=== cpu_writeback ===
==> cpu_writeback/placement.png <==
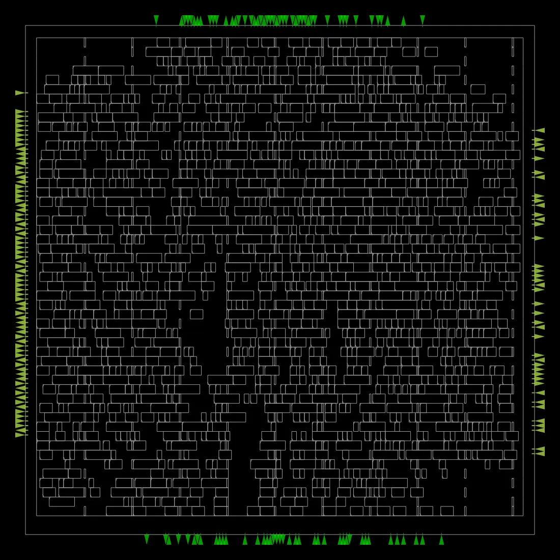

File: src/rtl/cpu_writeback_pkg.sv
// Shared definitions for the write-back stage: opcodes, data-memory access types, FSM states,
// and instruction-class helpers.
package cpu_writeback_pkg;

  localparam logic [7:0] OP_NOP    = 8'h00;
  localparam logic [7:0] OP_LD     = 8'h01;
  localparam logic [7:0] OP_LDN    = 8'h02;
  localparam logic [7:0] OP_LDI    = 8'h03;
  localparam logic [7:0] OP_ST     = 8'h04;
  localparam logic [7:0] OP_STN    = 8'h05;
  localparam logic [7:0] OP_S      = 8'h06;
  localparam logic [7:0] OP_R      = 8'h07;
  localparam logic [7:0] OP_AND    = 8'h08;
  localparam logic [7:0] OP_ANDN   = 8'h09;
  localparam logic [7:0] OP_ANDI   = 8'h0A;
  localparam logic [7:0] OP_OR     = 8'h0B;
  localparam logic [7:0] OP_ORN    = 8'h0C;
  localparam logic [7:0] OP_ORI    = 8'h0D;
  localparam logic [7:0] OP_XOR    = 8'h0E;
  localparam logic [7:0] OP_XORN   = 8'h0F;
  localparam logic [7:0] OP_XORI   = 8'h10;
  localparam logic [7:0] OP_NOT    = 8'h11;
  localparam logic [7:0] OP_EQU    = 8'h12;
  localparam logic [7:0] OP_F_TRIG = 8'h13;
  localparam logic [7:0] OP_R_TRIG = 8'h14;

  typedef enum logic [1:0] {
    DM_BIT   = 2'b00,
    DM_BYTE  = 2'b01,
    DM_WORD  = 2'b10,
    DM_DWORD = 2'b11
  } dm_type_t;

  typedef enum logic [2:0] {
    WB_IDLE  = 3'd0,
    WB_READ  = 3'd1,
    WB_WAIT  = 3'd2,
    WB_WRITE = 3'd3,
    WB_DONE  = 3'd4
  } wb_state_t;

  function automatic logic is_cr_only(input logic [7:0] op);
    case (op)
      OP_LD, OP_LDN, OP_LDI, OP_AND, OP_ANDN, OP_ANDI, OP_OR, OP_ORN, OP_ORI,
      OP_XOR, OP_XORN, OP_XORI, OP_NOT, OP_EQU: is_cr_only = 1'b1;
      default:                                  is_cr_only = 1'b0;
    endcase
  endfunction

  function automatic logic is_both(input logic [7:0] op);
    is_both = (op == OP_F_TRIG) || (op == OP_R_TRIG);
  endfunction

  // S and R only store when the current result is true.
  function automatic logic is_cond(input logic [7:0] op);
    is_cond = (op == OP_S) || (op == OP_R);
  endfunction

  function automatic logic is_dm_write(input logic [7:0] op);
    is_dm_write = (op == OP_ST) || (op == OP_STN) || is_cond(op) || is_both(op);
  endfunction

endpackage

File: src/rtl/cpu_writeback_merge.sv
// wb_merge: combinational merge of new ALU data into an old memory dword by access type.
// Unused select bits are ignored for BYTE and WORD accesses.
module wb_merge
  import cpu_writeback_pkg::*;
(
  input  logic [31:0] i_old,
  input  logic [31:0] i_new,
  input  dm_type_t    i_type,
  input  logic [4:0]  i_sel,
  output logic [31:0] o_merged
);

  always_comb begin
    o_merged = i_old;
    case (i_type)
      DM_BIT:  o_merged[i_sel] = i_new[0];
      DM_BYTE: begin
        case (i_sel[1:0])
          2'd0:    o_merged[7:0]   = i_new[7:0];
          2'd1:    o_merged[15:8]  = i_new[7:0];
          2'd2:    o_merged[23:16] = i_new[7:0];
          default: o_merged[31:24] = i_new[7:0];
        endcase
      end
      DM_WORD: begin
        if (i_sel[0]) o_merged[31:16] = i_new[15:0];
        else          o_merged[15:0]  = i_new[15:0];
      end
      default: o_merged = i_new;
    endcase
  end

endmodule

File: src/rtl/cpu_writeback.sv
// Write-back stage: owns CR, commits ALU data-memory results (sub-word via read-modify-write).
// Optional one-entry write cache enabled by defining WB_WRITE_CACHE_EN.
module cpu_writeback
  import cpu_writeback_pkg::*;
#(
  parameter int DM_ADDR_W = 8
) (
  input  logic                 clk,
  input  logic                 rst,
  input  logic                 wb_start,
  input  logic [7:0]           instr_code,
  input  logic [31:0]          alu_out_cr,
  input  logic [31:0]          alu_out_dm,
  input  logic [1:0]           dm_type,
  input  logic [DM_ADDR_W-1:0] dm_addr,
  input  logic [4:0]           dm_sel,
  input  logic [31:0]          dm_rd_data,
  output logic [31:0]          cr_out,
  output logic                 dm_rd_en,
  output logic                 dm_wr_en,
  output logic [DM_ADDR_W-1:0] dm_addr_out,
  output logic [31:0]          dm_wr_data,
  output logic                 wb_busy,
  output logic                 wb_done
);

  wb_state_t            r_state, w_state_nxt;
  logic [31:0]          r_cr, r_cr_new, r_new, r_old;
  dm_type_t             r_type;
  logic [4:0]           r_sel;
  logic [DM_ADDR_W-1:0] r_addr;
  logic                 r_upd_cr;
  logic                 w_go_write;
  logic                 w_hit;
  logic [31:0]          w_merged;

`ifdef WB_WRITE_CACHE_EN
  logic                 r_c_vld;
  logic [DM_ADDR_W-1:0] r_c_addr;
  logic [31:0]          r_c_dat;

  assign w_hit = r_c_vld && (r_c_addr == dm_addr);
`else
  assign w_hit = 1'b0;
`endif

  assign w_go_write = is_dm_write(instr_code) && (!is_cond(instr_code) || r_cr[0]);

  wb_merge u_merge (
    .i_old    (r_old),
    .i_new    (r_new),
    .i_type   (r_type),
    .i_sel    (r_sel),
    .o_merged (w_merged)
  );

  always_comb begin
    w_state_nxt = r_state;
    dm_rd_en    = 1'b0;
    dm_wr_en    = 1'b0;
    dm_addr_out = '0;
    dm_wr_data  = '0;
    wb_done     = 1'b0;
    case (r_state)
      WB_IDLE: begin
        if (wb_start) begin
          if (!w_go_write)
            w_state_nxt = WB_DONE;
          else if ((dm_type_t'(dm_type) == DM_DWORD) || w_hit)
            w_state_nxt = WB_WRITE;
          else
            w_state_nxt = WB_READ;
        end
      end
      WB_READ: begin
        dm_rd_en    = 1'b1;
        dm_addr_out = r_addr;
        w_state_nxt = WB_WAIT;
      end
      WB_WAIT: begin
        dm_addr_out = r_addr;
        w_state_nxt = WB_WRITE;
      end
      WB_WRITE: begin
        dm_wr_en    = 1'b1;
        dm_addr_out = r_addr;
        dm_wr_data  = w_merged;
        w_state_nxt = WB_DONE;
      end
      WB_DONE: begin
        wb_done     = 1'b1;
        w_state_nxt = WB_IDLE;
      end
      default: w_state_nxt = WB_IDLE;
    endcase
  end

  assign wb_busy = (r_state != WB_IDLE);
  assign cr_out  = r_cr;

  always_ff @(posedge clk) begin
    if (rst) begin
      r_state  <= WB_IDLE;
      r_cr     <= '0;
      r_cr_new <= '0;
      r_new    <= '0;
      r_old    <= '0;
      r_type   <= DM_BIT;
      r_sel    <= '0;
      r_addr   <= '0;
      r_upd_cr <= 1'b0;
    end else begin
      r_state <= w_state_nxt;
      case (r_state)
        WB_IDLE: begin
          if (wb_start) begin
            r_type   <= dm_type_t'(dm_type);
            r_sel    <= dm_sel;
            r_addr   <= dm_addr;
            r_new    <= alu_out_dm;
            r_cr_new <= alu_out_cr;
            r_upd_cr <= is_both(instr_code);
            // CR-only results must be visible in the DONE cycle that follows directly.
            if (is_cr_only(instr_code)) r_cr <= alu_out_cr;
`ifdef WB_WRITE_CACHE_EN
            if (w_hit) r_old <= r_c_dat;
`endif
          end
        end
        WB_WAIT:  r_old <= dm_rd_data;
        WB_WRITE: if (r_upd_cr) r_cr <= r_cr_new;
        default: ;
      endcase
    end
  end

`ifdef WB_WRITE_CACHE_EN
  always_ff @(posedge clk) begin
    if (rst) begin
      r_c_vld  <= 1'b0;
      r_c_addr <= '0;
      r_c_dat  <= '0;
    end else if (r_state == WB_WRITE) begin
      r_c_vld  <= 1'b1;
      r_c_addr <= r_addr;
      r_c_dat  <= w_merged;
    end
  end
`endif

endmodule

File: config.mk
export PLATFORM = sky130hd
export DESIGN_NAME = cpu_writeback
export DESIGN_NICKNAME = d
export VERILOG_FILES = /design/src/rtl/cpu_writeback_pkg.sv /design/src/rtl/cpu_writeback_merge.sv /design/src/rtl/cpu_writeback.sv
export SDC_FILE = /design/constraint.sdc
export NUM_CORES = 1
export LEC_CHECK = 0
export CELL_PAD_IN_SITES_DETAIL_PLACEMENT = 0
export CELL_PAD_IN_SITES_GLOBAL_PLACEMENT = 1
export CORE_MARGIN = 3
export CORE_UTILIZATION = 39
export CTS_BUF_LIST = sky130_fd_sc_hd__clkbuf_2
export DETAILED_ROUTE_END_ITERATION = 12
export GPL_TIMING_DRIVEN = 0
export PLACE_DENSITY = 0.85
export RECOVER_POWER = 25
export SYNTH_ARGS = -nofsm -noshare
export SYNTH_HDL_FRONTEND = slang
export SYNTH_SLANG_ARGS = --single-unit
File: constraint.sdc
create_clock -name clk -period 3.2 [get_ports clk]
set_clock_uncertainty 0.15 [all_clocks]
set_input_delay 0.64 -clock clk [delete_from_list [all_inputs] [get_ports clk]]
set_output_delay 0.64 -clock clk [all_outputs]
set_load 0.03 [all_outputs]
=== oam_dma_controller_flat ===
**src/rtl/nes_bus_pkg.sv**
```systemverilog
// Shared NES bus definitions: sprite DMA trigger/target addresses, transfer
// length and the OAM DMA state encoding.
// Optional feature: OAM_DMA_ALIGN_EN adds the ALIGN state used for
// read-cycle parity alignment.
package nes_bus_pkg;

   localparam logic [15:0] DMA_TRIG_ADDR = 16'h4014;
   localparam logic [15:0] OAM_DATA_ADDR = 16'h2004;
   localparam int unsigned DMA_LEN       = 256;

   // Byte counter value of the final READ/WRITE pair
   localparam logic [7:0]  LAST_CNT      = 8'(DMA_LEN - 1);

   typedef enum logic [2:0] {
      IDLE  = 3'd0,
      HALT  = 3'd1,
      READ  = 3'd2,
      WRITE = 3'd3
`ifdef OAM_DMA_ALIGN_EN
      ,
      ALIGN = 3'd4
`endif
   } dma_state_t;

   // A CPU write to the DMA page register starts a transfer
   function automatic logic is_trigger(input logic wr, input logic [15:0] addr);
      return wr && (addr == DMA_TRIG_ADDR);
   endfunction

endpackage

```
**src/rtl/oam_dma_controller_if.sv**
```systemverilog
// CPU/system bus signals seen by the OAM DMA controller.
// master: the DMA controller (drives halt, grant and DMA bus cycle).
// slave : the CPU / system bus side (drives CPU cycle and read data).
interface oam_dma_controller_if;

   logic [15:0] cpu_addr;
   logic [7:0]  cpu_wdata;
   logic        cpu_wr;
   logic [7:0]  bus_rdata;
   logic        cpu_rdy;
   logic        bus_grant;
   logic [15:0] dma_addr;
   logic [7:0]  dma_wdata;
   logic        dma_wr;
   logic        dma_busy;

   modport master (
      input  cpu_addr, cpu_wdata, cpu_wr, bus_rdata,
      output cpu_rdy, bus_grant, dma_addr, dma_wdata, dma_wr, dma_busy
   );

   modport slave (
      output cpu_addr, cpu_wdata, cpu_wr, bus_rdata,
      input  cpu_rdy, bus_grant, dma_addr, dma_wdata, dma_wr, dma_busy
   );

endinterface

```
**src/rtl/oam_dma_controller.sv**
```systemverilog
// OAM sprite DMA controller: a CPU write to $4014 halts the CPU and copies
// 256 bytes from page {page,00..FF} to $2004 as READ/WRITE cycle pairs.
// Optional feature: OAM_DMA_ALIGN_EN enables the free-running parity flop and
// the ALIGN state so the first READ always starts on an even cycle.
// All outputs are registered; the external bus mux selects on bus_grant.
module oam_dma_controller
   import nes_bus_pkg::*;
(
   input logic                  clk_ph1,
   input logic                  rst,
   oam_dma_controller_if.master bus
);

   dma_state_t  state;
   logic [7:0]  page;
   logic [7:0]  cnt;
   logic        cpu_rdy_q;
   logic        bus_grant_q;
   logic [15:0] dma_addr_q;
   logic [7:0]  dma_wdata_q;
   logic        dma_wr_q;
   logic        dma_busy_q;

`ifdef OAM_DMA_ALIGN_EN
   logic        parity;

   // Free-running cycle parity, cleared by reset
   always_ff @(posedge clk_ph1 or negedge rst) begin
      if (!rst) begin
         parity <= 1'b0;
      end else begin
         parity <= ~parity;
      end
   end
`endif

   // Transfer sequencer with registered bus/handshake outputs
   always_ff @(posedge clk_ph1 or negedge rst) begin
      if (!rst) begin
         state       <= IDLE;
         page        <= '0;
         cnt         <= '0;
         cpu_rdy_q   <= 1'b1;
         bus_grant_q <= 1'b0;
         dma_addr_q  <= '0;
         dma_wdata_q <= '0;
         dma_wr_q    <= 1'b0;
         dma_busy_q  <= 1'b0;
      end else begin
         case (state)
            IDLE: begin
               if (is_trigger(bus.cpu_wr, bus.cpu_addr)) begin
                  page       <= bus.cpu_wdata;
                  cnt        <= '0;
                  cpu_rdy_q  <= 1'b0;
                  dma_busy_q <= 1'b1;
                  state      <= HALT;
               end
            end

            HALT: begin
               // The CPU cannot stop mid-write, so wait for a non-write cycle
               if (!bus.cpu_wr) begin
`ifdef OAM_DMA_ALIGN_EN
                  if (parity) begin
                     state <= ALIGN;
                  end else
`endif
                  begin
                     state       <= READ;
                     bus_grant_q <= 1'b1;
                     dma_addr_q  <= {page, cnt};
                  end
               end
            end

`ifdef OAM_DMA_ALIGN_EN
            ALIGN: begin
               state       <= READ;
               bus_grant_q <= 1'b1;
               dma_addr_q  <= {page, cnt};
            end
`endif

            READ: begin
               // Read data returns in the address cycle; hold it for the write
               state       <= WRITE;
               dma_addr_q  <= OAM_DATA_ADDR;
               dma_wdata_q <= bus.bus_rdata;
               dma_wr_q    <= 1'b1;
            end

            WRITE: begin
               cnt         <= cnt + 8'd1;
               dma_wr_q    <= 1'b0;
               dma_wdata_q <= '0;
               if (cnt == LAST_CNT) begin
                  state       <= IDLE;
                  bus_grant_q <= 1'b0;
                  dma_addr_q  <= '0;
                  cpu_rdy_q   <= 1'b1;
                  dma_busy_q  <= 1'b0;
               end else begin
                  state      <= READ;
                  dma_addr_q <= {page, cnt + 8'd1};
               end
            end

            default: begin
               state       <= IDLE;
               cpu_rdy_q   <= 1'b1;
               bus_grant_q <= 1'b0;
               dma_addr_q  <= '0;
               dma_wdata_q <= '0;
               dma_wr_q    <= 1'b0;
               dma_busy_q  <= 1'b0;
            end
         endcase
      end
   end

   assign bus.cpu_rdy   = cpu_rdy_q;
   assign bus.bus_grant = bus_grant_q;
   assign bus.dma_addr  = dma_addr_q;
   assign bus.dma_wdata = dma_wdata_q;
   assign bus.dma_wr    = dma_wr_q;
   assign bus.dma_busy  = dma_busy_q;

endmodule

```
**src/flat_wrapper.sv**
```systemverilog
// flat-port wrapper written by rule: the top's interface ports become plain ports
module oam_dma_controller_flat import nes_bus_pkg::*;
  (clk_ph1, rst, bus_cpu_addr, bus_cpu_wdata, bus_cpu_wr, bus_bus_rdata, bus_cpu_rdy, bus_bus_grant, bus_dma_addr, bus_dma_wdata, bus_dma_wr, bus_dma_busy);
  oam_dma_controller_if bus_i ();
  input logic clk_ph1;
  input logic rst;
  input wire logic [$bits(bus_i.cpu_addr)-1:0] bus_cpu_addr;
  input wire logic [$bits(bus_i.cpu_wdata)-1:0] bus_cpu_wdata;
  input wire logic [$bits(bus_i.cpu_wr)-1:0] bus_cpu_wr;
  input wire logic [$bits(bus_i.bus_rdata)-1:0] bus_bus_rdata;
  output wire logic [$bits(bus_i.cpu_rdy)-1:0] bus_cpu_rdy;
  output wire logic [$bits(bus_i.bus_grant)-1:0] bus_bus_grant;
  output wire logic [$bits(bus_i.dma_addr)-1:0] bus_dma_addr;
  output wire logic [$bits(bus_i.dma_wdata)-1:0] bus_dma_wdata;
  output wire logic [$bits(bus_i.dma_wr)-1:0] bus_dma_wr;
  output wire logic [$bits(bus_i.dma_busy)-1:0] bus_dma_busy;
  assign bus_i.cpu_addr = bus_cpu_addr;
  assign bus_i.cpu_wdata = bus_cpu_wdata;
  assign bus_i.cpu_wr = bus_cpu_wr;
  assign bus_i.bus_rdata = bus_bus_rdata;
  assign bus_cpu_rdy = bus_i.cpu_rdy;
  assign bus_bus_grant = bus_i.bus_grant;
  assign bus_dma_addr = bus_i.dma_addr;
  assign bus_dma_wdata = bus_i.dma_wdata;
  assign bus_dma_wr = bus_i.dma_wr;
  assign bus_dma_busy = bus_i.dma_busy;
  oam_dma_controller u_core (.clk_ph1(clk_ph1), .rst(rst), .bus(bus_i));
endmodule
```
**config.mk**
```make
export PLATFORM = sky130hd
export DESIGN_NAME = oam_dma_controller_flat
export DESIGN_NICKNAME = d
export VERILOG_FILES = /design/src/rtl/nes_bus_pkg.sv /design/src/rtl/oam_dma_controller_if.sv /design/src/rtl/oam_dma_controller.sv /design/src/flat_wrapper.sv
export SDC_FILE = /design/constraint.sdc
export NUM_CORES = 1
export LEC_CHECK = 0
export CAP_MARGIN = 5
export CORE_ASPECT_RATIO = 1.2
export CORE_UTILIZATION = 48
export DETAILED_ROUTE_END_ITERATION = 16
export PLACE_DENSITY = 0.8
export SYNTH_ARGS = -nofsm -noshare
export SYNTH_HDL_FRONTEND = slang
export SYNTH_SLANG_ARGS = --single-unit
export TNS_END_PERCENT = 5
```
**constraint.sdc**
```tcl
create_clock -name clk_ph1 -period 2.25 [get_ports clk_ph1]
set_input_delay 0.5625 -clock clk_ph1 [delete_from_list [all_inputs] [get_ports clk_ph1]]
set_output_delay 0.5625 -clock clk_ph1 [all_outputs]
set_load 0.03 [all_outputs]
```
=== ws2812_frame_ctrl ===
**src/rtl/ws2812_frame_ctrl.sv**
```systemverilog
// WS2812 frame sequencer: streams LED_NUM pixels from a synchronous RAM to the word
// serializer, one word ahead in a prefetch buffer, then holds the line in latch/reset.
module ws2812_frame_ctrl #(
  parameter int LED_NUM      = 64,
  parameter int ADDR_W       = 6,
  parameter int LATCH_CYCLES = 60000
) (
  input  logic              clk,
  input  logic              rest,
  input  logic              start,
  output logic              busy,
  output logic              done,
  output logic              rd_en,
  output logic [ADDR_W-1:0] rd_addr,
  input  logic [23:0]       rd_data,
  output logic [23:0]       rgb_out,
  output logic              en_out,
  input  logic              word_done,
  output logic              latch_active
);

  localparam int LC_W = $clog2(LATCH_CYCLES + 1);
  localparam logic [ADDR_W-1:0] LAST_PIX   = ADDR_W'(LED_NUM - 1);
  localparam logic [LC_W-1:0]   LAST_LATCH = LC_W'(LATCH_CYCLES - 1);

  typedef enum logic [2:0] {IDLE, PREFETCH, LOAD, SEND, LATCH} state_t;

  state_t            state, state_nxt;
  logic [ADDR_W-1:0] pix_cnt, pix_cnt_nxt;
  logic [LC_W-1:0]   latch_cnt, latch_cnt_nxt;
  logic [23:0]       next_buf, next_buf_nxt;
  logic              fetch_req, fetch_req_nxt;
  logic              cap_pend, cap_pend_nxt;
  logic              busy_nxt, done_nxt, rd_en_nxt, en_out_nxt, latch_active_nxt;
  logic [ADDR_W-1:0] rd_addr_nxt;
  logic [23:0]       rgb_out_nxt;

  always_ff @(posedge clk or posedge rest) begin
    if (rest) begin
      state        <= IDLE;
      pix_cnt      <= '0;
      latch_cnt    <= '0;
      next_buf     <= '0;
      fetch_req    <= 1'b0;
      cap_pend     <= 1'b0;
      busy         <= 1'b0;
      done         <= 1'b0;
      rd_en        <= 1'b0;
      rd_addr      <= '0;
      rgb_out      <= '0;
      en_out       <= 1'b0;
      latch_active <= 1'b0;
    end else begin
      state        <= state_nxt;
      pix_cnt      <= pix_cnt_nxt;
      latch_cnt    <= latch_cnt_nxt;
      next_buf     <= next_buf_nxt;
      fetch_req    <= fetch_req_nxt;
      cap_pend     <= cap_pend_nxt;
      busy         <= busy_nxt;
      done         <= done_nxt;
      rd_en        <= rd_en_nxt;
      rd_addr      <= rd_addr_nxt;
      rgb_out      <= rgb_out_nxt;
      en_out       <= en_out_nxt;
      latch_active <= latch_active_nxt;
    end
  end

  always_comb begin
    state_nxt        = state;
    pix_cnt_nxt      = pix_cnt;
    latch_cnt_nxt    = latch_cnt;
    next_buf_nxt     = next_buf;
    fetch_req_nxt    = fetch_req;
    cap_pend_nxt     = cap_pend;
    busy_nxt         = busy;
    done_nxt         = 1'b0;
    rd_en_nxt        = 1'b0;
    rd_addr_nxt      = rd_addr;
    rgb_out_nxt      = rgb_out;
    en_out_nxt       = en_out;
    latch_active_nxt = latch_active;

    case (state)
      IDLE: begin
        if (start) begin
          rd_en_nxt   = 1'b1;
          rd_addr_nxt = '0;
          busy_nxt    = 1'b1;
          state_nxt   = PREFETCH;
        end
      end
      PREFETCH: state_nxt = LOAD;
      LOAD: begin
        rgb_out_nxt   = rd_data;
        en_out_nxt    = 1'b1;
        pix_cnt_nxt   = '0;
        fetch_req_nxt = (LED_NUM > 1);
        cap_pend_nxt  = 1'b0;
        state_nxt     = SEND;
      end
      SEND: begin
        // Read issued last cycle is sampled by the RAM now; its data lands next cycle.
        if (cap_pend) begin
          next_buf_nxt = rd_data;
          cap_pend_nxt = 1'b0;
        end
        if (rd_en) cap_pend_nxt = 1'b1;
        if (fetch_req) begin
          rd_en_nxt     = 1'b1;
          rd_addr_nxt   = pix_cnt + 1'b1;
          fetch_req_nxt = 1'b0;
        end
        if (word_done) begin
          if (pix_cnt == LAST_PIX) begin
            en_out_nxt       = 1'b0;
            latch_active_nxt = 1'b1;
            latch_cnt_nxt    = '0;
            fetch_req_nxt    = 1'b0;
            state_nxt        = LATCH;
          end else begin
            rgb_out_nxt   = next_buf;
            pix_cnt_nxt   = pix_cnt + 1'b1;
            fetch_req_nxt = ((pix_cnt + 1'b1) != LAST_PIX);
          end
        end
      end
      LATCH: begin
        if (latch_cnt == LAST_LATCH) begin
          latch_active_nxt = 1'b0;
          busy_nxt         = 1'b0;
          done_nxt         = 1'b1;
          state_nxt        = IDLE;
        end else begin
          latch_cnt_nxt = latch_cnt + 1'b1;
        end
      end
      default: state_nxt = IDLE;
    endcase
  end

endmodule
```
**config.mk**
```make
export PLATFORM = sky130hd
export DESIGN_NAME = ws2812_frame_ctrl
export DESIGN_NICKNAME = d
export VERILOG_FILES = /design/src/rtl/ws2812_frame_ctrl.sv
export SDC_FILE = /design/constraint.sdc
export NUM_CORES = 1
export LEC_CHECK = 0
export CORE_UTILIZATION = 50
export DETAILED_ROUTE_END_ITERATION = 16
export PLACE_DENSITY = 0.76
export SLEW_MARGIN = 10
export SYNTH_ARGS = -nofsm -noshare
export SYNTH_HDL_FRONTEND = slang
export SYNTH_SLANG_ARGS = --single-unit
export TNS_END_PERCENT = 100
```
**constraint.sdc**
```tcl
create_clock -name clk -period 3.6 [get_ports clk]
set_input_delay 1.08 -clock clk [delete_from_list [all_inputs] [get_ports clk]]
set_output_delay 1.08 -clock clk [all_outputs]
set_load 0.02 [all_outputs]
```
=== ram_sweep_master ===
--- src/rtl/ram_pkg.sv ---
// Shared sizes and FSM state encoding for the RAM sweep master and its RAM model.
package ram_pkg;

   localparam int unsigned DEPTH_DEF = 12;
   localparam int unsigned W_DEF     = 8;
   localparam int unsigned SUM_W     = 16;

   typedef enum logic [1:0] {
      IDLE  = 2'd0,
      READ  = 2'd1,
      WRITE = 2'd2,
      FIN   = 2'd3
   } state_t;

endpackage

--- src/rtl/ram_sweep_master.sv ---
// Sweeps a RAM window: reads each word, writes back word+addend, and tracks
// the sum and maximum of the original words.
module ram_sweep_master
   import ram_pkg::*;
#(
   parameter int unsigned DEPTH = DEPTH_DEF,
   parameter int unsigned W     = W_DEF
) (
   input  logic             clk,
   input  logic             rst,
   input  logic             start,
   input  logic [W-1:0]     base,
   input  logic [W-1:0]     len,
   input  logic [W-1:0]     addend,
   output logic [W-1:0]     Dir,
   output logic [W-1:0]     Dato_e,
   output logic             EN,
   input  logic [W-1:0]     Dato_s,
   output logic             busy,
   output logic             done,
   output logic             err,
   output logic [SUM_W-1:0] suma,
   output logic [W-1:0]     maximo
);

   localparam int unsigned AW = W + 1;

   state_t             state_q, state_d;
   logic [W-1:0]       dir_q, dir_d;
   logic [W-1:0]       dato_e_q, dato_e_d;
   logic [W-1:0]       rem_q, rem_d;
   logic [W-1:0]       addend_q, addend_d;
   logic               en_q, en_d;
   logic               busy_q, busy_d;
   logic               done_q, done_d;
   logic               err_q, err_d;
   logic [SUM_W-1:0]   suma_q, suma_d;
   logic [W-1:0]       maximo_q, maximo_d;
   logic [AW-1:0]      end_addr_c;

   always_ff @(posedge clk or posedge rst) begin
      if (rst) begin
         state_q  <= IDLE;
         dir_q    <= '0;
         dato_e_q <= '0;
         rem_q    <= '0;
         addend_q <= '0;
         en_q     <= 1'b0;
         busy_q   <= 1'b0;
         done_q   <= 1'b0;
         err_q    <= 1'b0;
         suma_q   <= '0;
         maximo_q <= '0;
      end else begin
         state_q  <= state_d;
         dir_q    <= dir_d;
         dato_e_q <= dato_e_d;
         rem_q    <= rem_d;
         addend_q <= addend_d;
         en_q     <= en_d;
         busy_q   <= busy_d;
         done_q   <= done_d;
         err_q    <= err_d;
         suma_q   <= suma_d;
         maximo_q <= maximo_d;
      end
   end

   // Range check at one extra bit so base+len cannot wrap past DEPTH.
   always_comb begin
      end_addr_c = {1'b0, base} + {1'b0, len};
   end

   always_comb begin
      state_d  = state_q;
      dir_d    = dir_q;
      dato_e_d = dato_e_q;
      rem_d    = rem_q;
      addend_d = addend_q;
      en_d     = 1'b0;
      busy_d   = busy_q;
      done_d   = 1'b0;
      err_d    = 1'b0;
      suma_d   = suma_q;
      maximo_d = maximo_q;

      unique case (state_q)
         IDLE: begin
            if (start) begin
               if (len == '0) begin
                  suma_d   = '0;
                  maximo_d = '0;
                  done_d   = 1'b1;
                  state_d  = FIN;
               end else if (end_addr_c > AW'(DEPTH)) begin
                  err_d = 1'b1;
               end else begin
                  dir_d    = base;
                  rem_d    = len;
                  addend_d = addend;
                  suma_d   = '0;
                  maximo_d = '0;
                  busy_d   = 1'b1;
                  state_d  = READ;
               end
            end
         end
         READ: begin
            suma_d   = suma_q + SUM_W'(Dato_s);
            if (Dato_s > maximo_q) maximo_d = Dato_s;
            dato_e_d = Dato_s + addend_q;
            en_d     = 1'b1;
            state_d  = WRITE;
         end
         WRITE: begin
            if (rem_q > W'(1)) begin
               rem_d   = rem_q - W'(1);
               dir_d   = dir_q + W'(1);
               state_d = READ;
            end else begin
               busy_d  = 1'b0;
               done_d  = 1'b1;
               state_d = FIN;
            end
         end
         FIN: begin
            state_d = IDLE;
         end
         default: state_d = IDLE;
      endcase
   end

   assign Dir    = dir_q;
   assign Dato_e = dato_e_q;
   assign EN     = en_q;
   assign busy   = busy_q;
   assign done   = done_q;
   assign err    = err_q;
   assign suma   = suma_q;
   assign maximo = maximo_q;

endmodule

--- config.mk ---
export PLATFORM = sky130hd
export DESIGN_NAME = ram_sweep_master
export DESIGN_NICKNAME = d
export VERILOG_FILES = /design/src/rtl/ram_pkg.sv /design/src/rtl/ram_sweep_master.sv
export SDC_FILE = /design/constraint.sdc
export NUM_CORES = 1
export LEC_CHECK = 0
export ABC_AREA = 1
export ABC_CLOCK_PERIOD_IN_PS = 5100
export CAP_MARGIN = 10
export CORE_ASPECT_RATIO = 1.5
export CORE_MARGIN = 10
export CORE_UTILIZATION = 35
export DETAILED_ROUTE_END_ITERATION = 10
export SKIP_LAST_GASP = 1
export SLEW_MARGIN = 0
export SYNTH_ARGS = -nofsm -noshare
export SYNTH_HDL_FRONTEND = slang
export SYNTH_SLANG_ARGS = --single-unit
--- constraint.sdc ---
create_clock -name clk -period 5.1 [get_ports clk]
set_input_delay 1.02 -clock clk [delete_from_list [all_inputs] [get_ports clk]]
set_output_delay 1.02 -clock clk [all_outputs]
set_load 0.05 [all_outputs]
==> oam_dma_controller_flat/wires.png <==
Drawn at 6 px/µm. Only two layers are drawn.
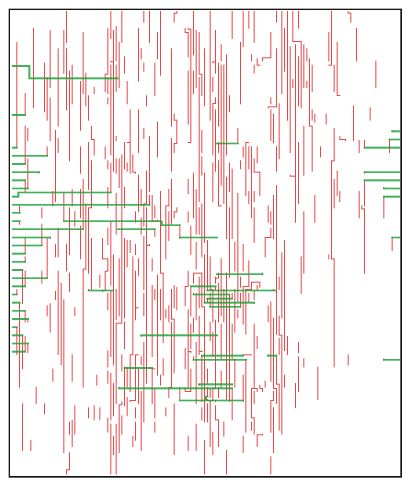
layer	colour	wire length
metal 3	green	316 µm
metal 2	red	2620 µm
routed len/inst: 15.8 µm
final WL: 5270 µm

==> results.toml, oam_dma_controller_flat <==
# yosys + openroad results
[place]
dp_hpwl_um = 3800

[yosys]
synthesis.nets = 248
area_leaders = "dfrtp_1 (49%), mux2_2 (5.4%), nand2_1 (4.4%)"
ff_type = "dfrtp_1"
synth_top_area_share = 0.492
ys_top_logic_family = "AND-OR/OR-AND gates"
largest_area_cell = "dfrtp_1"

[run_status]
outcome = "finished, final reports clean"

[power_and_ir_drop]
switchingPower_mw = 0.359
p_seq_mw = 0.836
power_clock_mw = 0.534
powerDensity_mw_per_mm2 = 479
intPower_mw = 1.13

[route]
met1Wirelength_um = 2270

[setup_path]
critical-path-max-stage-delay_ps = 660

[die]
die-area_mm2 = 0.00505
[oam_dma_controller_flat: worst paths after layout]
kind / startpoint / endpoint / slack, ps / depth (start not counted)
max in group asynchronous: rst / u_core.bus.cpu_rdy / 1440 / 2
min in group clk_ph1: u_core.bus.dma_wdata[5] / u_core.bus.dma_wdata[5] / 480 / 2
worst min-delay path: rst / u_core.bus.dma_addr[0] / 220 / 1
worst max register to register: u_core.cnt[0] / u_core.bus.dma_addr[6] / 320 / 5
worst max-delay path: u_core.bus.cpu_rdy / bus_cpu_rdy / 160 / 1
worst min register to register: u_core.bus.dma_wdata[5] / u_core.bus.dma_wdata[5] / 480 / 2
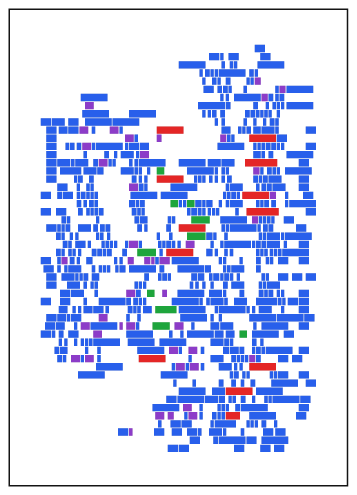
(ram_sweep_master/sizes.png)
Drawn at 3 px/µm.
size	colour	cells	share
_6 and larger	red	12	1.8%
_2 cells	purple	43	6.3%
_3 and _4 cells	green	10	1.5%
_0 and _1 cells	blue	618	90%
Design Area, Final: 0.00570 mm²
setup ws final: 1770 ps
Area Overhead vs Synth: 27.5%

==> results.toml, ram_sweep_master <==
# yosys + openroad results
[run_status]
outcome = "finished, final reports clean"

[setup_path]
start_kind = "input port"
cp_slowest_cell = "clkdlybuf4s50_1"

[global_route]
grt_overflow_total = 0
grt_max_degree = 33
use_met3 = 0.0316

[run]
warnings = 27

[power_and_ir_drop]
p_seq_frac = 0.278
p_leak_nw = 2.89
p_clk_frac = 0.216

[yosys]
ys_seq_share = 0.347
synthTopCellsByCount = "nand2_1 (180), inv_1 (84), dfrtp_1 (62)"
area_leaders = "dfrtp_1 (35%), nand2_1 (15%), ha_1 (9.5%)"

[finish]
layout.clock.cell_area_share = 0.0569
lay_top_count = "nand2_1"
clock_buffers = 10
num-fill-cells = 1274

[worst_hold_path]
hold_path.class = "reg2reg"

[die]
die_h_um = 158

[timing]
min_period_ps = 3330

[route]
totalWireLength_um = 11800
-- ram_sweep_master: worst paths after layout --
path / cells past startpoint / startpoint / slack (ps) / endpoint
min in group asynchronous: 2 / rst / 1120 / addend_q[2]
setup reg to reg: 10 / rem_q[0] / 2900 / rem_q[7]
hold reg to reg: 2 / Dato_e[5] / 480 / Dato_e[5]
max in group asynchronous: 3 / rst / 3080 / maximo[6]
setup / recovery: 15 / len[0] / 1770 / rem_q[7]
hold / removal: 2 / Dato_e[5] / 480 / Dato_e[5]
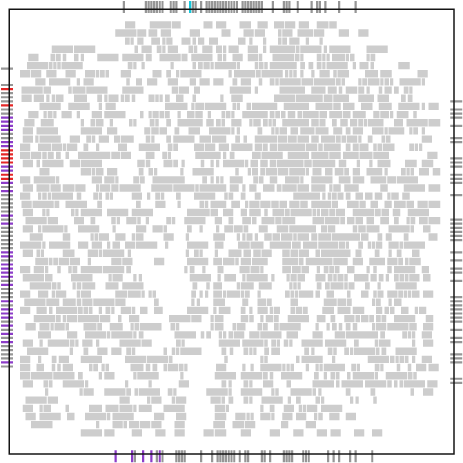
(cpu_writeback/io_placement.png)
Drawn at 3 px/µm. Pins as bars across the die edge, other pins in grey.
port	colour	pins	direction	edge
dm_rd_en	cyan	1	output	north
instr_code	red	8	input	west
cr_out	purple	32	output	27 west, 5 south
Die W: 148 µm
die height: 148 µm

Notes on cpu_writeback/placement.png above:
Core Box Area: 0.0196 mm²
final-layout fill cell count: 1810
num rows: 51
post-route insts no fill: 1582

==> results.toml, cpu_writeback <==
# yosys + openroad results
[run_status]
outcome = "complete, but fails checks"
violations = "setup timing"

[clocking]
clk_latency_ps = 730
clockRootBuffer = "clkbuf_2"
cts_resized = 396
cts_buffer_depth = 2
htree_levels = 4

[route]
met1Wirelength_um = 12300
routed.top_layer = "met5"
drc = 0
met3_length_um = 2910

[setup_path]
rrSetupSlack_ps = 310
reg2reg_to = "cr_out[29]"
worstPathArrival_ps = 2460
r2r-start = "r_state[0]"
cp.depth = 6
cp_slowest_cell = "dfxtp_4"
path_buffers = 2

[finish]
num-nonclk-buffers = 329
final_cell_mix = "nand2_1 (286), clkdlybuf4s50_1 (154), a21oi_1 (137), dfxtp_1 (137)"
comb_area_frac = 0.422
design_area_mm2 = 0.0117
antenna_cells = 0
final-comb-area_mm2 = 0.00494

[timing]
tns_ps = -231
hold_ws_ps = 247
setup_ws_ps = -54.9
setup_viol = 6
final_hold_viol_count = 0
relSlewSlack = 0.413

[global_route]
antenna_found_initial = 1
grt_pass1_wl_um = 46000
met1_usage = 0.332
use_met2 = 0.433
top_usage_layer = "met2"

[place]
place_congestion = 0.985
dpl_cell_area_mm2 = 0.0101

[yosys]
yosysWarningCount = 0
area_leaders = "dfxtp_1 (38%), nand2_1 (14%), a21oi_1 (9.8%)"
synth_cells = 1048

[power_and_ir_drop]
pg_comb_mw = 0.965
p_sw_frac = 0.326
power_clock_mw = 1.26
maxPowerGroup = "sequential cells"
==> cpu_writeback: cell families after synthesis <==
family / share of synthesized area
and+or+nand+nor: 0.220
AOI/OAI and AO/OA: 0.245
buffers and inverters: 0.0551
DFF: 0.376
muxes: 0.104
==> cpu_writeback: worst min-delay path by stage <==
stage,from,to,slack (ps),depth (start not counted)
2_1_floorplan,r_upd_cr,r_upd_cr,280,2
3_3_place_gp,r_addr[5],r_addr[5],290,2
3_5_place_dp,r_addr[5],r_addr[5],290,2
4_1_cts,dm_addr[7],r_addr[7],180,3
5_1_grt,dm_addr[7],r_addr[7],170,3
6_report,dm_addr[2],r_addr[2],250,3
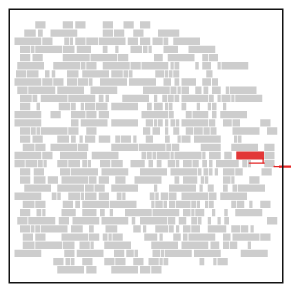
(ws2812_frame_ctrl/io_fan.png)
Drawn at 3 px/µm.
port	colour	bits	direction	end cells	wire
busy	red	1	output	1	9.20 µm
I/O pin count: 63
PortBufs: 62

==> results.toml, ws2812_frame_ctrl <==
# yosys + openroad results
[route]
drc = 0
drt_pass1_iterations = 4

[yosys]
synth.avg_cell_area_um2 = 10.9
synth_flops = 86
synth-xor-area-share = 0.0245
synth.distinct_cells = 42
ff_type = "dfrtp_1"
synth_cells = 359
ys_seq_share = 0.548
ys_cells = 359
async_flop_share = 1.00

[finish]
seq_area_mm2 = 0.00215
final_cell_mix = "dfrtp_1 (86), clkdlybuf4s50_1 (62), nand2_1 (53), o21ai_0 (35)"
fin_util = 0.644
nets = 447
lay_top_count = "dfrtp_1"

[setup_path]
crit_family = "buffers and inverters"
cp.depth = 1
worstPathRequired_ps = 2520
crit_path_end_kind = "primary output"
path_class = "reg2out"
path_max_fanout = 2
reg2reg_depth = 4

[power_and_ir_drop]
p_sw_frac = 0.315
p_seq_frac = 0.515
p_leak_nw = 1.93
p_clk_frac = 0.268
pg_comb_mw = 0.508
power_clock_mw = 0.631

[clocking]
clock_sink_count = 86
postCtsSetupBuffers = 0
cts_resized = 0

[timing]
setup_viol = 0
tns_ps = 0

[run_status]
outcome = "finished, final reports clean"

[global_route]
top_usage_layer = "met2"
==> ws2812_frame_ctrl: layout make-up <==
| type | count | share of cell area |
|---|---|---|
| multi-input cells | 244 | 0.339 |
| clock buffers | 9 | 0.0259 |
| clock inverters | 7 | 0.0118 |
| flip-flops and latches | 86 | 0.451 |
| repair buffers | 66 | 0.139 |
| inverters | 9 | 0.00734 |
| well taps | 99 | 0.0259 |

=== sic1_mem_arbiter ===
==> sic1_mem_arbiter/io_placement.png <==
Drawn at 6 px/µm. Pins as bars across the die edge, other pins in grey.
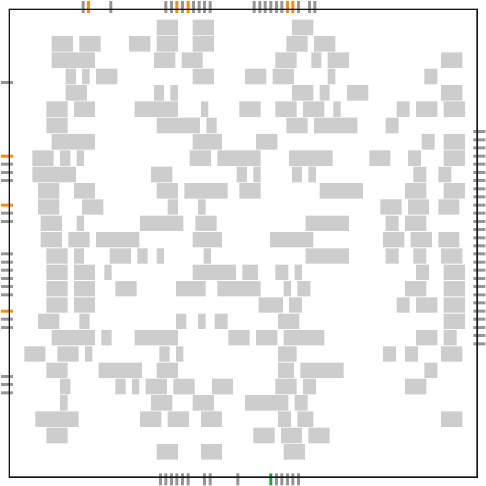

## config.mk

```make
export PLATFORM = sky130hd
export DESIGN_NAME = sic1_mem_arbiter
export DESIGN_NICKNAME = d
export VERILOG_FILES = /design/src/rtl/sic1_pkg.sv /design/src/rtl/sic1_rr_pick.sv /design/src/rtl/sic1_mem_arbiter.sv
export SDC_FILE = /design/constraint.sdc
export NUM_CORES = 1
export LEC_CHECK = 0
export CELL_PAD_IN_SITES_DETAIL_PLACEMENT = 1
export CELL_PAD_IN_SITES_GLOBAL_PLACEMENT = 2
export CORE_UTILIZATION = 18
export CTS_BUF_LIST = sky130_fd_sc_hd__clkbuf_8
export DETAILED_ROUTE_END_ITERATION = 8
export PLACE_DENSITY_LB_ADDON = 0.1
export REMOVE_ABC_BUFFERS = 1
export SYNTH_ARGS = -nofsm -noshare
export SYNTH_HDL_FRONTEND = slang
export SYNTH_SLANG_ARGS = --single-unit
export TNS_END_PERCENT = 1
```

## constraint.sdc

```tcl
create_clock -name clk -period 3.6 [get_ports clk]
set_input_delay 0.54 -clock clk [delete_from_list [all_inputs] [get_ports clk]]
set_output_delay 0.54 -clock clk [all_outputs]
set_load 0.01 [all_outputs]
```

## src/rtl/sic1_pkg.sv

```systemverilog
// Shared types for the SIC-1 memory subsystem: requester identity and the
// request word that the arbiter registers onto the memory port.
package sic1_pkg;

  localparam int SIC1_ADDR_W = 8;
  localparam int SIC1_DATA_W = 8;

  typedef enum logic {
    OWNER_CPU  = 1'b0,
    OWNER_HOST = 1'b1
  } owner_e;

  typedef struct packed {
    logic [SIC1_ADDR_W-1:0] addr;
    logic                   we;
    logic [SIC1_DATA_W-1:0] wdata;
  } mem_req_t;

endpackage

```

## src/rtl/sic1_rr_pick.sv

```systemverilog
// Two-way grant picker: round-robin or fixed host priority, with a lockout
// input that removes the host from consideration entirely.
module sic1_rr_pick
  import sic1_pkg::*;
#(
  parameter bit HOST_PRIORITY = 1'b0
) (
  input  logic [1:0] req,
  input  logic       last_owner,
  input  logic       host_block,
  output logic [1:0] gnt
);

  logic [1:0] req_eff_s;

  // Grant decode; bit 0 is the CPU, bit 1 is the host.
  always_comb begin
    gnt       = 2'b00;
    req_eff_s = {req[1] & ~host_block, req[0]};
    case (req_eff_s)
      2'b01: gnt = 2'b01;
      2'b10: gnt = 2'b10;
      2'b11: begin
        if (HOST_PRIORITY) begin
          gnt = 2'b10;
        end else if (last_owner == OWNER_HOST) begin
          gnt = 2'b01;
        end else begin
          gnt = 2'b10;
        end
      end
      default: gnt = 2'b00;
    endcase
  end

endmodule

```

## src/rtl/sic1_mem_arbiter.sv

```systemverilog
// Shares the single-port SIC-1 memory between the subleq core and the host
// port; one registered access per cycle, reads return two cycles after grant.
module sic1_mem_arbiter
  import sic1_pkg::*;
#(
  parameter int ADDR_W        = SIC1_ADDR_W,
  parameter int DATA_W        = SIC1_DATA_W,
  parameter bit HOST_PRIORITY = 1'b0
) (
  input  logic              clk,
  input  logic              rst_n,
  input  logic              cpu_req,
  input  logic [ADDR_W-1:0] cpu_addr,
  input  logic              cpu_we,
  input  logic [DATA_W-1:0] cpu_wdata,
  input  logic              cpu_lock,
  output logic              cpu_gnt,
  output logic              cpu_rvalid,
  output logic [DATA_W-1:0] cpu_rdata,
  input  logic              host_req,
  input  logic [ADDR_W-1:0] host_addr,
  input  logic              host_we,
  input  logic [DATA_W-1:0] host_wdata,
  output logic              host_gnt,
  output logic              host_rvalid,
  output logic [DATA_W-1:0] host_rdata,
  output logic [ADDR_W-1:0] mem_addr,
  output logic              mem_wr_en,
  output logic [DATA_W-1:0] mem_data_in,
  input  logic [DATA_W-1:0] mem_data_out,
  output logic              locked
);

  logic [1:0]        gnt_s;
  logic              cpu_acc_s;
  logic              host_acc_s;
  logic              acc_s;
  mem_req_t          sel_s;

  logic [ADDR_W-1:0] mem_addr_r;
  logic              mem_wr_en_r;
  logic [DATA_W-1:0] mem_data_in_r;
  owner_e            last_owner_r;
  logic              s1_valid_r;
  owner_e            s1_owner_r;
  logic              cpu_rvalid_r;
  logic              host_rvalid_r;
  logic              locked_r;

  sic1_rr_pick #(
    .HOST_PRIORITY(HOST_PRIORITY)
  ) u_pick (
    .req       ({host_req, cpu_req}),
    .last_owner(last_owner_r),
    .host_block(locked_r),
    .gnt       (gnt_s)
  );

  assign cpu_gnt    = gnt_s[0];
  assign host_gnt   = gnt_s[1];
  assign cpu_acc_s  = cpu_req & gnt_s[0];
  assign host_acc_s = host_req & gnt_s[1];
  assign acc_s      = cpu_acc_s | host_acc_s;

  // Select the winning requester's address/command/data.
  always_comb begin
    sel_s = '{addr: cpu_addr, we: cpu_we, wdata: cpu_wdata};
    if (host_acc_s) begin
      sel_s = '{addr: host_addr, we: host_we, wdata: host_wdata};
    end else begin
      sel_s = '{addr: cpu_addr, we: cpu_we, wdata: cpu_wdata};
    end
  end

  // Memory port, read pipeline, round-robin history and CPU lock.
  always_ff @(posedge clk) begin
    if (!rst_n) begin
      mem_addr_r    <= {ADDR_W{1'b0}};
      mem_wr_en_r   <= 1'b0;
      mem_data_in_r <= {DATA_W{1'b0}};
      last_owner_r  <= OWNER_HOST;
      s1_valid_r    <= 1'b0;
      s1_owner_r    <= OWNER_CPU;
      cpu_rvalid_r  <= 1'b0;
      host_rvalid_r <= 1'b0;
      locked_r      <= 1'b0;
    end else begin
      if (acc_s) begin
        mem_addr_r    <= sel_s.addr;
        mem_wr_en_r   <= sel_s.we;
        mem_data_in_r <= sel_s.wdata;
        last_owner_r  <= host_acc_s ? OWNER_HOST : OWNER_CPU;
      end else begin
        mem_wr_en_r   <= 1'b0;
      end
      s1_valid_r    <= acc_s & ~sel_s.we;
      s1_owner_r    <= host_acc_s ? OWNER_HOST : OWNER_CPU;
      cpu_rvalid_r  <= s1_valid_r & (s1_owner_r == OWNER_CPU);
      host_rvalid_r <= s1_valid_r & (s1_owner_r == OWNER_HOST);
      // Dropping cpu_lock always wins; a lock only begins with an accepted CPU access.
      if (!cpu_lock) begin
        locked_r <= 1'b0;
      end else if (cpu_acc_s) begin
        locked_r <= 1'b1;
      end else begin
        locked_r <= locked_r;
      end
    end
  end

  assign mem_addr    = mem_addr_r;
  assign mem_wr_en   = mem_wr_en_r;
  assign mem_data_in = mem_data_in_r;
  assign locked      = locked_r;
  assign cpu_rvalid  = cpu_rvalid_r;
  assign host_rvalid = host_rvalid_r;
  // The memory's synchronous read output lines up with stage 2, so it is steered, not re-registered.
  assign cpu_rdata   = cpu_rvalid_r  ? mem_data_out : {DATA_W{1'b0}};
  assign host_rdata  = host_rvalid_r ? mem_data_out : {DATA_W{1'b0}};

endmodule

```

=== count_bcd_converter ===
===== config.mk =====
export PLATFORM = sky130hd
export DESIGN_NAME = count_bcd_converter
export DESIGN_NICKNAME = d
export VERILOG_FILES = /design/src/rtl/count_bcd_converter.sv
export SDC_FILE = /design/constraint.sdc
export NUM_CORES = 1
export LEC_CHECK = 0
export CAP_MARGIN = 5
export CORE_MARGIN = 2
export CORE_UTILIZATION = 46
export DETAILED_ROUTE_END_ITERATION = 10
export GPL_TIMING_DRIVEN = 0
export PLACE_DENSITY = 0.81
export SLEW_MARGIN = 10
export SYNTH_ARGS = -nofsm -noshare
export SYNTH_HDL_FRONTEND = slang
export SYNTH_SLANG_ARGS = --single-unit

===== constraint.sdc =====
create_clock -name clk -period 1.5 [get_ports clk]
set_input_delay 0.3 -clock clk [delete_from_list [all_inputs] [get_ports clk]]
set_output_delay 0.3 -clock clk [all_outputs]
set_load 0.1 [all_outputs]

===== src/rtl/count_bcd_converter.sv =====
// Sequential binary-to-BCD converter (double dabble), one input bit per clock.
// A start/done handshake delivers one stable packed-BCD result per conversion.
module count_bcd_converter #(
  parameter int WIDTH  = 8,
  parameter int DIGITS = 3
) (
  input  logic                  clk,
  input  logic                  rst_n,
  input  logic                  start,
  input  logic [WIDTH-1:0]      bin_in,
  output logic                  busy,
  output logic                  done,
  output logic [4*DIGITS-1:0]   bcd_out
);

  localparam int BCD_W = 4 * DIGITS;
  localparam int CNT_W = (WIDTH > 1) ? $clog2(WIDTH) : 1;
  localparam logic [CNT_W-1:0] LAST_BIT = CNT_W'(WIDTH - 1);

  typedef enum logic [1:0] {
    IDLE = 2'd0,
    CONV = 2'd1,
    DONE = 2'd2
  } state_e;

  state_e             state_q, state_d;
  logic [WIDTH-1:0]   shift_q, shift_d;
  logic [BCD_W-1:0]   scratch_q, scratch_d;
  logic [BCD_W-1:0]   adjusted;
  logic [CNT_W-1:0]   bit_cnt_q, bit_cnt_d;
  logic [BCD_W-1:0]   bcd_q, bcd_d;

  // Add-3 correction: digits are always <= 9 here, so a 4-bit add never carries out.
  always_comb begin
    adjusted = scratch_q;
    for (int d = 0; d < DIGITS; d++) begin
      if (scratch_q[4*d +: 4] >= 4'd5) begin
        adjusted[4*d +: 4] = scratch_q[4*d +: 4] + 4'd3;
      end
    end
  end

  // NOTE: every always_comb output gets a default first so no path leaves it unassigned (no latches).
  always_comb begin
    state_d   = state_q;
    shift_d   = shift_q;
    scratch_d = scratch_q;
    bit_cnt_d = bit_cnt_q;
    bcd_d     = bcd_q;
    unique case (state_q)
      IDLE, DONE: begin
        if (start) begin
          shift_d   = bin_in;
          scratch_d = '0;
          bit_cnt_d = '0;
          state_d   = CONV;
        end else begin
          state_d   = IDLE;
        end
      end
      CONV: begin
        scratch_d = {adjusted[BCD_W-2:0], shift_q[WIDTH-1]};
        shift_d   = shift_q << 1;
        bit_cnt_d = bit_cnt_q + 1'b1;
        if (bit_cnt_q == LAST_BIT) begin
          bcd_d   = {adjusted[BCD_W-2:0], shift_q[WIDTH-1]};
          state_d = DONE;
        end
      end
      default: state_d = IDLE;
    endcase
  end

  // NOTE: sequential state uses non-blocking assignments so all registers update together at the edge.
  always_ff @(posedge clk or negedge rst_n) begin
    if (!rst_n) begin
      state_q   <= IDLE;
      shift_q   <= '0;
      scratch_q <= '0;
      bit_cnt_q <= '0;
      bcd_q     <= '0;
    end else begin
      state_q   <= state_d;
      shift_q   <= shift_d;
      scratch_q <= scratch_d;
      bit_cnt_q <= bit_cnt_d;
      bcd_q     <= bcd_d;
    end
  end

  assign busy    = (state_q == CONV);
  assign done    = (state_q == DONE);
  assign bcd_out = bcd_q;

endmodule

==> count_bcd_converter/io_placement.png <==
Drawn at 6 px/µm. Pins as bars across the die edge, other pins in grey.
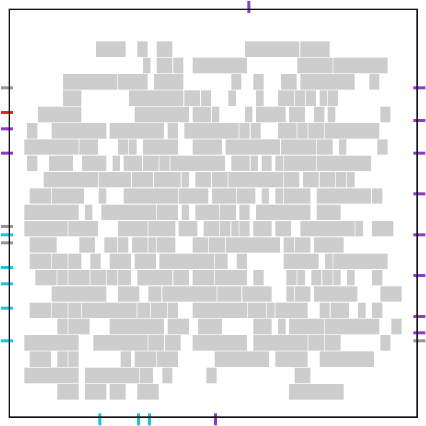
port	colour	pins	direction	edge
bcd_out	purple	12	output	8 east, 2 west, 1 south, 1 north
bin_in	cyan	8	input	5 west, 3 south
busy	red	1	output	west
all pins by edge	11 west, 9 east, 4 south, 1 north
die height: 67.7 µm
PortBufs: 24
Die W: 67.7 µm

==> results.toml, count_bcd_converter <==
# yosys + openroad results
[timing]
min_period_ps = 1580
relSlewSlack = 0.662
setup_ws_ps = -78.3
setup_viol = 1
hold_ws_ps = 395

[setup_path]
r2r-start = "scratch_q[4]"
cp_slowest_cell = "dfrtp_1"

[clocking]
cts_resized = 81
cts_buffer_depth = 2
htree_levels = 2

[run_status]
outcome = "complete, but fails checks"
violations = "setup timing"

[finish]
comb_area_frac = 0.378

[place]
dp_cells = 250
dpl_cell_area_mm2 = 0.00220

[die]
fp_util = 0.474

[route]
ant_nets = 0
first_iter_violations = 43
[count_bcd_converter: cell families after synthesis]
family | count (synthesis)
multiplexers | 14
AND-OR/OR-AND | 51
flip-flops | 37
buffers and inverters | 18
XOR/XNOR | 3
AND/OR/NAND/NOR | 44
adder cells (fa/ha/maj) | 8
[count_bcd_converter: layer usage]
metal  part of all wire  up-vias  GRT usage
met2               0.51       27      0.305
met5                  0        -          0
met4              0.011        0     0.0612
met1               0.44      714      0.233
li1                   -      724          -
met3              0.037        7     0.0550
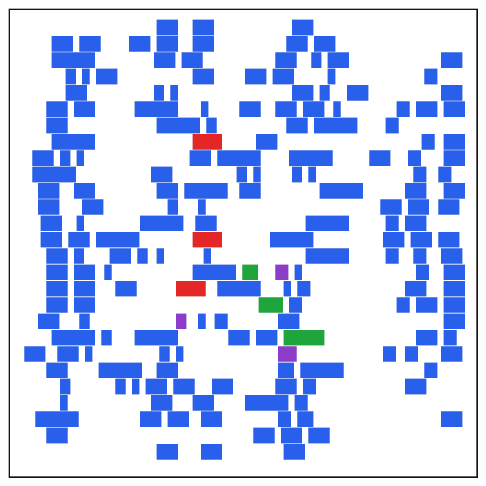
(sic1_mem_arbiter/sizes.png)
Drawn at 6 px/µm.
size	colour	cells	share
_0 and _1 cells	blue	185	95%
_6 and larger	red	3	1.5%
_3 and _4 cells	green	3	1.5%
_2 cells	purple	3	1.5%
Design Area, Final: 0.00198 mm²
setup ws final: 900 ps
bufs w/o clock: 85

## Picture notes: sic1_mem_arbiter/io_placement.png
port	colour	pins	direction	edge
locked	green	1	output	south
cpu_wdata	orange	8	input	5 north, 3 west
PortBufs: 84
die height: 77.7 µm
Die W: 77.7 µm

==> results.toml, sic1_mem_arbiter <==
# yosys + openroad results
[timing]
tightestPinTransition_ps = 771

[setup_path]
reg2reg_depth = 5
critical-path-max-stage-delay_ps = 560
worstPathRequired_ps = 3060
cp_slowest_cell = "clkdlybuf4s50_1"
r2r-start = "locked"
worstPathArrival_ps = 2160
reg2reg_to = "mem_addr[3]"

[yosys]
ys_cells = 109
ff_type = "dfxtp_1"

[finish]
clock_buffers = 3
logic_gate_count = 81

[clocking]
postCtsSetupBuffers = 0
ctsHoldBuffers = 0
clk_latency_ps = 270
cts_buffer_depth = 2

[run_status]
outcome = "finished, final reports clean"

[global_route]
use_met3 = 0.0259
grt_overflow_total = 0

[die]
core-area_mm2 = 0.00551
[sic1_mem_arbiter: worst max-delay path by stage]
stage                  start       end  slack (ps)  depth (start not counted)
detailed placement  host_req  host_gnt         880                          5
floorplan           host_req  host_gnt        1710                          3
CTS                 host_req  host_gnt         870                          5
global placement    host_req  host_gnt         900                          5
global route        host_req  host_gnt         780                          5
finish              host_req  host_gnt         900                          5

=== fifo_reader_flat ===
==> fifo_reader_flat/placement.png <==
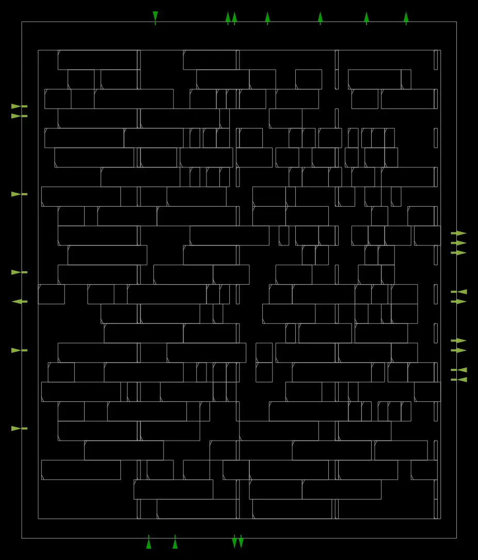

## src/rtl/fifo_reader_if.sv

```systemverilog
// fifo_reader_if: producer/consumer signal bundle for fifo_reader.
// The master side is the producer/consumer environment; the slave side is the FIFO.
interface fifo_reader_if #(
    parameter int WIDTH = 8
);
    logic             trig_write;
    logic [WIDTH-1:0] din;
    logic [WIDTH-1:0] dout;
    logic             dout_valid;
    logic             dout_ready;
    logic [2:0]       level;
    logic             empty;
    logic             full;
    logic             ovf;

    modport master (
        output trig_write, din, dout_ready,
        input  dout, dout_valid, level, empty, full, ovf
    );

    modport slave (
        input  trig_write, din, dout_ready,
        output dout, dout_valid, level, empty, full, ovf
    );
endinterface

```

## src/rtl/fifo_reader.sv

```systemverilog
// fifo_reader: 4-entry edge-triggered shift FIFO with a registered output stage.
// Optional sticky overflow flag enabled by defining FIFO_READER_OVF_EN.
//
// state   | meaning
// --------+--------------------------------------------------------------
// S_IDLE  | nothing presented; wait for a stored entry
// S_LOAD  | one cycle: move oldest entry into dout, pop it, raise dout_valid
// S_VALID | dout presented and held until the consumer accepts it
module fifo_reader #(
    parameter int WIDTH = 8
) (
    input  logic          clk,
    input  logic          rst,
    fifo_reader_if.slave  bus
);
    localparam logic [1:0] S_IDLE  = 2'd0;
    localparam logic [1:0] S_LOAD  = 2'd1;
    localparam logic [1:0] S_VALID = 2'd2;

    logic [1:0]       r_state;
    logic             r_trig_d;
    logic             r_trig_hold;
    logic [WIDTH-1:0] r_mem [0:3];
    logic [2:0]       r_level;
    logic [WIDTH-1:0] r_dout;
    logic             r_dout_valid;

    logic             w_edge;
    logic             w_pop;
    logic             w_full;
    logic             w_push_acc;
    logic [1:0]       w_rd_idx;
    logic [2:0]       w_level_next;

    // r_trig_hold masks a trigger level already high out of reset, so only a
    // fresh low-to-high transition after reset counts as a push.
    assign w_edge     = bus.trig_write & ~r_trig_d & ~r_trig_hold & ~rst;
    assign w_pop      = (r_state == S_LOAD);
    assign w_full     = (r_level == 3'd4);
    assign w_push_acc = w_edge & (~w_full | w_pop);
    // level 4 wraps to index 3 in two bits, which is the intended oldest slot
    assign w_rd_idx   = r_level[1:0] - 2'd1;

    // trigger edge detector
    always_ff @(posedge clk) begin
        if (rst) begin
            r_trig_d    <= 1'b0;
            r_trig_hold <= bus.trig_write;
        end else begin
            r_trig_d    <= bus.trig_write;
            r_trig_hold <= 1'b0;
        end
    end

    // shift storage; contents are deliberately left unreset
    always_ff @(posedge clk) begin
        if (w_push_acc) begin
            r_mem[0] <= bus.din;
            for (int i = 1; i < 4; i++) begin
                r_mem[i] <= r_mem[i-1];
            end
        end
    end

    // next stored count, saturating at 0 and 4
    always_comb begin
        w_level_next = r_level;
        if (w_push_acc && !w_pop) begin
            if (r_level != 3'd4) w_level_next = r_level + 3'd1;
        end else if (w_pop && !w_push_acc) begin
            if (r_level != 3'd0) w_level_next = r_level - 3'd1;
        end
    end

    // stored entry counter
    always_ff @(posedge clk) begin
        if (rst) r_level <= 3'd0;
        else     r_level <= w_level_next;
    end

    // output stage sequencing
    always_ff @(posedge clk) begin
        if (rst) begin
            r_state      <= S_IDLE;
            r_dout       <= '0;
            r_dout_valid <= 1'b0;
        end else begin
            case (r_state)
                S_IDLE: begin
                    if (r_level != 3'd0) r_state <= S_LOAD;
                end
                S_LOAD: begin
                    r_dout       <= r_mem[w_rd_idx];
                    r_dout_valid <= 1'b1;
                    r_state      <= S_VALID;
                end
                S_VALID: begin
                    // dout_valid drops during the reload so the same word is never accepted twice
                    if (bus.dout_ready) begin
                        r_dout_valid <= 1'b0;
                        r_state      <= (w_level_next != 3'd0) ? S_LOAD : S_IDLE;
                    end
                end
                default: begin
                    r_state      <= S_IDLE;
                    r_dout_valid <= 1'b0;
                end
            endcase
        end
    end

`ifdef FIFO_READER_OVF_EN
    logic r_ovf;
    logic w_drop;
    assign w_drop = w_edge & w_full & ~w_pop;

    // sticky record of any dropped push
    always_ff @(posedge clk) begin
        if (rst)         r_ovf <= 1'b0;
        else if (w_drop) r_ovf <= 1'b1;
    end
    assign bus.ovf = r_ovf;
`else
    assign bus.ovf = 1'b0;
`endif

    assign bus.dout       = r_dout;
    assign bus.dout_valid = r_dout_valid;
    assign bus.level      = r_level;
    assign bus.empty      = (r_level == 3'd0);
    assign bus.full       = w_full;
endmodule

```

## src/flat_wrapper.sv

```systemverilog
// flat-port wrapper written by rule: the top's interface ports become plain ports
module fifo_reader_flat 
#(
    parameter int WIDTH = 8
)
  (clk, rst, bus_trig_write, bus_din, bus_dout_ready, bus_dout, bus_dout_valid, bus_level, bus_empty, bus_full, bus_ovf);
  fifo_reader_if #(.WIDTH(WIDTH)) bus_i ();
  input  logic clk;
  input  logic rst;
  input wire logic [$bits(bus_i.trig_write)-1:0] bus_trig_write;
  input wire logic [$bits(bus_i.din)-1:0] bus_din;
  input wire logic [$bits(bus_i.dout_ready)-1:0] bus_dout_ready;
  output wire logic [$bits(bus_i.dout)-1:0] bus_dout;
  output wire logic [$bits(bus_i.dout_valid)-1:0] bus_dout_valid;
  output wire logic [$bits(bus_i.level)-1:0] bus_level;
  output wire logic [$bits(bus_i.empty)-1:0] bus_empty;
  output wire logic [$bits(bus_i.full)-1:0] bus_full;
  output wire logic [$bits(bus_i.ovf)-1:0] bus_ovf;
  assign bus_i.trig_write = bus_trig_write;
  assign bus_i.din = bus_din;
  assign bus_i.dout_ready = bus_dout_ready;
  assign bus_dout = bus_i.dout;
  assign bus_dout_valid = bus_i.dout_valid;
  assign bus_level = bus_i.level;
  assign bus_empty = bus_i.empty;
  assign bus_full = bus_i.full;
  assign bus_ovf = bus_i.ovf;
  fifo_reader #(.WIDTH(WIDTH)) u_core (.clk(clk), .rst(rst), .bus(bus_i));
endmodule
```

## config.mk

```make
export PLATFORM = sky130hd
export DESIGN_NAME = fifo_reader_flat
export DESIGN_NICKNAME = d
export VERILOG_FILES = /design/src/rtl/fifo_reader_if.sv /design/src/rtl/fifo_reader.sv /design/src/flat_wrapper.sv
export SDC_FILE = /design/constraint.sdc
export NUM_CORES = 1
export LEC_CHECK = 0
export CAP_MARGIN = 20
export CORE_ASPECT_RATIO = 1.2
export CORE_MARGIN = 2
export CORE_UTILIZATION = 51
export CTS_CLUSTER_SIZE = 20
export DETAILED_ROUTE_END_ITERATION = 8
export PLACE_DENSITY_LB_ADDON = 0.15
export SLEW_MARGIN = 15
export SYNTH_ARGS = -nofsm -noshare
export SYNTH_HDL_FRONTEND = slang
export SYNTH_SLANG_ARGS = --single-unit
```

## constraint.sdc

```tcl
create_clock -name clk -period 7.6 [get_ports clk]
set_clock_uncertainty 0.1 [all_clocks]
set_input_delay 1.14 -clock clk [delete_from_list [all_inputs] [get_ports clk]]
set_output_delay 1.14 -clock clk [all_outputs]
set_load 0.01 [all_outputs]
```

=== sd_dac_multi ===
`config.mk`:
```
export PLATFORM = sky130hd
export DESIGN_NAME = sd_dac_multi
export DESIGN_NICKNAME = d
export VERILOG_FILES = /design/src/rtl/sd_dac_multi.sv
export SDC_FILE = /design/constraint.sdc
export NUM_CORES = 1
export LEC_CHECK = 0
export CAP_MARGIN = 10
export CORE_ASPECT_RATIO = 0.8
export CORE_UTILIZATION = 30
export DETAILED_ROUTE_END_ITERATION = 6
export RECOVER_POWER = 50
export SLEW_MARGIN = 20
export SYNTH_ARGS = -nofsm -noshare
export SYNTH_HDL_FRONTEND = slang
export SYNTH_SLANG_ARGS = --single-unit
```
`constraint.sdc`:
```
create_clock -name i_clk -period 5.4 [get_ports i_clk]
set_input_delay 1.08 -clock i_clk [delete_from_list [all_inputs] [get_ports i_clk]]
set_output_delay 1.08 -clock i_clk [all_outputs]
set_load 0.02 [all_outputs]
```
`src/rtl/sd_dac_multi.sv`:
```
// Multi-channel second-order sigma-delta DAC with a one-frame holding register.
// Optional LFSR dither into the first integrator when SD_DAC_DITHER_EN is defined.
module sd_dac_multi #(
  parameter int WIDTH    = 16,
  parameter int CHANNELS = 2,
  parameter int GUARD    = 4,
  parameter int OSR      = 256
) (
  input  logic                         i_clk,
  input  logic                         i_res,
  input  logic                         i_ce,
  input  logic [CHANNELS*WIDTH-1:0]    i_data,
  input  logic                         i_valid,
  output logic                         o_ready,
  output logic [CHANNELS-1:0]          o_dac,
  output logic                         o_underrun
);

  localparam int                     A        = WIDTH + GUARD;
  localparam int                     CW       = (OSR > 1) ? $clog2(OSR) : 1;
  localparam logic [CW-1:0]          CNT_LAST = CW'(OSR - 1);
  localparam logic signed [A-1:0]    FS       = A'(1 << (WIDTH - 1));

  logic [CW-1:0]               r_cnt;
  logic                        r_full;
  logic                        r_ready;
  logic [CHANNELS*WIDTH-1:0]   r_hold;

  logic w_tick;
  logic w_strobe;
  logic w_accept;
  logic w_xfer;
  logic w_full_next;

  assign w_tick   = i_ce;
  assign w_strobe = i_ce & (r_cnt == CNT_LAST);
  assign w_accept = i_valid & r_ready;
  assign w_xfer   = w_strobe & r_full;

  // A strobe that empties the register wins; accept can only land while empty.
  always_comb begin
    w_full_next = r_full;
    if (w_xfer) begin
      w_full_next = 1'b0;
    end else if (w_accept) begin
      w_full_next = 1'b1;
    end
  end

  assign o_ready    = r_ready;
  assign o_underrun = w_strobe & ~r_full;

  always_ff @(posedge i_clk or negedge i_res) begin
    if (!i_res) begin
      r_cnt <= '0;
    end else if (w_tick) begin
      r_cnt <= w_strobe ? '0 : r_cnt + CW'(1);
    end
  end

  always_ff @(posedge i_clk or negedge i_res) begin
    if (!i_res) begin
      r_full  <= 1'b0;
      r_ready <= 1'b1;
      r_hold  <= '0;
    end else begin
      r_full  <= w_full_next;
      r_ready <= ~w_full_next;
      if (w_accept) begin
        r_hold <= i_data;
      end
    end
  end

`ifdef SD_DAC_DITHER_EN
  logic [15:0] r_lfsr;
  logic        w_lfsr_fb;

  // Fibonacci form of x^16+x^14+x^13+x^11+1, shifting right.
  assign w_lfsr_fb = r_lfsr[0] ^ r_lfsr[2] ^ r_lfsr[3] ^ r_lfsr[5];

  always_ff @(posedge i_clk or negedge i_res) begin
    if (!i_res) begin
      r_lfsr <= 16'hACE1;
    end else if (w_tick) begin
      r_lfsr <= {w_lfsr_fb, r_lfsr[15:1]};
    end
  end
`endif

  genvar gi;
  generate
    for (gi = 0; gi < CHANNELS; gi++) begin : g_ch
      logic signed [WIDTH-1:0] r_cur;
      logic signed [A-1:0]     r_acc1;
      logic signed [A-1:0]     r_acc2;
      logic                    r_dac;

      logic signed [A-1:0]     w_x;
      logic signed [A-1:0]     w_fb;
      logic signed [A-1:0]     w_dith;
      logic signed [A-1:0]     w_acc1_next;
      logic signed [A-1:0]     w_acc2_next;

      assign w_x  = {{GUARD{r_cur[WIDTH-1]}}, r_cur};
      assign w_fb = r_dac ? -FS : FS;
`ifdef SD_DAC_DITHER_EN
      assign w_dith = {{(A-1){1'b0}}, r_lfsr[gi]};
`else
      assign w_dith = '0;
`endif
      // Both integrators wrap modulo 2^A; the sum widths are A bits on purpose.
      assign w_acc1_next = r_acc1 + w_x + w_fb + w_dith;
      assign w_acc2_next = r_acc2 + w_acc1_next + w_fb;

      always_ff @(posedge i_clk or negedge i_res) begin
        if (!i_res) begin
          r_cur  <= '0;
          r_acc1 <= '0;
          r_acc2 <= '0;
          r_dac  <= 1'b0;
        end else begin
          if (w_tick) begin
            r_acc1 <= w_acc1_next;
            r_acc2 <= w_acc2_next;
            r_dac  <= ~w_acc2_next[A-1];
          end
          if (w_xfer) begin
            r_cur <= r_hold[gi*WIDTH +: WIDTH];
          end
        end
      end

      assign o_dac[gi] = r_dac;
    end
  endgenerate

endmodule

```
==> fifo_reader_flat/wires.png <==
Drawn at 6 px/µm. Only two layers are drawn.
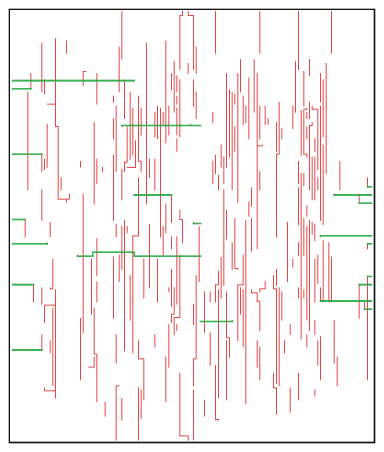
layer	colour	wire length
metal 3	green	122 µm
metal 2	red	1630 µm
routed len/inst: 14.9 µm
GRT Overall Usage: 0.172
vias: 1126

Notes on fifo_reader_flat/placement.png above:
n_taps: 52
flop share of the area: 0.549
Flops: 48

==> results.toml, fifo_reader_flat <==
# yosys + openroad results
[setup_path]
cp-endpoint = "bus_full"
path_class = "reg2out"
critPathLaunch = "u_core.bus.level[0]"
crit_path_end_kind = "primary output"
worstPathRequired_ps = 6360

[clocking]
ctsHoldBuffers = 0
numCtsBuffers = 5
postCtsSetupBuffers = 0
clock_sink_count = 48
htree_levels = 2

[run_status]
outcome = "finished, final reports clean"

[run]
maxCapViolations = 0

[power_and_ir_drop]
p_leak_nw = 0.748
maxPowerGroup = "sequential cells"
p_seq_mw = 0.300

[global_route]
grt_overflow_total = 0
antenna_found_initial = 0

[timing]
tns_ps = 0
setup_viol = 0
fmax_mhz = 279

[finish]
fin_util = 0.637
nets = 177
clock_buffers = 7
nonClkBufAreaFrac = 0.107
final_cell_mix = "edfxtp_1 (32), clkdlybuf4s50_1 (25), nand2_1 (16), dfxtp_1 (16), a21oi_1 (11)"
lay_top_count = "edfxtp_1"

[yosys]
synth_top_area_share = 0.489
area_leaders = "edfxtp_1 (49%), dfxtp_1 (16%), mux4_2 (9.2%)"
ys_seq_share = 0.653
aoi_share = 0.0701
synthTopCellsByCount = "edfxtp_1 (32), dfxtp_1 (16), nand2_1 (16)"
ys_cells = 138
synth_flops = 48
yosys.area_share.simple = 0.122
synthesis.nets = 153

[die]
die-area_mm2 = 0.00436
fp_util = 0.536
std_cell_rows = 24

[route]
totalWireLength_um = 3210
vias_per_cell = 5.24
routed.top_layer = "met4"
drc = 0

[place]
numPortBuffers = 25

[worst_hold_path]
hp-start = "u_core.r_mem[0][2]"
whs_endpoint = "u_core.r_mem[1][2]"
==> fifo_reader_flat: state kept, by name, summed over array words and instances (netlist names) <==
register               cells
u_core.r_trig_d            1
u_core.r_mem              32
u_core.r_trig_hold         1
u_core.bus.dout_valid      1
u_core.bus.dout            8
u_core.r_state             2
u_core.bus.level           3
==> fifo_reader_flat: worst max-delay path: stages (launching register included) <==
cell	delay, ps
dfxtp_1	780
inv_1	190
ha_1	350
and2_1	240
clkdlybuf4s50_1	490
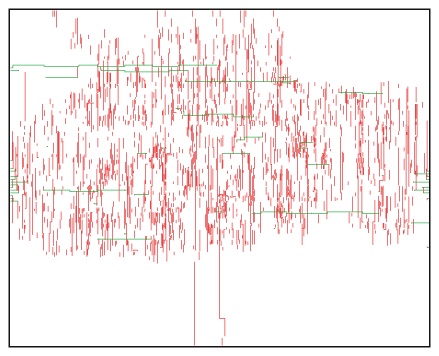
(sd_dac_multi/wires.png)
Drawn at 2 px/µm. Only two layers are drawn.
layer	colour	wire length
metal 3	green	581 µm
metal 2	red	8040 µm
routed len/inst: 13.8 µm
final WL: 19400 µm
GRT Overall Usage: 0.119

==> results.toml, sd_dac_multi <==
# yosys + openroad results
[run_status]
outcome = "complete, but fails checks"
violations = "capacitance limit, slew limit"

[route]
ant_nets = 0
vias_per_cell = 4.85

[timing]
finalClockPeriodUsage = 0.930
finalMaxSlewViolations = 161
setup_viol = 0

[place]
place_congestion = 0.787
numPortBuffers = 39

[finish]
n_all_inverters = 37
clock_buffers = 20
final_cell_mix = "dfrtp_1 (155), ha_1 (136), mux2_2 (130), a21oi_1 (56), xnor2_1 (52)"
post_layout_nonfiller_instances = 1408

[global_route]
antenna_found_initial = 0
grt_overflow_total = 0

[setup_path]
worstPathRequired_ps = 5730
path_buffers = 0
cp-endpoint = "g_ch[1].r_dac"
cp_slowest_cell = "or4_4"
reg2reg_depth = 21
path_common_cell = "ha_1"

[clocking]
numCtsBuffers = 17
cts_resized = 0
ctsHoldBuffers = 0

[yosys]
synthTopCellsByCount = "dfrtp_1 (155), ha_1 (137), mux2_2 (130)"
synthesis.area_mm2 = 0.0103
area_leaders = "dfrtp_1 (38%), ha_1 (17%), mux2_2 (14%)"
ys_seq_share = 0.378
synthesis.nets = 1105

[power_and_ir_drop]
maxPowerGroup = "combinational cells"
pwr-share-comb = 0.549
p_clk_frac = 0.187
switchingPower_mw = 2.37
power_clock_mw = 1.14

[die]
fp_util = 0.306
num_tap_cells = 434
core-area_mm2 = 0.0338

[worst_hold_path]
hold_path.class = "reg2reg"

[run]
warnings = 26
maxCapViolations = 3
==> sd_dac_multi: routing by layer <==
| layer | up-vias | part of all wire | GRT usage |
|---|---|---|---|
| li1 | 3447 | - | - |
| met1 | 3298 | 0.54 | 0.170 |
| met2 | 71 | 0.41 | 0.175 |
| met3 | 19 | 0.030 | 0.0295 |
| met4 | 0 | 0.013 | 0.0374 |
| met5 | - | 0 | 0 |
==> sd_dac_multi: state kept, by name, summed over array words and instances (netlist names) <==
name / count
r_cnt: 8
g_ch.r_acc2: 40
r_hold: 32
o_ready: 1
g_ch.r_dac: 2
g_ch.r_cur: 32
g_ch.r_acc1: 40
r_full: 1

=== clock_reset_sequencer_flat ===
==> clock_reset_sequencer_flat/sizes.png <==
Drawn at 6 px/µm.
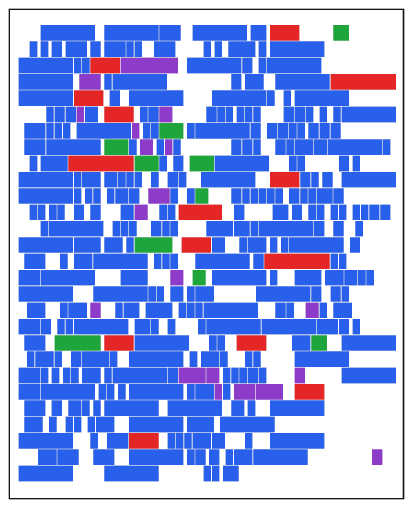

[config.mk]
export PLATFORM = sky130hd
export DESIGN_NAME = clock_reset_sequencer_flat
export DESIGN_NICKNAME = d
export VERILOG_FILES = /design/src/rtl/clock_reset_sequencer_pkg.sv /design/src/rtl/clock_reset_sequencer_if.sv /design/src/rtl/clock_reset_sequencer_lock_synchronizer.sv /design/src/rtl/clock_reset_sequencer.sv /design/src/flat_wrapper.sv
export SDC_FILE = /design/constraint.sdc
export NUM_CORES = 1
export LEC_CHECK = 0
export ABC_AREA = 1
export CAP_MARGIN = 30
export CORE_ASPECT_RATIO = 1.25
export CORE_UTILIZATION = 59
export CTS_CLUSTER_DIAMETER = 100
export CTS_CLUSTER_SIZE = 14
export DETAILED_ROUTE_END_ITERATION = 10
export GPL_ROUTABILITY_DRIVEN = 0
export PLACE_DENSITY = 0.79
export SLEW_MARGIN = 0
export SYNTH_ARGS = -nofsm -noshare
export SYNTH_HDL_FRONTEND = slang
export SYNTH_HIERARCHICAL = 1
export SYNTH_SLANG_ARGS = --single-unit
[constraint.sdc]
create_clock -name clk -period 2.9 [get_ports clk]
set_input_delay 0.58 -clock clk [delete_from_list [all_inputs] [get_ports clk]]
set_output_delay 0.58 -clock clk [all_outputs]
set_load 0.005 [all_outputs]
[src/rtl/clock_reset_sequencer_pkg.sv]
// Shared clocking definitions: sequencer state encoding, default timing constants
// and a counter-width helper used to size the sequencer's internal counters.
package clock_reset_sequencer_pkg;

    typedef enum logic [2:0] {
        ST_PLL_RESET = 3'd0,
        ST_WAIT_LOCK = 3'd1,
        ST_FILTER    = 3'd2,
        ST_RELEASE   = 3'd3,
        ST_RUN       = 3'd4,
        ST_FAULT     = 3'd5
    } crs_state_e;

    localparam int DEF_N_DOMAINS           = 3;
    localparam int DEF_PLL_RST_CYCLES      = 16;
    localparam int DEF_LOCK_FILTER_CYCLES  = 1024;
    localparam int DEF_RELEASE_GAP_CYCLES  = 8;
    localparam int DEF_LOCK_TIMEOUT_CYCLES = 65536;
    localparam int DEF_MAX_RETRIES         = 3;
    localparam int DEF_CNT_W               = 8;

    // Bits needed to hold 0..max_val, never narrower than one bit.
    function automatic int cnt_width(input int max_val);
        return (max_val < 2) ? 1 : $clog2(max_val + 1);
    endfunction

endpackage

[src/rtl/clock_reset_sequencer_if.sv]
// Sequencer status/control bundle: PLL lock and restart in, PLL and domain resets plus status out.
// master = sequencer side, slave = PLL / domain / supervisor side.
interface clock_reset_sequencer_if
    import clock_reset_sequencer_pkg::*;
#(
    parameter int N_DOMAINS = DEF_N_DOMAINS,
    parameter int CNT_W     = DEF_CNT_W
);
    logic                 pll_lock;
    logic                 restart_req;
    logic                 pll_rst;
    logic [N_DOMAINS-1:0] domain_rst_n;
    logic                 ready;
    logic                 fault;
    logic [CNT_W-1:0]     lock_loss_count;

    modport master (
        input  pll_lock, restart_req,
        output pll_rst, domain_rst_n, ready, fault, lock_loss_count
    );

    modport slave (
        output pll_lock, restart_req,
        input  pll_rst, domain_rst_n, ready, fault, lock_loss_count
    );
endinterface

[src/rtl/clock_reset_sequencer_lock_synchronizer.sv]
// Two-flop synchroniser bringing the asynchronous PLL lock into the clk domain.
// Latency: two clk edges; no backpressure (level signal).
module lock_synchronizer (
    input  logic clk,
    input  logic rstn,
    input  logic async_in,
    output logic sync_out
);
    logic meta_q, meta_d;
    logic sync_q, sync_d;

    always_comb begin
        meta_d = async_in;
        sync_d = meta_q;
    end

    always_ff @(posedge clk or negedge rstn) begin
        if (!rstn) begin
            meta_q <= 1'b0;
            sync_q <= 1'b0;
        end else begin
            meta_q <= meta_d;
            sync_q <= sync_d;
        end
    end

    assign sync_out = sync_q;
endmodule

[src/rtl/clock_reset_sequencer.sv]
// PLL bring-up sequencer: pulses PLL reset, qualifies lock, then releases domain resets in order.
// Latency: all outputs registered, one edge after lock_s/restart_req; no backpressure (status outputs only).
module clock_reset_sequencer
    import clock_reset_sequencer_pkg::*;
#(
    parameter int N_DOMAINS           = DEF_N_DOMAINS,
    parameter int PLL_RST_CYCLES      = DEF_PLL_RST_CYCLES,
    parameter int LOCK_FILTER_CYCLES  = DEF_LOCK_FILTER_CYCLES,
    parameter int RELEASE_GAP_CYCLES  = DEF_RELEASE_GAP_CYCLES,
    parameter int LOCK_TIMEOUT_CYCLES = DEF_LOCK_TIMEOUT_CYCLES,
    parameter int MAX_RETRIES         = DEF_MAX_RETRIES,
    parameter int CNT_W               = DEF_CNT_W
) (
    input  logic                    clk,
    input  logic                    rstn,
    clock_reset_sequencer_if.master bus
);
    localparam int REL_SPAN = N_DOMAINS * RELEASE_GAP_CYCLES;
    localparam int RST_W    = cnt_width(PLL_RST_CYCLES);
    localparam int FLT_W    = cnt_width(LOCK_FILTER_CYCLES);
    localparam int REL_W    = cnt_width(REL_SPAN + 1);
    localparam int TO_W     = cnt_width(LOCK_TIMEOUT_CYCLES);
    localparam int RTY_W    = cnt_width(MAX_RETRIES);

    localparam logic [RST_W-1:0] RST_LAST = RST_W'(PLL_RST_CYCLES - 1);
    localparam logic [FLT_W-1:0] FLT_LAST = FLT_W'(LOCK_FILTER_CYCLES - 1);
    localparam logic [REL_W-1:0] REL_LAST = REL_W'(REL_SPAN);
    localparam logic [TO_W-1:0]  TO_LAST  = TO_W'(LOCK_TIMEOUT_CYCLES - 1);
    localparam logic [RTY_W-1:0] RTY_LAST = RTY_W'(MAX_RETRIES - 1);

    logic lock_s;
    logic lock_lost;

    crs_state_e           state_q, state_d;
    logic [RST_W-1:0]     rst_cnt_q, rst_cnt_d;
    logic [FLT_W-1:0]     filt_cnt_q, filt_cnt_d;
    logic [REL_W-1:0]     rel_cnt_q, rel_cnt_d;
    logic [TO_W-1:0]      to_cnt_q, to_cnt_d;
    logic [RTY_W-1:0]     retry_q, retry_d;
    logic                 pll_rst_q, pll_rst_d;
    logic [N_DOMAINS-1:0] domain_rst_n_q, domain_rst_n_d;
    logic                 ready_q, ready_d;
    logic                 fault_q, fault_d;
    logic [CNT_W-1:0]     lock_loss_count_q, lock_loss_count_d;

    lock_synchronizer u_lock_sync (
        .clk      (clk),
        .rstn     (rstn),
        .async_in (bus.pll_lock),
        .sync_out (lock_s)
    );

    assign lock_lost = ((state_q == ST_RELEASE) || (state_q == ST_RUN)) && !lock_s;

    always_comb begin
        state_d           = state_q;
        rst_cnt_d         = '0;
        filt_cnt_d        = '0;
        rel_cnt_d         = '0;
        to_cnt_d          = to_cnt_q;
        retry_d           = retry_q;
        lock_loss_count_d = lock_loss_count_q;
        domain_rst_n_d    = '0;

        case (state_q)
            ST_PLL_RESET: begin
                to_cnt_d = '0;
                if (rst_cnt_q == RST_LAST) begin
                    state_d = ST_WAIT_LOCK;
                end else begin
                    rst_cnt_d = rst_cnt_q + RST_W'(1);
                end
            end
            // The timeout spans both acquisition states; a filter dropout does not refund it.
            ST_WAIT_LOCK, ST_FILTER: begin
                to_cnt_d = to_cnt_q + TO_W'(1);
                if ((state_q == ST_FILTER) && lock_s && (filt_cnt_q == FLT_LAST)) begin
                    state_d = ST_RELEASE;
                    retry_d = '0;
                end else if (to_cnt_q == TO_LAST) begin
                    if (retry_q == RTY_LAST) begin
                        state_d = ST_FAULT;
                    end else begin
                        state_d = ST_PLL_RESET;
                        retry_d = retry_q + RTY_W'(1);
                    end
                end else if (lock_s) begin
                    state_d    = ST_FILTER;
                    filt_cnt_d = filt_cnt_q + FLT_W'(1);
                end else begin
                    state_d = ST_WAIT_LOCK;
                end
            end
            ST_RELEASE: begin
                rel_cnt_d = rel_cnt_q + REL_W'(1);
                if (rel_cnt_q == REL_LAST) begin
                    state_d = ST_RUN;
                end
            end
            default: ;
        endcase

        // Lock loss outranks a coincident restart so the event is still counted.
        if (lock_lost) begin
            state_d   = ST_PLL_RESET;
            rel_cnt_d = '0;
            if (lock_loss_count_q != {CNT_W{1'b1}}) begin
                lock_loss_count_d = lock_loss_count_q + CNT_W'(1);
            end
        end else if (bus.restart_req && (state_q != ST_PLL_RESET)) begin
            state_d    = ST_PLL_RESET;
            retry_d    = '0;
            rel_cnt_d  = '0;
            filt_cnt_d = '0;
        end

        pll_rst_d = (state_d == ST_PLL_RESET) || (state_d == ST_FAULT);
        ready_d   = (state_d == ST_RUN);
        fault_d   = (state_d == ST_FAULT);
        for (int i = 0; i < N_DOMAINS; i++) begin
            domain_rst_n_d[i] = (state_d == ST_RUN) ||
                ((state_d == ST_RELEASE) &&
                 (rel_cnt_d >= REL_W'((i + 1) * RELEASE_GAP_CYCLES)));
        end
    end

    always_ff @(posedge clk or negedge rstn) begin
        if (!rstn) begin
            state_q           <= ST_PLL_RESET;
            rst_cnt_q         <= '0;
            filt_cnt_q        <= '0;
            rel_cnt_q         <= '0;
            to_cnt_q          <= '0;
            retry_q           <= '0;
            pll_rst_q         <= 1'b1;
            domain_rst_n_q    <= '0;
            ready_q           <= 1'b0;
            fault_q           <= 1'b0;
            lock_loss_count_q <= '0;
        end else begin
            state_q           <= state_d;
            rst_cnt_q         <= rst_cnt_d;
            filt_cnt_q        <= filt_cnt_d;
            rel_cnt_q         <= rel_cnt_d;
            to_cnt_q          <= to_cnt_d;
            retry_q           <= retry_d;
            pll_rst_q         <= pll_rst_d;
            domain_rst_n_q    <= domain_rst_n_d;
            ready_q           <= ready_d;
            fault_q           <= fault_d;
            lock_loss_count_q <= lock_loss_count_d;
        end
    end

    assign bus.pll_rst         = pll_rst_q;
    assign bus.domain_rst_n    = domain_rst_n_q;
    assign bus.ready           = ready_q;
    assign bus.fault           = fault_q;
    assign bus.lock_loss_count = lock_loss_count_q;
endmodule
[src/flat_wrapper.sv]
// flat-port wrapper written by rule: the top's interface ports become plain ports
module clock_reset_sequencer_flat import clock_reset_sequencer_pkg::*;
#(
    parameter int N_DOMAINS           = DEF_N_DOMAINS,
    parameter int PLL_RST_CYCLES      = DEF_PLL_RST_CYCLES,
    parameter int LOCK_FILTER_CYCLES  = DEF_LOCK_FILTER_CYCLES,
    parameter int RELEASE_GAP_CYCLES  = DEF_RELEASE_GAP_CYCLES,
    parameter int LOCK_TIMEOUT_CYCLES = DEF_LOCK_TIMEOUT_CYCLES,
    parameter int MAX_RETRIES         = DEF_MAX_RETRIES,
    parameter int CNT_W               = DEF_CNT_W
)
  (clk, rstn, bus_pll_lock, bus_restart_req, bus_pll_rst, bus_domain_rst_n, bus_ready, bus_fault, bus_lock_loss_count);
  clock_reset_sequencer_if #(.N_DOMAINS(N_DOMAINS), .CNT_W(CNT_W)) bus_i ();
  input  logic clk;
  input  logic rstn;
  input wire logic [$bits(bus_i.pll_lock)-1:0] bus_pll_lock;
  input wire logic [$bits(bus_i.restart_req)-1:0] bus_restart_req;
  output wire logic [$bits(bus_i.pll_rst)-1:0] bus_pll_rst;
  output wire logic [$bits(bus_i.domain_rst_n)-1:0] bus_domain_rst_n;
  output wire logic [$bits(bus_i.ready)-1:0] bus_ready;
  output wire logic [$bits(bus_i.fault)-1:0] bus_fault;
  output wire logic [$bits(bus_i.lock_loss_count)-1:0] bus_lock_loss_count;
  assign bus_i.pll_lock = bus_pll_lock;
  assign bus_i.restart_req = bus_restart_req;
  assign bus_pll_rst = bus_i.pll_rst;
  assign bus_domain_rst_n = bus_i.domain_rst_n;
  assign bus_ready = bus_i.ready;
  assign bus_fault = bus_i.fault;
  assign bus_lock_loss_count = bus_i.lock_loss_count;
  clock_reset_sequencer #(.N_DOMAINS(N_DOMAINS), .PLL_RST_CYCLES(PLL_RST_CYCLES), .LOCK_FILTER_CYCLES(LOCK_FILTER_CYCLES), .RELEASE_GAP_CYCLES(RELEASE_GAP_CYCLES), .LOCK_TIMEOUT_CYCLES(LOCK_TIMEOUT_CYCLES), .MAX_RETRIES(MAX_RETRIES), .CNT_W(CNT_W)) u_core (.clk(clk), .rstn(rstn), .bus(bus_i));
endmodule
=== hwa_total ===
File: config.mk
export PLATFORM = sky130hd
export DESIGN_NAME = hwa_total
export DESIGN_NICKNAME = d
export VERILOG_FILES = /design/src/rtl/hwa_total.sv
export SDC_FILE = /design/constraint.sdc
export NUM_CORES = 1
export LEC_CHECK = 0
export CAP_MARGIN = 20
export CORE_MARGIN = 1
export CORE_UTILIZATION = 59
export DETAILED_ROUTE_END_ITERATION = 8
export GPL_ROUTABILITY_DRIVEN = 1
export PLACE_DENSITY = 0.8
export SLEW_MARGIN = 20
export SYNTH_ARGS = -nofsm -noshare
export SYNTH_HDL_FRONTEND = slang
export SYNTH_SLANG_ARGS = --single-unit
File: constraint.sdc
create_clock -name clock -period 5.35 [get_ports clock]
set_input_delay 0.8025 -clock clock [delete_from_list [all_inputs] [get_ports clock]]
set_output_delay 0.8025 -clock clock [all_outputs]
set_load 0.01 [all_outputs]
File: src/rtl/hwa_total.sv
// Stochastic-computing 4-tap FIR bank: one binary sample per 2**N-clock window,
// AND products and a 4:1 MUX sum per clock, per-window ones count added into a saturating total.

// 12-bit de Bruijn generator: maximal LFSR with the all-zero state spliced in,
// so every value 0..2**N-1 appears exactly once per 2**N steps.
module hwa_total_dbseq #(
  parameter int           N    = 12,
  parameter logic [N-1:0] TAPS = 12'h829,  // x^12+x^6+x^4+x+1
  parameter logic [N-1:0] SEED = '0
) (
  input  logic         clock,
  input  logic         reset,
  input  logic         reseed_i,
  input  logic         step_i,
  output logic [N-1:0] state_o
);
  logic [N-1:0] s_q, s_d;
  logic         fb;

  // Zero-detect on the low bits steers 100..0 -> 0 -> 0..01 instead of 100..0 -> 0..01.
  always_comb begin
    fb  = (^(s_q & TAPS)) ^ (s_q[N-2:0] == '0);
    s_d = {s_q[N-2:0], fb};
  end

  always_ff @(posedge clock) begin
    if (reset || reseed_i) s_q <= SEED;
    else if (step_i)       s_q <= s_d;
  end

  assign state_o = s_q;
endmodule

// One tap: unipolar SC multiply of sample and coefficient streams.
module hwa_total_tap #(
  parameter int N = 12
) (
  input  logic [N-1:0] x_i,
  input  logic [N-1:0] c_i,
  input  logic [N-1:0] a_i,
  input  logic [N-1:0] b_i,
  output logic         p_o
);
  assign p_o = (x_i > a_i) & (c_i > b_i);
endmodule

module hwa_total #(
  parameter int           N      = 12,
  parameter int           OUT_W  = 4*N-5,
  parameter int           TAPS   = 4,
  parameter logic [N-1:0] C0     = 12'd1024,
  parameter logic [N-1:0] C1     = 12'd1024,
  parameter logic [N-1:0] C2     = 12'd1024,
  parameter logic [N-1:0] C3     = 12'd1024,
  parameter logic [N-1:0] SEED_A = 12'h001,
  parameter logic [N-1:0] SEED_B = 12'hACE,
  parameter logic [N-1:0] SEED_S = 12'h5A5
) (
  input  logic             clock,
  input  logic             reset,
  input  logic             start,
  input  logic [N-1:0]     in,
  output logic [OUT_W-1:0] out,
  output logic             out_valid
);
  typedef enum logic {IDLE, RUN} state_e;

  localparam logic [TAPS-1:0][N-1:0] COEF = {C3, C2, C1, C0};

  state_e                   state_q;
  logic [N-1:0]             cnt_q;
  logic [N:0]               ones_q;
  logic [TAPS-1:0][N-1:0]   x_q;
  logic [OUT_W-1:0]         out_q;
  logic                     out_valid_q;

  logic [N-1:0]             gen_a, gen_b, gen_s;
  logic [TAPS-1:0]          p;
  logic                     y, run, win_end;
  logic [N:0]               win_cnt_d;
  logic [OUT_W:0]           sum_d;
  logic [OUT_W-1:0]         acc_d;
  logic                     unused_s;

  // A start pulse takes the edge over any counting, including a window end.
  assign run     = (state_q == RUN) && !start;
  assign win_end = run && (cnt_q == '1);

  hwa_total_dbseq #(.N(N), .SEED(SEED_A)) u_gen_a (
    .clock(clock), .reset(reset), .reseed_i(start), .step_i(run), .state_o(gen_a));
  hwa_total_dbseq #(.N(N), .SEED(SEED_B)) u_gen_b (
    .clock(clock), .reset(reset), .reseed_i(start), .step_i(run), .state_o(gen_b));
  hwa_total_dbseq #(.N(N), .SEED(SEED_S)) u_gen_s (
    .clock(clock), .reset(reset), .reseed_i(start), .step_i(run), .state_o(gen_s));

  for (genvar i = 0; i < TAPS; i++) begin : g_tap
    hwa_total_tap #(.N(N)) u_tap (
      .x_i(x_q[i]), .c_i(COEF[i]), .a_i(gen_a), .b_i(gen_b), .p_o(p[i]));
  end

  assign y        = p[gen_s[1:0]];
  assign unused_s = ^gen_s[N-1:2];

  // Window total includes this cycle's bit; it can reach exactly 2**N.
  always_comb begin
    win_cnt_d = ones_q + {{N{1'b0}}, y};
    sum_d     = {1'b0, out_q} + {{(OUT_W-N){1'b0}}, win_cnt_d};
    acc_d     = sum_d[OUT_W] ? '1 : sum_d[OUT_W-1:0];
  end

  always_ff @(posedge clock) begin
    if (reset) begin
      state_q     <= IDLE;
      cnt_q       <= '0;
      ones_q      <= '0;
      x_q         <= '0;
      out_q       <= '0;
      out_valid_q <= 1'b0;
    end else if (start) begin
      state_q     <= RUN;
      cnt_q       <= '0;
      ones_q      <= '0;
      x_q         <= {{((TAPS-1)*N){1'b0}}, in};
      out_q       <= '0;
      out_valid_q <= 1'b0;
    end else if (state_q == RUN) begin
      cnt_q <= cnt_q + 1'b1;
      if (win_end) begin
        out_q       <= acc_d;
        out_valid_q <= 1'b1;
        ones_q      <= '0;
        x_q         <= {x_q[TAPS-2:0], in};
      end else begin
        out_valid_q <= 1'b0;
        ones_q      <= win_cnt_d;
      end
    end else begin
      out_valid_q <= 1'b0;
    end
  end

  assign out       = out_q;
  assign out_valid = out_valid_q;
endmodule

=== wb_classic_fifo_device ===
`config.mk`:
```
export PLATFORM = sky130hd
export DESIGN_NAME = wb_classic_fifo_device
export DESIGN_NICKNAME = d
export VERILOG_FILES = /design/src/rtl/wb_classic_fifo_device.sv
export SDC_FILE = /design/constraint.sdc
export NUM_CORES = 1
export LEC_CHECK = 0
export CORE_ASPECT_RATIO = 0.7
export CORE_MARGIN = 3
export CORE_UTILIZATION = 58
export CTS_CLUSTER_SIZE = 16
export DETAILED_ROUTE_END_ITERATION = 8
export GPL_TIMING_DRIVEN = 0
export PLACE_DENSITY = 0.83
export SKIP_LAST_GASP = 1
export SYNTH_ARGS = -nofsm -noshare
export SYNTH_HDL_FRONTEND = slang
export SYNTH_SLANG_ARGS = --single-unit
```
`constraint.sdc`:
```
create_clock -name clk_i -period 4.3 [get_ports clk_i]
set_clock_uncertainty 0.2 [all_clocks]
set_input_delay 0.645 -clock clk_i [delete_from_list [all_inputs] [get_ports clk_i]]
set_output_delay 0.645 -clock clk_i [all_outputs]
set_load 0.05 [all_outputs]
```
`src/rtl/wb_classic_fifo_device.sv`:
```
// Wishbone B4 classic device fronting a small FIFO: writes push, reads pop.
// Optional macro WB_ASYNC_ACK_EN: same-cycle responses when WAIT_STATES == 0.
module wb_classic_fifo_device #(
  parameter int DAT_WIDTH   = 8,
  parameter int DEPTH       = 4,
  parameter int WAIT_STATES = 0
) (
  input  logic                       clk_i,
  input  logic                       rst_ni,
  input  logic                       cyc_i,
  input  logic                       stb_i,
  input  logic                       we_i,
  input  logic [DAT_WIDTH-1:0]       dat_i,
  output logic                       ack_o,
  output logic                       err_o,
  output logic                       rty_o,
  output logic [DAT_WIDTH-1:0]       dat_o,
  output logic [$clog2(DEPTH):0]     level_o
);

  localparam int AW = $clog2(DEPTH);
  localparam int LW = AW + 1;
  // The counter is loaded one short so the response lands WAIT_STATES+1 cycles after the request.
  localparam logic [3:0] WAIT_LOAD = (WAIT_STATES > 0) ? 4'(WAIT_STATES - 1) : 4'd0;
`ifdef WB_ASYNC_ACK_EN
  localparam bit ASYNC = (WAIT_STATES == 0);
`else
  localparam bit ASYNC = 1'b0;
`endif

  typedef enum logic [1:0] {S_IDLE, S_WAIT, S_RESP, S_HOLD} state_t;

  state_t            state, state_next;
  logic [3:0]        cnt, cnt_next;
  logic [AW-1:0]     wr_ptr, rd_ptr;
  logic [LW-1:0]     level;
  logic [DAT_WIDTH-1:0] mem [DEPTH];
  logic              req, respond, full, empty, push, pop;

  assign req     = cyc_i && stb_i;
  assign full    = (level == LW'(DEPTH));
  assign empty   = (level == '0);
  assign level_o = level;

  always_ff @(posedge clk_i or negedge rst_ni) begin
    if (!rst_ni) begin
      state <= S_IDLE;
      cnt   <= '0;
    end else begin
      state <= state_next;
      cnt   <= cnt_next;
    end
  end

  always_comb begin
    state_next = state;
    cnt_next   = cnt;
    respond    = 1'b0;
    case (state)
      S_IDLE: begin
        if (req) begin
          if (ASYNC) begin
            respond = 1'b1;
          end else if (WAIT_STATES == 0) begin
            state_next = S_RESP;
          end else begin
            state_next = S_WAIT;
            cnt_next   = WAIT_LOAD;
          end
        end
      end
      S_WAIT: begin
        if (!req)            state_next = S_IDLE;
        else if (cnt == '0)  state_next = S_RESP;
        else                 cnt_next   = cnt - 4'd1;
      end
      S_RESP: begin
        if (!req) begin
          state_next = S_IDLE;
        end else begin
          respond    = 1'b1;
          state_next = S_HOLD;
        end
      end
      default: state_next = S_IDLE;
    endcase
  end

  always_comb begin
    ack_o = 1'b0;
    err_o = 1'b0;
    rty_o = 1'b0;
    dat_o = '0;
    push  = 1'b0;
    pop   = 1'b0;
    if (respond) begin
      if (we_i) begin
        if (full) begin
          rty_o = 1'b1;
        end else begin
          ack_o = 1'b1;
          push  = 1'b1;
        end
      end else if (empty) begin
        err_o = 1'b1;
      end else begin
        ack_o = 1'b1;
        pop   = 1'b1;
        dat_o = mem[rd_ptr];
      end
    end
  end

  always_ff @(posedge clk_i or negedge rst_ni) begin
    if (!rst_ni) begin
      wr_ptr <= '0;
      rd_ptr <= '0;
      level  <= '0;
    end else begin
      if (push) begin
        wr_ptr <= wr_ptr + AW'(1);
        level  <= level + LW'(1);
      end else if (pop) begin
        rd_ptr <= rd_ptr + AW'(1);
        level  <= level - LW'(1);
      end
    end
  end

  // Storage needs no reset; occupancy is tracked by the pointers and level.
  always_ff @(posedge clk_i) begin
    if (push) mem[wr_ptr] <= dat_i;
  end

endmodule

```
==> hwa_total/io_fan.png <==
Drawn at 2 px/µm.
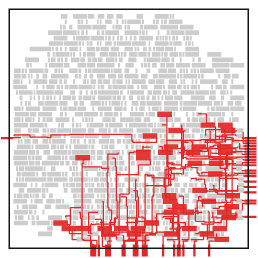
port	colour	bits	direction	end cells	wire
out	red	43	output	43	2090 µm
PortBufs: 58
I/O pin count: 59

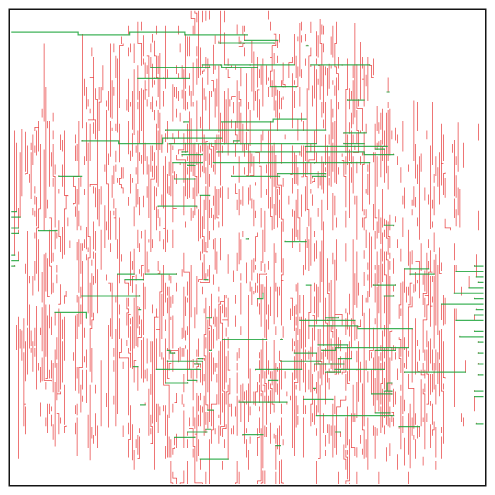
(hwa_total/wires.png)
Drawn at 4 px/µm. Only two layers are drawn.
layer	colour	wire length
metal 2	red	8900 µm
metal 3	green	919 µm
routed len/inst: 16.0 µm
vias: 7047
GRT Overall Usage: 0.277
final WL: 19200 µm

==> results.toml, hwa_total <==
# yosys + openroad results
[route]
first_iter_violations = 571

[worst_hold_path]
whs_endpoint = "x_q[36]"

[yosys]
largest_area_cell = "dfxtp_1"
synth.distinct_cells = 53
ys_sh_mux = 0.0423
ys_sh_adder = 0.104

[finish]
seq_cell_count = 154
largestClassByArea = "logic gates"
nets = 1092
design_area_mm2 = 0.00945

[power_and_ir_drop]
powerDensity_mw_per_mm2 = 273
p_seq_mw = 1.17
intPower_mw = 2.03
power_clock_mw = 1.31

[timing]
relSlewSlack = 0.416
fin_skew_ps = 10.8
finalClockPeriodUsage = 0.950
finalMaxSlewViolations = 0

[setup_path]
crit_path_cell_trace = "inv_1 > ha_1 > and3_1 > nand4_1 > a21oi_1 > a211oi_2 > a21oi_1 > a2111oi_2 > nor4_2 > ha_1 > ha_2 > inv_1 > fa_1 > nor2b_1 > o2111ai_1 > a32oi_2 > a311oi_2 > buf_4 > nor4_2 > xnor2_1 > o21ai_1"
crit_path_end_kind = "register"
reg2reg_depth = 21
cp-endpoint = "out[28]"

[die]
std_cell_rows = 42

[clocking]
clk_pin_slew_ps = 60

[global_route]
grt_pass1_wl_um = 31500

[run]
maxCapViolations = 0

[run_status]
outcome = "finished, final reports clean"

[place]
place_congestion = 0.895
dpl_cell_area_mm2 = 0.00876
==> hwa_total: through the flow <==
stage / TNS, ps / util
floorplan: 0 / -
global placement: 0 / 0.662
detailed placement: 0 / 0.662
CTS: 0 / 0.710
global route: -90.1 / 0.714
finish: 0 / 0.714
==> hwa_total: routing by layer <==
layer	GRT usage	vias to the layer above
met1	0.371	3327
met2	0.444	211
met4	0.0997	0
met5	0	-
li1	-	3477
met3	0.0502	32
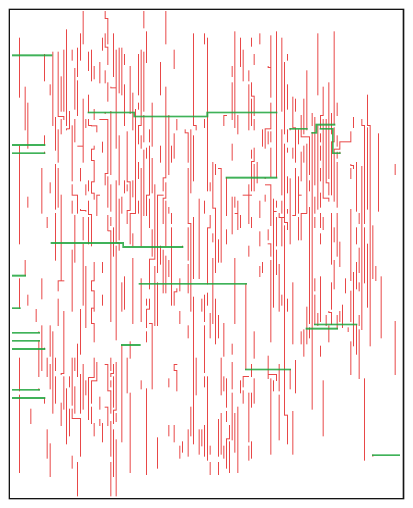
(clock_reset_sequencer_flat/wires.png)
Drawn at 6 px/µm. Only two layers are drawn.
layer	colour	wire length
metal 2	red	2790 µm
metal 3	green	167 µm
final WL: 5300 µm
vias: 2232
GRT Overall Usage: 0.223

About clock_reset_sequencer_flat/sizes.png:
size	colour	cells	share
_6 and larger	red	14	3.8%
_3 and _4 cells	green	10	2.7%
_2 cells	purple	19	5.2%
_0 and _1 cells	blue	325	88%
Design Area, Final: 0.00344 mm²
Area Overhead vs Synth: 16.0%
bufs w/o clock: 19

==> results.toml, clock_reset_sequencer_flat <==
# yosys + openroad results
[run_status]
outcome = "finished, final reports clean"

[setup_path]
reg2reg_depth = 11
worstPathRequired_ps = 3130
start_kind = "register"
path_max_fanout = 11
crit_path_end_kind = "register"

[yosys]
edf_count = 0
ys_sh_mux = 0
synthTopCellsByCount = "nand2_1 (66), dfrtp_1 (58), inv_1 (46)"
ys_cells = 336
synth_flops = 59
yosys_area_mm2 = 0.00297
ys_top_logic_family = "simple AND/OR/NAND/NOR gates"
largest_area_cell = "dfrtp_1"

[clocking]
tritoncts = "built"
htree_levels = 3
cts_resized = 0

[route]
met3_length_um = 166
vias_per_cell = 5.21
routed.top_layer = "met4"

[finish]
lay_top_count = "nand2_1"
antenna_cells = 0
final-comb-area_mm2 = 0.00127
regMostFlops = "u_core/to_cnt_q"
final_cell_mix = "nand2_1 (66), dfrtp_1 (58), inv_1 (46), nor2_1 (38), nand3_1 (21)"
num-fill-cells = 332

[global_route]
use_met3 = 0.0660
antenna_found_initial = 0
top_usage_layer = "met2"

[die]
core-area_mm2 = 0.00480
die_w_um = 65.5
fp_util = 0.619

[timing]
fin_skew_ps = 6.26
setup_ws_ps = 496
finalMaxSlewViolations = 0
setup_viol = 0

[run]
warnings = 28

[power_and_ir_drop]
p_seq_frac = 0.403
power_clock_mw = 0.889
irDropWorstVdd_mv = 0.600
pwr-share-comb = 0.214
p_clk_frac = 0.383
pg_comb_mw = 0.498

[place]
dp_hpwl_um = 3750
==> clock_reset_sequencer_flat: critical path, stage by stage, from the launching register on <==
cell and delay [ps]:
dfrtp_1 400, ha_1 230, nand3_1 120, nor2_1 60, nand2_1 90, inv_1 70
nand3_1 110, nor3b_1 70, ha_1 220, nor2_1 180, nand4_1 430, nor3b_1 330
==> clock_reset_sequencer_flat: layout make-up <==
type,instances,area share
clock buffers,11,0.0410
clock inverters,5,0.0291
inverters,52,0.0581
multi-input cells,222,0.369
flip-flops and latches,59,0.429
well taps,60,0.0218
repair buffers,19,0.0523
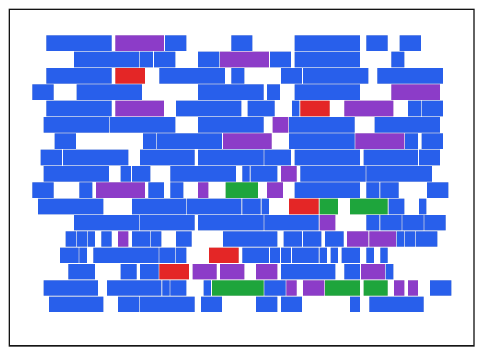
(wb_classic_fifo_device/sizes.png)
Drawn at 6 px/µm.
size	colour	cells	share
_6 and larger	red	5	3.0%
_0 and _1 cells	blue	129	79%
_2 cells	purple	24	15%
_3 and _4 cells	green	6	3.7%
Design Area, Final: 0.00246 mm²
setup ws final: 746 ps
Area Overhead vs Synth: 19.7%

==> results.toml, wb_classic_fifo_device <==
# yosys + openroad results
[route]
totalWireLength_um = 3560
vias_per_cell = 5.64

[yosys]
yosysWarningCount = 0
yosys_area_mm2 = 0.00206

[clocking]
clk_latency_ps = 290

[power_and_ir_drop]
p_seq_mw = 0.539
pg_comb_mw = 0.371

[global_route]
grt_overflow_total = 0
use_met2 = 0.311

[run_status]
outcome = "finished, final reports clean"

[die]
die_w_um = 77.2
pin_count = 27

[finish]
seq_cell_count = 45
antenna_cells = 0

[run]
maxCapViolations = 0

[setup_path]
path_class = "in2out"
critical-path-max-stage-delay_ps = 820
r2r-start = "state[0]"

[timing]
min_period_ps = 3550
==> wb_classic_fifo_device: placed cells by master (no fill, tap or decap), types with 2 or more instances in the layout <==
cell	instances
inv_1	7
nand3_1	2
nor2_1	2
and4b_2	2
nor2b_1	8
buf_2	3
and2_2	4
nand2_1	3
dfrtp_1	13
nor3_1	2
clkbuf_8	5
edfxtp_1	32
ha_1	6
o21ai_0	2
a21oi_1	4
mux4_2	8
clkdlybuf4s50_1	26
xnor2_1	7
==> wb_classic_fifo_device: flip-flops by register name, summed over array words and instances, names as in the netlist <==
register  flops
mem          32
cnt           4
level_o       3
rd_ptr        2
state         2
wr_ptr        2

==> notes/layouts.md <==
Pictures saved along the way, in no particular order.

Cell placement.
picture 1
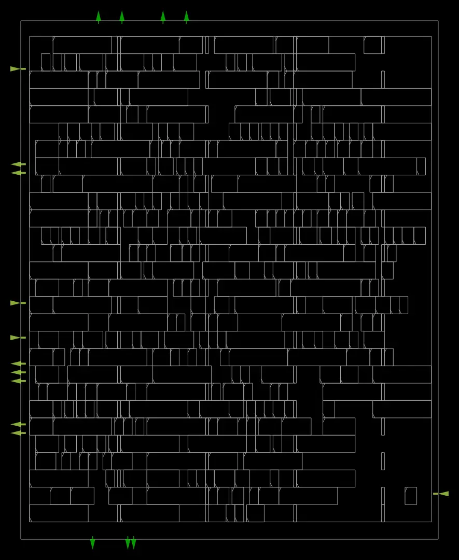
picture 2
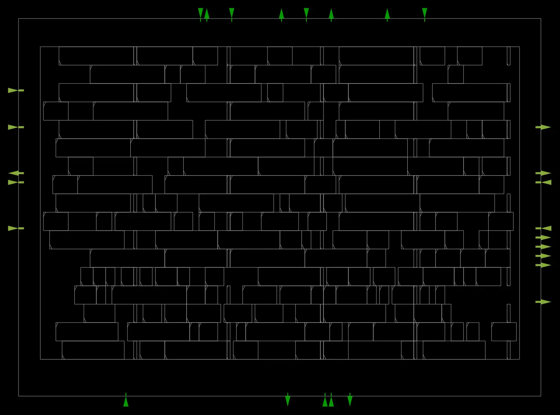
picture 3
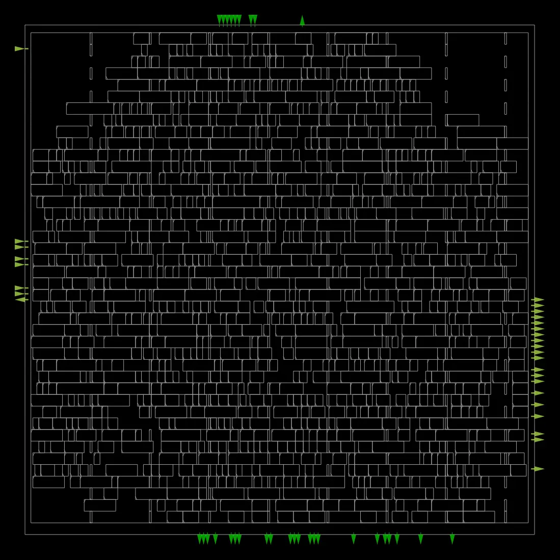
picture 1 -> clock_reset_sequencer_flat
picture 3 -> hwa_total
picture 2 -> wb_classic_fifo_device
Of these, fewest sequential cells: picture 2


=== instr_fetch_unit ===
**src/rtl/rv32_fetch_pkg.sv**
```systemverilog
// Shared constants and types for the RV32 instruction fetch stage.
package rv32_fetch_pkg;

  localparam logic [31:0] NOP_INSTR    = 32'h0000_0013;
  localparam logic [31:0] EBREAK_INSTR = 32'h0010_0073;

  typedef enum logic [1:0] {
    BOOT = 2'd0,
    RUN  = 2'd1,
    HALT = 2'd2
  } fetch_state_e;

  typedef enum logic [1:0] {
    NONE         = 2'd0,
    MISALIGNED   = 2'd1,
    OUT_OF_RANGE = 2'd2
  } fault_cause_e;

  typedef enum logic [1:0] {
    PC_HOLD     = 2'd0,
    PC_INC      = 2'd1,
    PC_REDIRECT = 2'd2
  } pc_sel_e;

  typedef struct packed {
    logic [31:0] instr;
    logic [31:0] pc;
    logic [31:0] pc_plus4;
  } if_id_t;

endpackage

```
**src/rtl/fetch_pc_gen.sv**
```systemverilog
// Program counter register, next-PC mux and target/fetch address checks.
module fetch_pc_gen
  import rv32_fetch_pkg::*;
#(
  parameter logic [31:0] RESET_PC   = 32'h0000_0000,
  parameter int unsigned IMEM_WORDS = 1024
) (
  input  logic         clk,
  input  logic         rst,
  input  pc_sel_e      i_sel,
  input  logic         i_redirect_valid,
  input  logic [31:0]  i_redirect_pc,
  output logic [31:0]  o_pc,
  output logic [31:0]  o_pc_plus4,
  output fault_cause_e o_fault_cause
);

  // One past the last valid byte address; 33 bits so a 4 GiB memory still fits.
  localparam logic [32:0] PC_LIMIT = 33'(IMEM_WORDS) * 33'd4;

  logic [31:0] r_pc;
  logic [31:0] w_pc_next;

  // Sequential add wraps modulo 2^32 by construction.
  assign o_pc       = r_pc;
  assign o_pc_plus4 = r_pc + 32'd4;

  // Next-PC selection: hold, sequential step, or redirect target.
  always_comb begin
    // NOTE: default assignment first so every path writes w_pc_next and no latch is inferred.
    w_pc_next = r_pc;
    case (i_sel)
      PC_INC:      w_pc_next = o_pc_plus4;
      PC_REDIRECT: w_pc_next = i_redirect_pc;
      default:     w_pc_next = r_pc;
    endcase
  end

  // Classify the fault this cycle would raise; redirect target wins over fetch address.
  always_comb begin
    o_fault_cause = NONE;
    if (i_redirect_valid) begin
      if (i_redirect_pc[1:0] != 2'b00) o_fault_cause = MISALIGNED;
    end else if ({1'b0, r_pc} >= PC_LIMIT) begin
      o_fault_cause = OUT_OF_RANGE;
    end
  end

  // PC register with asynchronous reset to the boot address.
  always_ff @(posedge clk or negedge rst) begin
    // NOTE: non-blocking assignments keep every flop sampling pre-edge values.
    if (!rst) r_pc <= RESET_PC;
    else      r_pc <= w_pc_next;
  end

endmodule

```
**src/rtl/instr_fetch_unit.sv**
```systemverilog
// Fetch stage: drives instruction memory, fills IF/ID, handles redirect/stall/halt.
module instr_fetch_unit
  import rv32_fetch_pkg::*;
#(
  parameter logic [31:0] RESET_PC   = 32'h0000_0000,
  parameter int unsigned IMEM_WORDS = 1024
) (
  input  logic        clk,
  input  logic        rst,
  output logic [31:0] imem_addr,
  input  logic [31:0] imem_rdata,
  input  logic        redirect_valid,
  input  logic [31:0] redirect_pc,
  input  logic        id_ready,
  output logic        id_valid,
  output logic [31:0] id_instr,
  output logic [31:0] id_pc,
  output logic [31:0] id_pc_plus4,
  output logic        halted,
  output logic        fault,
  output logic [31:0] fetch_count
);

  fetch_state_e r_state;
  if_id_t       r_if_id;
  logic         r_id_valid;
  logic         r_halted;
  logic         r_fault;
  logic [31:0]  r_fetch_count;

  logic [31:0]  w_pc;
  logic [31:0]  w_pc_plus4;
  fault_cause_e w_fault_cause;
  pc_sel_e      w_pc_sel;
  logic         w_advance;
  logic         w_accept;
  logic         w_redirect_ok;
  logic         w_fault_take;
  logic         w_capture;

  fetch_pc_gen #(
    .RESET_PC   (RESET_PC),
    .IMEM_WORDS (IMEM_WORDS)
  ) u_pc_gen (
    .clk              (clk),
    .rst              (rst),
    .i_sel            (w_pc_sel),
    .i_redirect_valid (redirect_valid),
    .i_redirect_pc    (redirect_pc),
    .o_pc             (w_pc),
    .o_pc_plus4       (w_pc_plus4),
    .o_fault_cause    (w_fault_cause)
  );

  assign imem_addr   = w_pc;
  assign id_valid    = r_id_valid;
  assign id_instr    = r_if_id.instr;
  assign id_pc       = r_if_id.pc;
  assign id_pc_plus4 = r_if_id.pc_plus4;
  assign halted      = r_halted;
  assign fault       = r_fault;
  assign fetch_count = r_fetch_count;

  // Decide this cycle's action; redirect outranks advance, faults outrank both.
  always_comb begin
    w_advance     = !r_id_valid || id_ready;
    w_accept      = r_id_valid && id_ready;
    w_redirect_ok = (r_state == RUN) && redirect_valid && (w_fault_cause != MISALIGNED);
    w_fault_take  = (r_state == RUN) &&
                    ((redirect_valid && (w_fault_cause == MISALIGNED)) ||
                     (!redirect_valid && w_advance && (w_fault_cause == OUT_OF_RANGE)));
    w_capture     = (r_state == RUN) && !redirect_valid && w_advance &&
                    (w_fault_cause != OUT_OF_RANGE);
    if (w_redirect_ok)  w_pc_sel = PC_REDIRECT;
    else if (w_capture) w_pc_sel = PC_INC;
    else                w_pc_sel = PC_HOLD;
  end

  // FSM, IF/ID register, sticky status flags and accept counter.
  always_ff @(posedge clk or negedge rst) begin
    if (!rst) begin
      r_state       <= BOOT;
      r_if_id       <= '{instr: NOP_INSTR, pc: 32'h0, pc_plus4: 32'h0};
      r_id_valid    <= 1'b0;
      r_halted      <= 1'b0;
      r_fault       <= 1'b0;
      r_fetch_count <= 32'h0;
    end else begin
      if (w_accept) r_fetch_count <= r_fetch_count + 32'd1;
      case (r_state)
        BOOT: r_state <= RUN;
        RUN: begin
          if (w_fault_take) begin
            r_id_valid <= 1'b0;
            r_fault    <= 1'b1;
            r_halted   <= 1'b1;
            r_state    <= HALT;
          end else if (w_redirect_ok) begin
            r_id_valid <= 1'b0;
          end else if (w_capture) begin
            r_if_id    <= '{instr: imem_rdata, pc: w_pc, pc_plus4: w_pc_plus4};
            r_id_valid <= 1'b1;
            if (imem_rdata == EBREAK_INSTR) begin
              r_halted <= 1'b1;
              r_state  <= HALT;
            end
          end
        end
        HALT: begin
          if (w_accept) r_id_valid <= 1'b0;
        end
        default: r_state <= HALT;
      endcase
    end
  end

endmodule

```
**config.mk**
```make
export PLATFORM = sky130hd
export DESIGN_NAME = instr_fetch_unit
export DESIGN_NICKNAME = d
export VERILOG_FILES = /design/src/rtl/rv32_fetch_pkg.sv /design/src/rtl/fetch_pc_gen.sv /design/src/rtl/instr_fetch_unit.sv
export SDC_FILE = /design/constraint.sdc
export NUM_CORES = 1
export LEC_CHECK = 0
export CAP_MARGIN = 20
export CELL_PAD_IN_SITES_DETAIL_PLACEMENT = 1
export CELL_PAD_IN_SITES_GLOBAL_PLACEMENT = 1
export CORE_ASPECT_RATIO = 1.25
export CORE_MARGIN = 2
export CORE_UTILIZATION = 34
export DETAILED_ROUTE_END_ITERATION = 12
export GPL_ROUTABILITY_DRIVEN = 0
export MAX_ROUTING_LAYER = met4
export PLACE_DENSITY = 0.76
export SYNTH_ARGS = -nofsm -noshare
export SYNTH_HDL_FRONTEND = slang
export SYNTH_HIERARCHICAL = 1
export SYNTH_SLANG_ARGS = --single-unit
```
**constraint.sdc**
```tcl
create_clock -name clk -period 3.35 [get_ports clk]
set_input_delay 0.67 -clock clk [delete_from_list [all_inputs] [get_ports clk]]
set_output_delay 0.67 -clock clk [all_outputs]
set_load 0.1 [all_outputs]
```
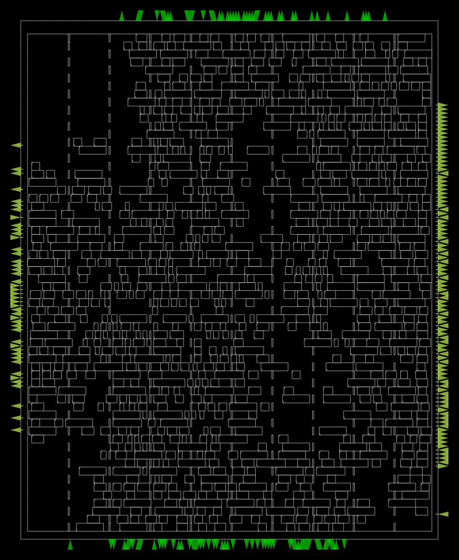
(instr_fetch_unit/placement.png)
flop share of the area: 0.380
final-layout fill cell count: 2485

==> results.toml <==
# yosys + openroad results
[run_status]
outcome = "finished, final reports clean"

[route]
met3_length_um = 1240
drt_pass1_iterations = 5

[finish]
nets = 999
logic_gate_count = 463
design_area_mm2 = 0.0109
drive_gt1_frac = 0.390
largestClassByArea = "flip-flops and latches"
fin_util = 0.473

[yosys]
ys_seq_share = 0.515
synth_flops = 165
async_flop_share = 1.00
yosysWarningCount = 6
ff_type = "dfrtp_1"

[die]
core-area_mm2 = 0.0231

[global_route]
grt_pass1_vias = 6854

[power_and_ir_drop]
power_mw = 4.13
pg_comb_mw = 0.192

[setup_path]
worstPathArrival_ps = 3320
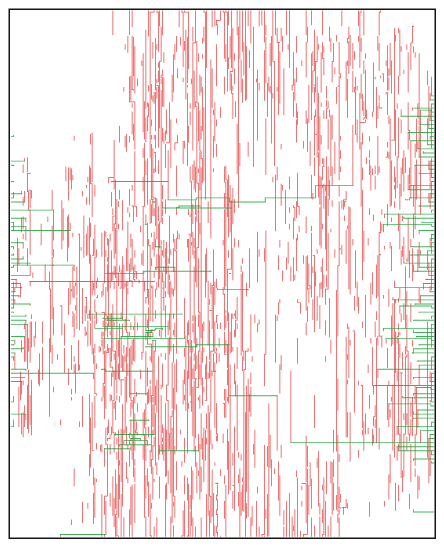
(instr_fetch_unit/wires.png)
Drawn at 3 px/µm. Only two layers are drawn.
layer	colour	wire length
metal 2	red	12100 µm
metal 3	green	1240 µm
vias: 6439
routed len/inst: 19.6 µm
final WL: 24000 µm

## worst max-delay path, cell delays in order, from the launching register on
cell	delay [ps]
dfrtp_4	530
nor4_1	330
and3_1	240
a31oi_1	110
nand2b_1	110
nand2_1	80
nor3_4	190
inv_1	70
ha_2	390
buf_12	240
nor3_1	60
and3_1	190
a311o_1	310
## flip-flops by register name (all words and copies together), names as in the netlist
signal / cells
id_pc_plus4: 32
u_pc_gen/o_pc: 32
id_valid: 1
r_state: 2
fetch_count: 32
halted: 1
fault: 1
id_pc: 32
id_instr: 32


==> gallery <==
Cell placement.
panel A
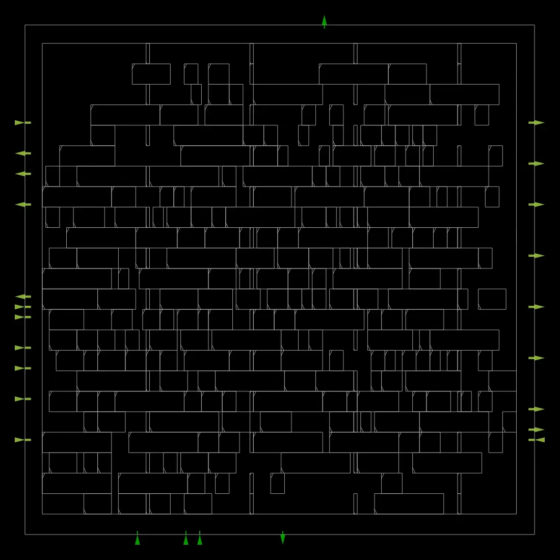
panel B
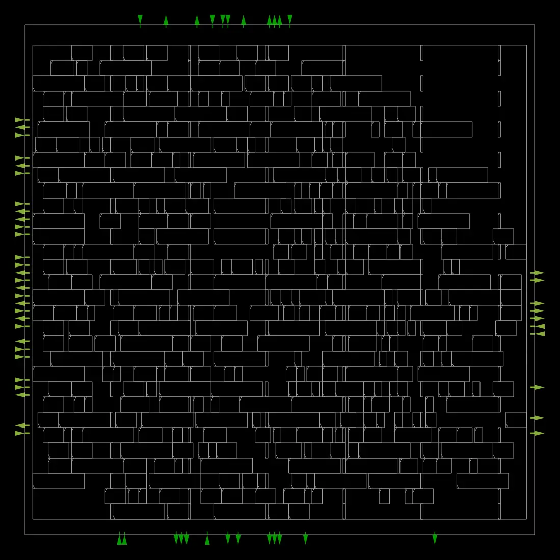
panel C
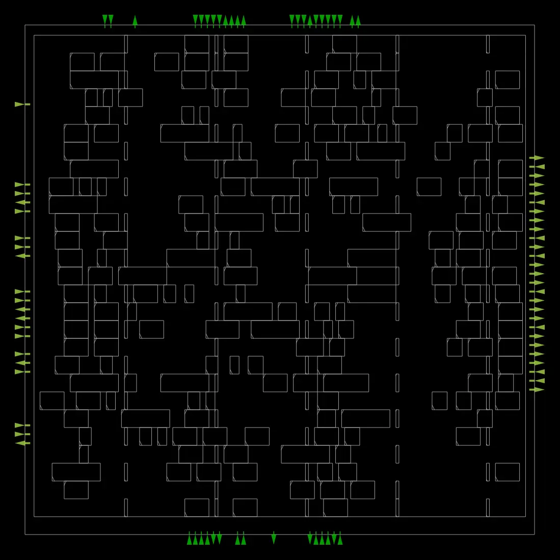
panel D
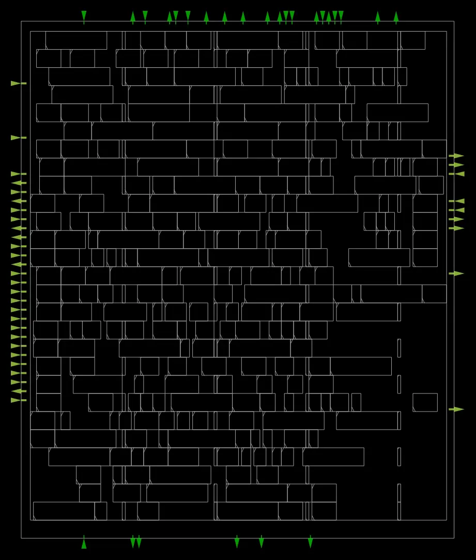
panel E
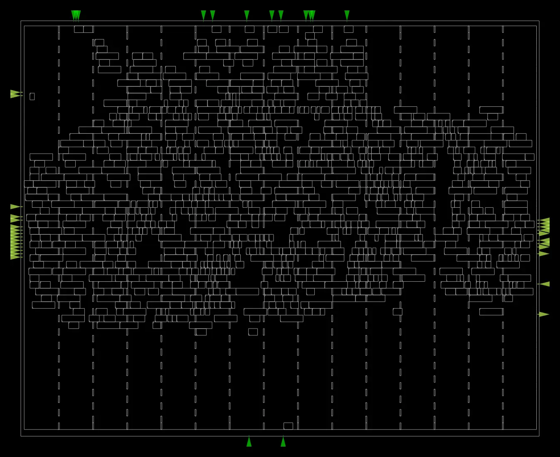
panel F
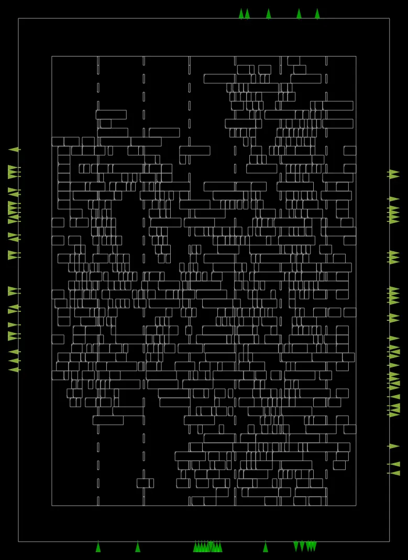
The one with the most cells is panel E.
The one with the fewest sequential cells is panel C.
panel B: ws2812_frame_ctrl
panel F: ram_sweep_master
panel A: count_bcd_converter
panel E: sd_dac_multi
panel C: sic1_mem_arbiter
panel D: oam_dma_controller_flat


## Gallery

Cell sizes after repair.
Plate I
Drawn at 6 px/µm.
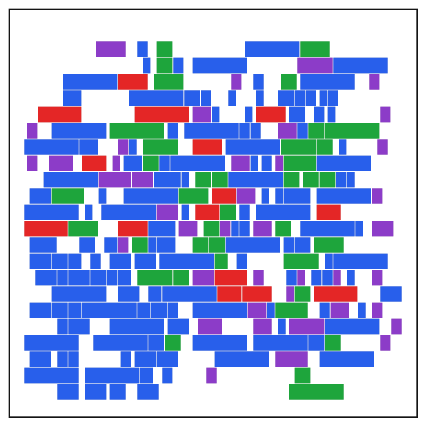
Plate II
Drawn at 4 px/µm.
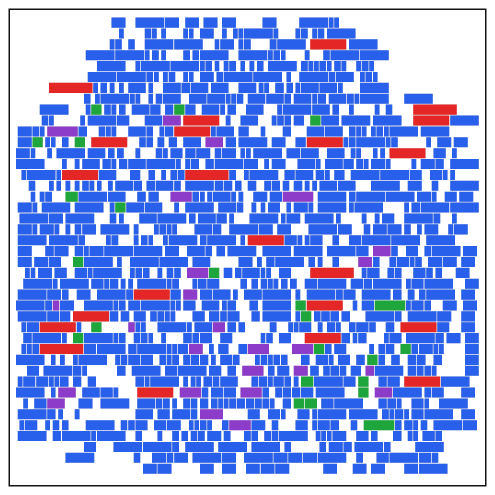
Plate III
Drawn at 3 px/µm.
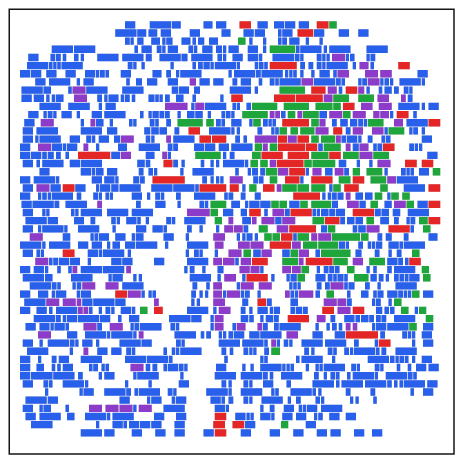
Plate IV
Drawn at 6 px/µm.
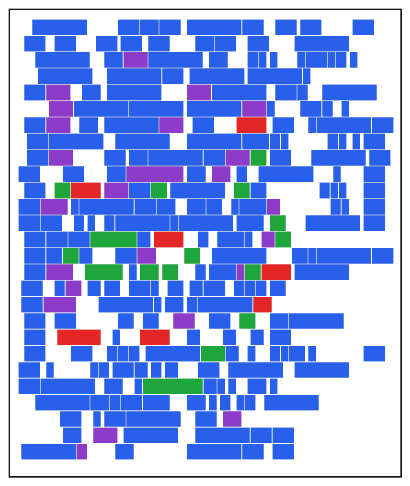
Plate V
Drawn at 4 px/µm.
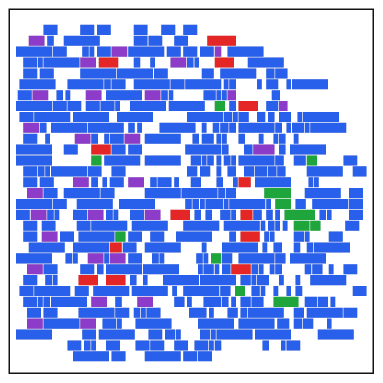
Plate VI
Drawn at 3 px/µm.
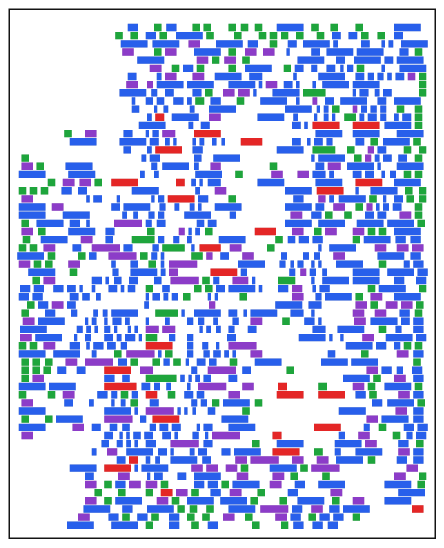
instr_fetch_unit is Plate VI.
hwa_total is Plate II.
oam_dma_controller_flat is Plate IV.
cpu_writeback is Plate III.
count_bcd_converter is Plate I.
ws2812_frame_ctrl is Plate V.
- most cells: Plate III
- fewest cells: Plate I

Key to Plate II:
size	colour	cells	share
_6 and larger	red	22	2.2%
_0 and _1 cells	blue	953	93%
_3 and _4 cells	green	23	2.2%
_2 cells	purple	25	2.4%

Power and IR drop assume default switching activity.
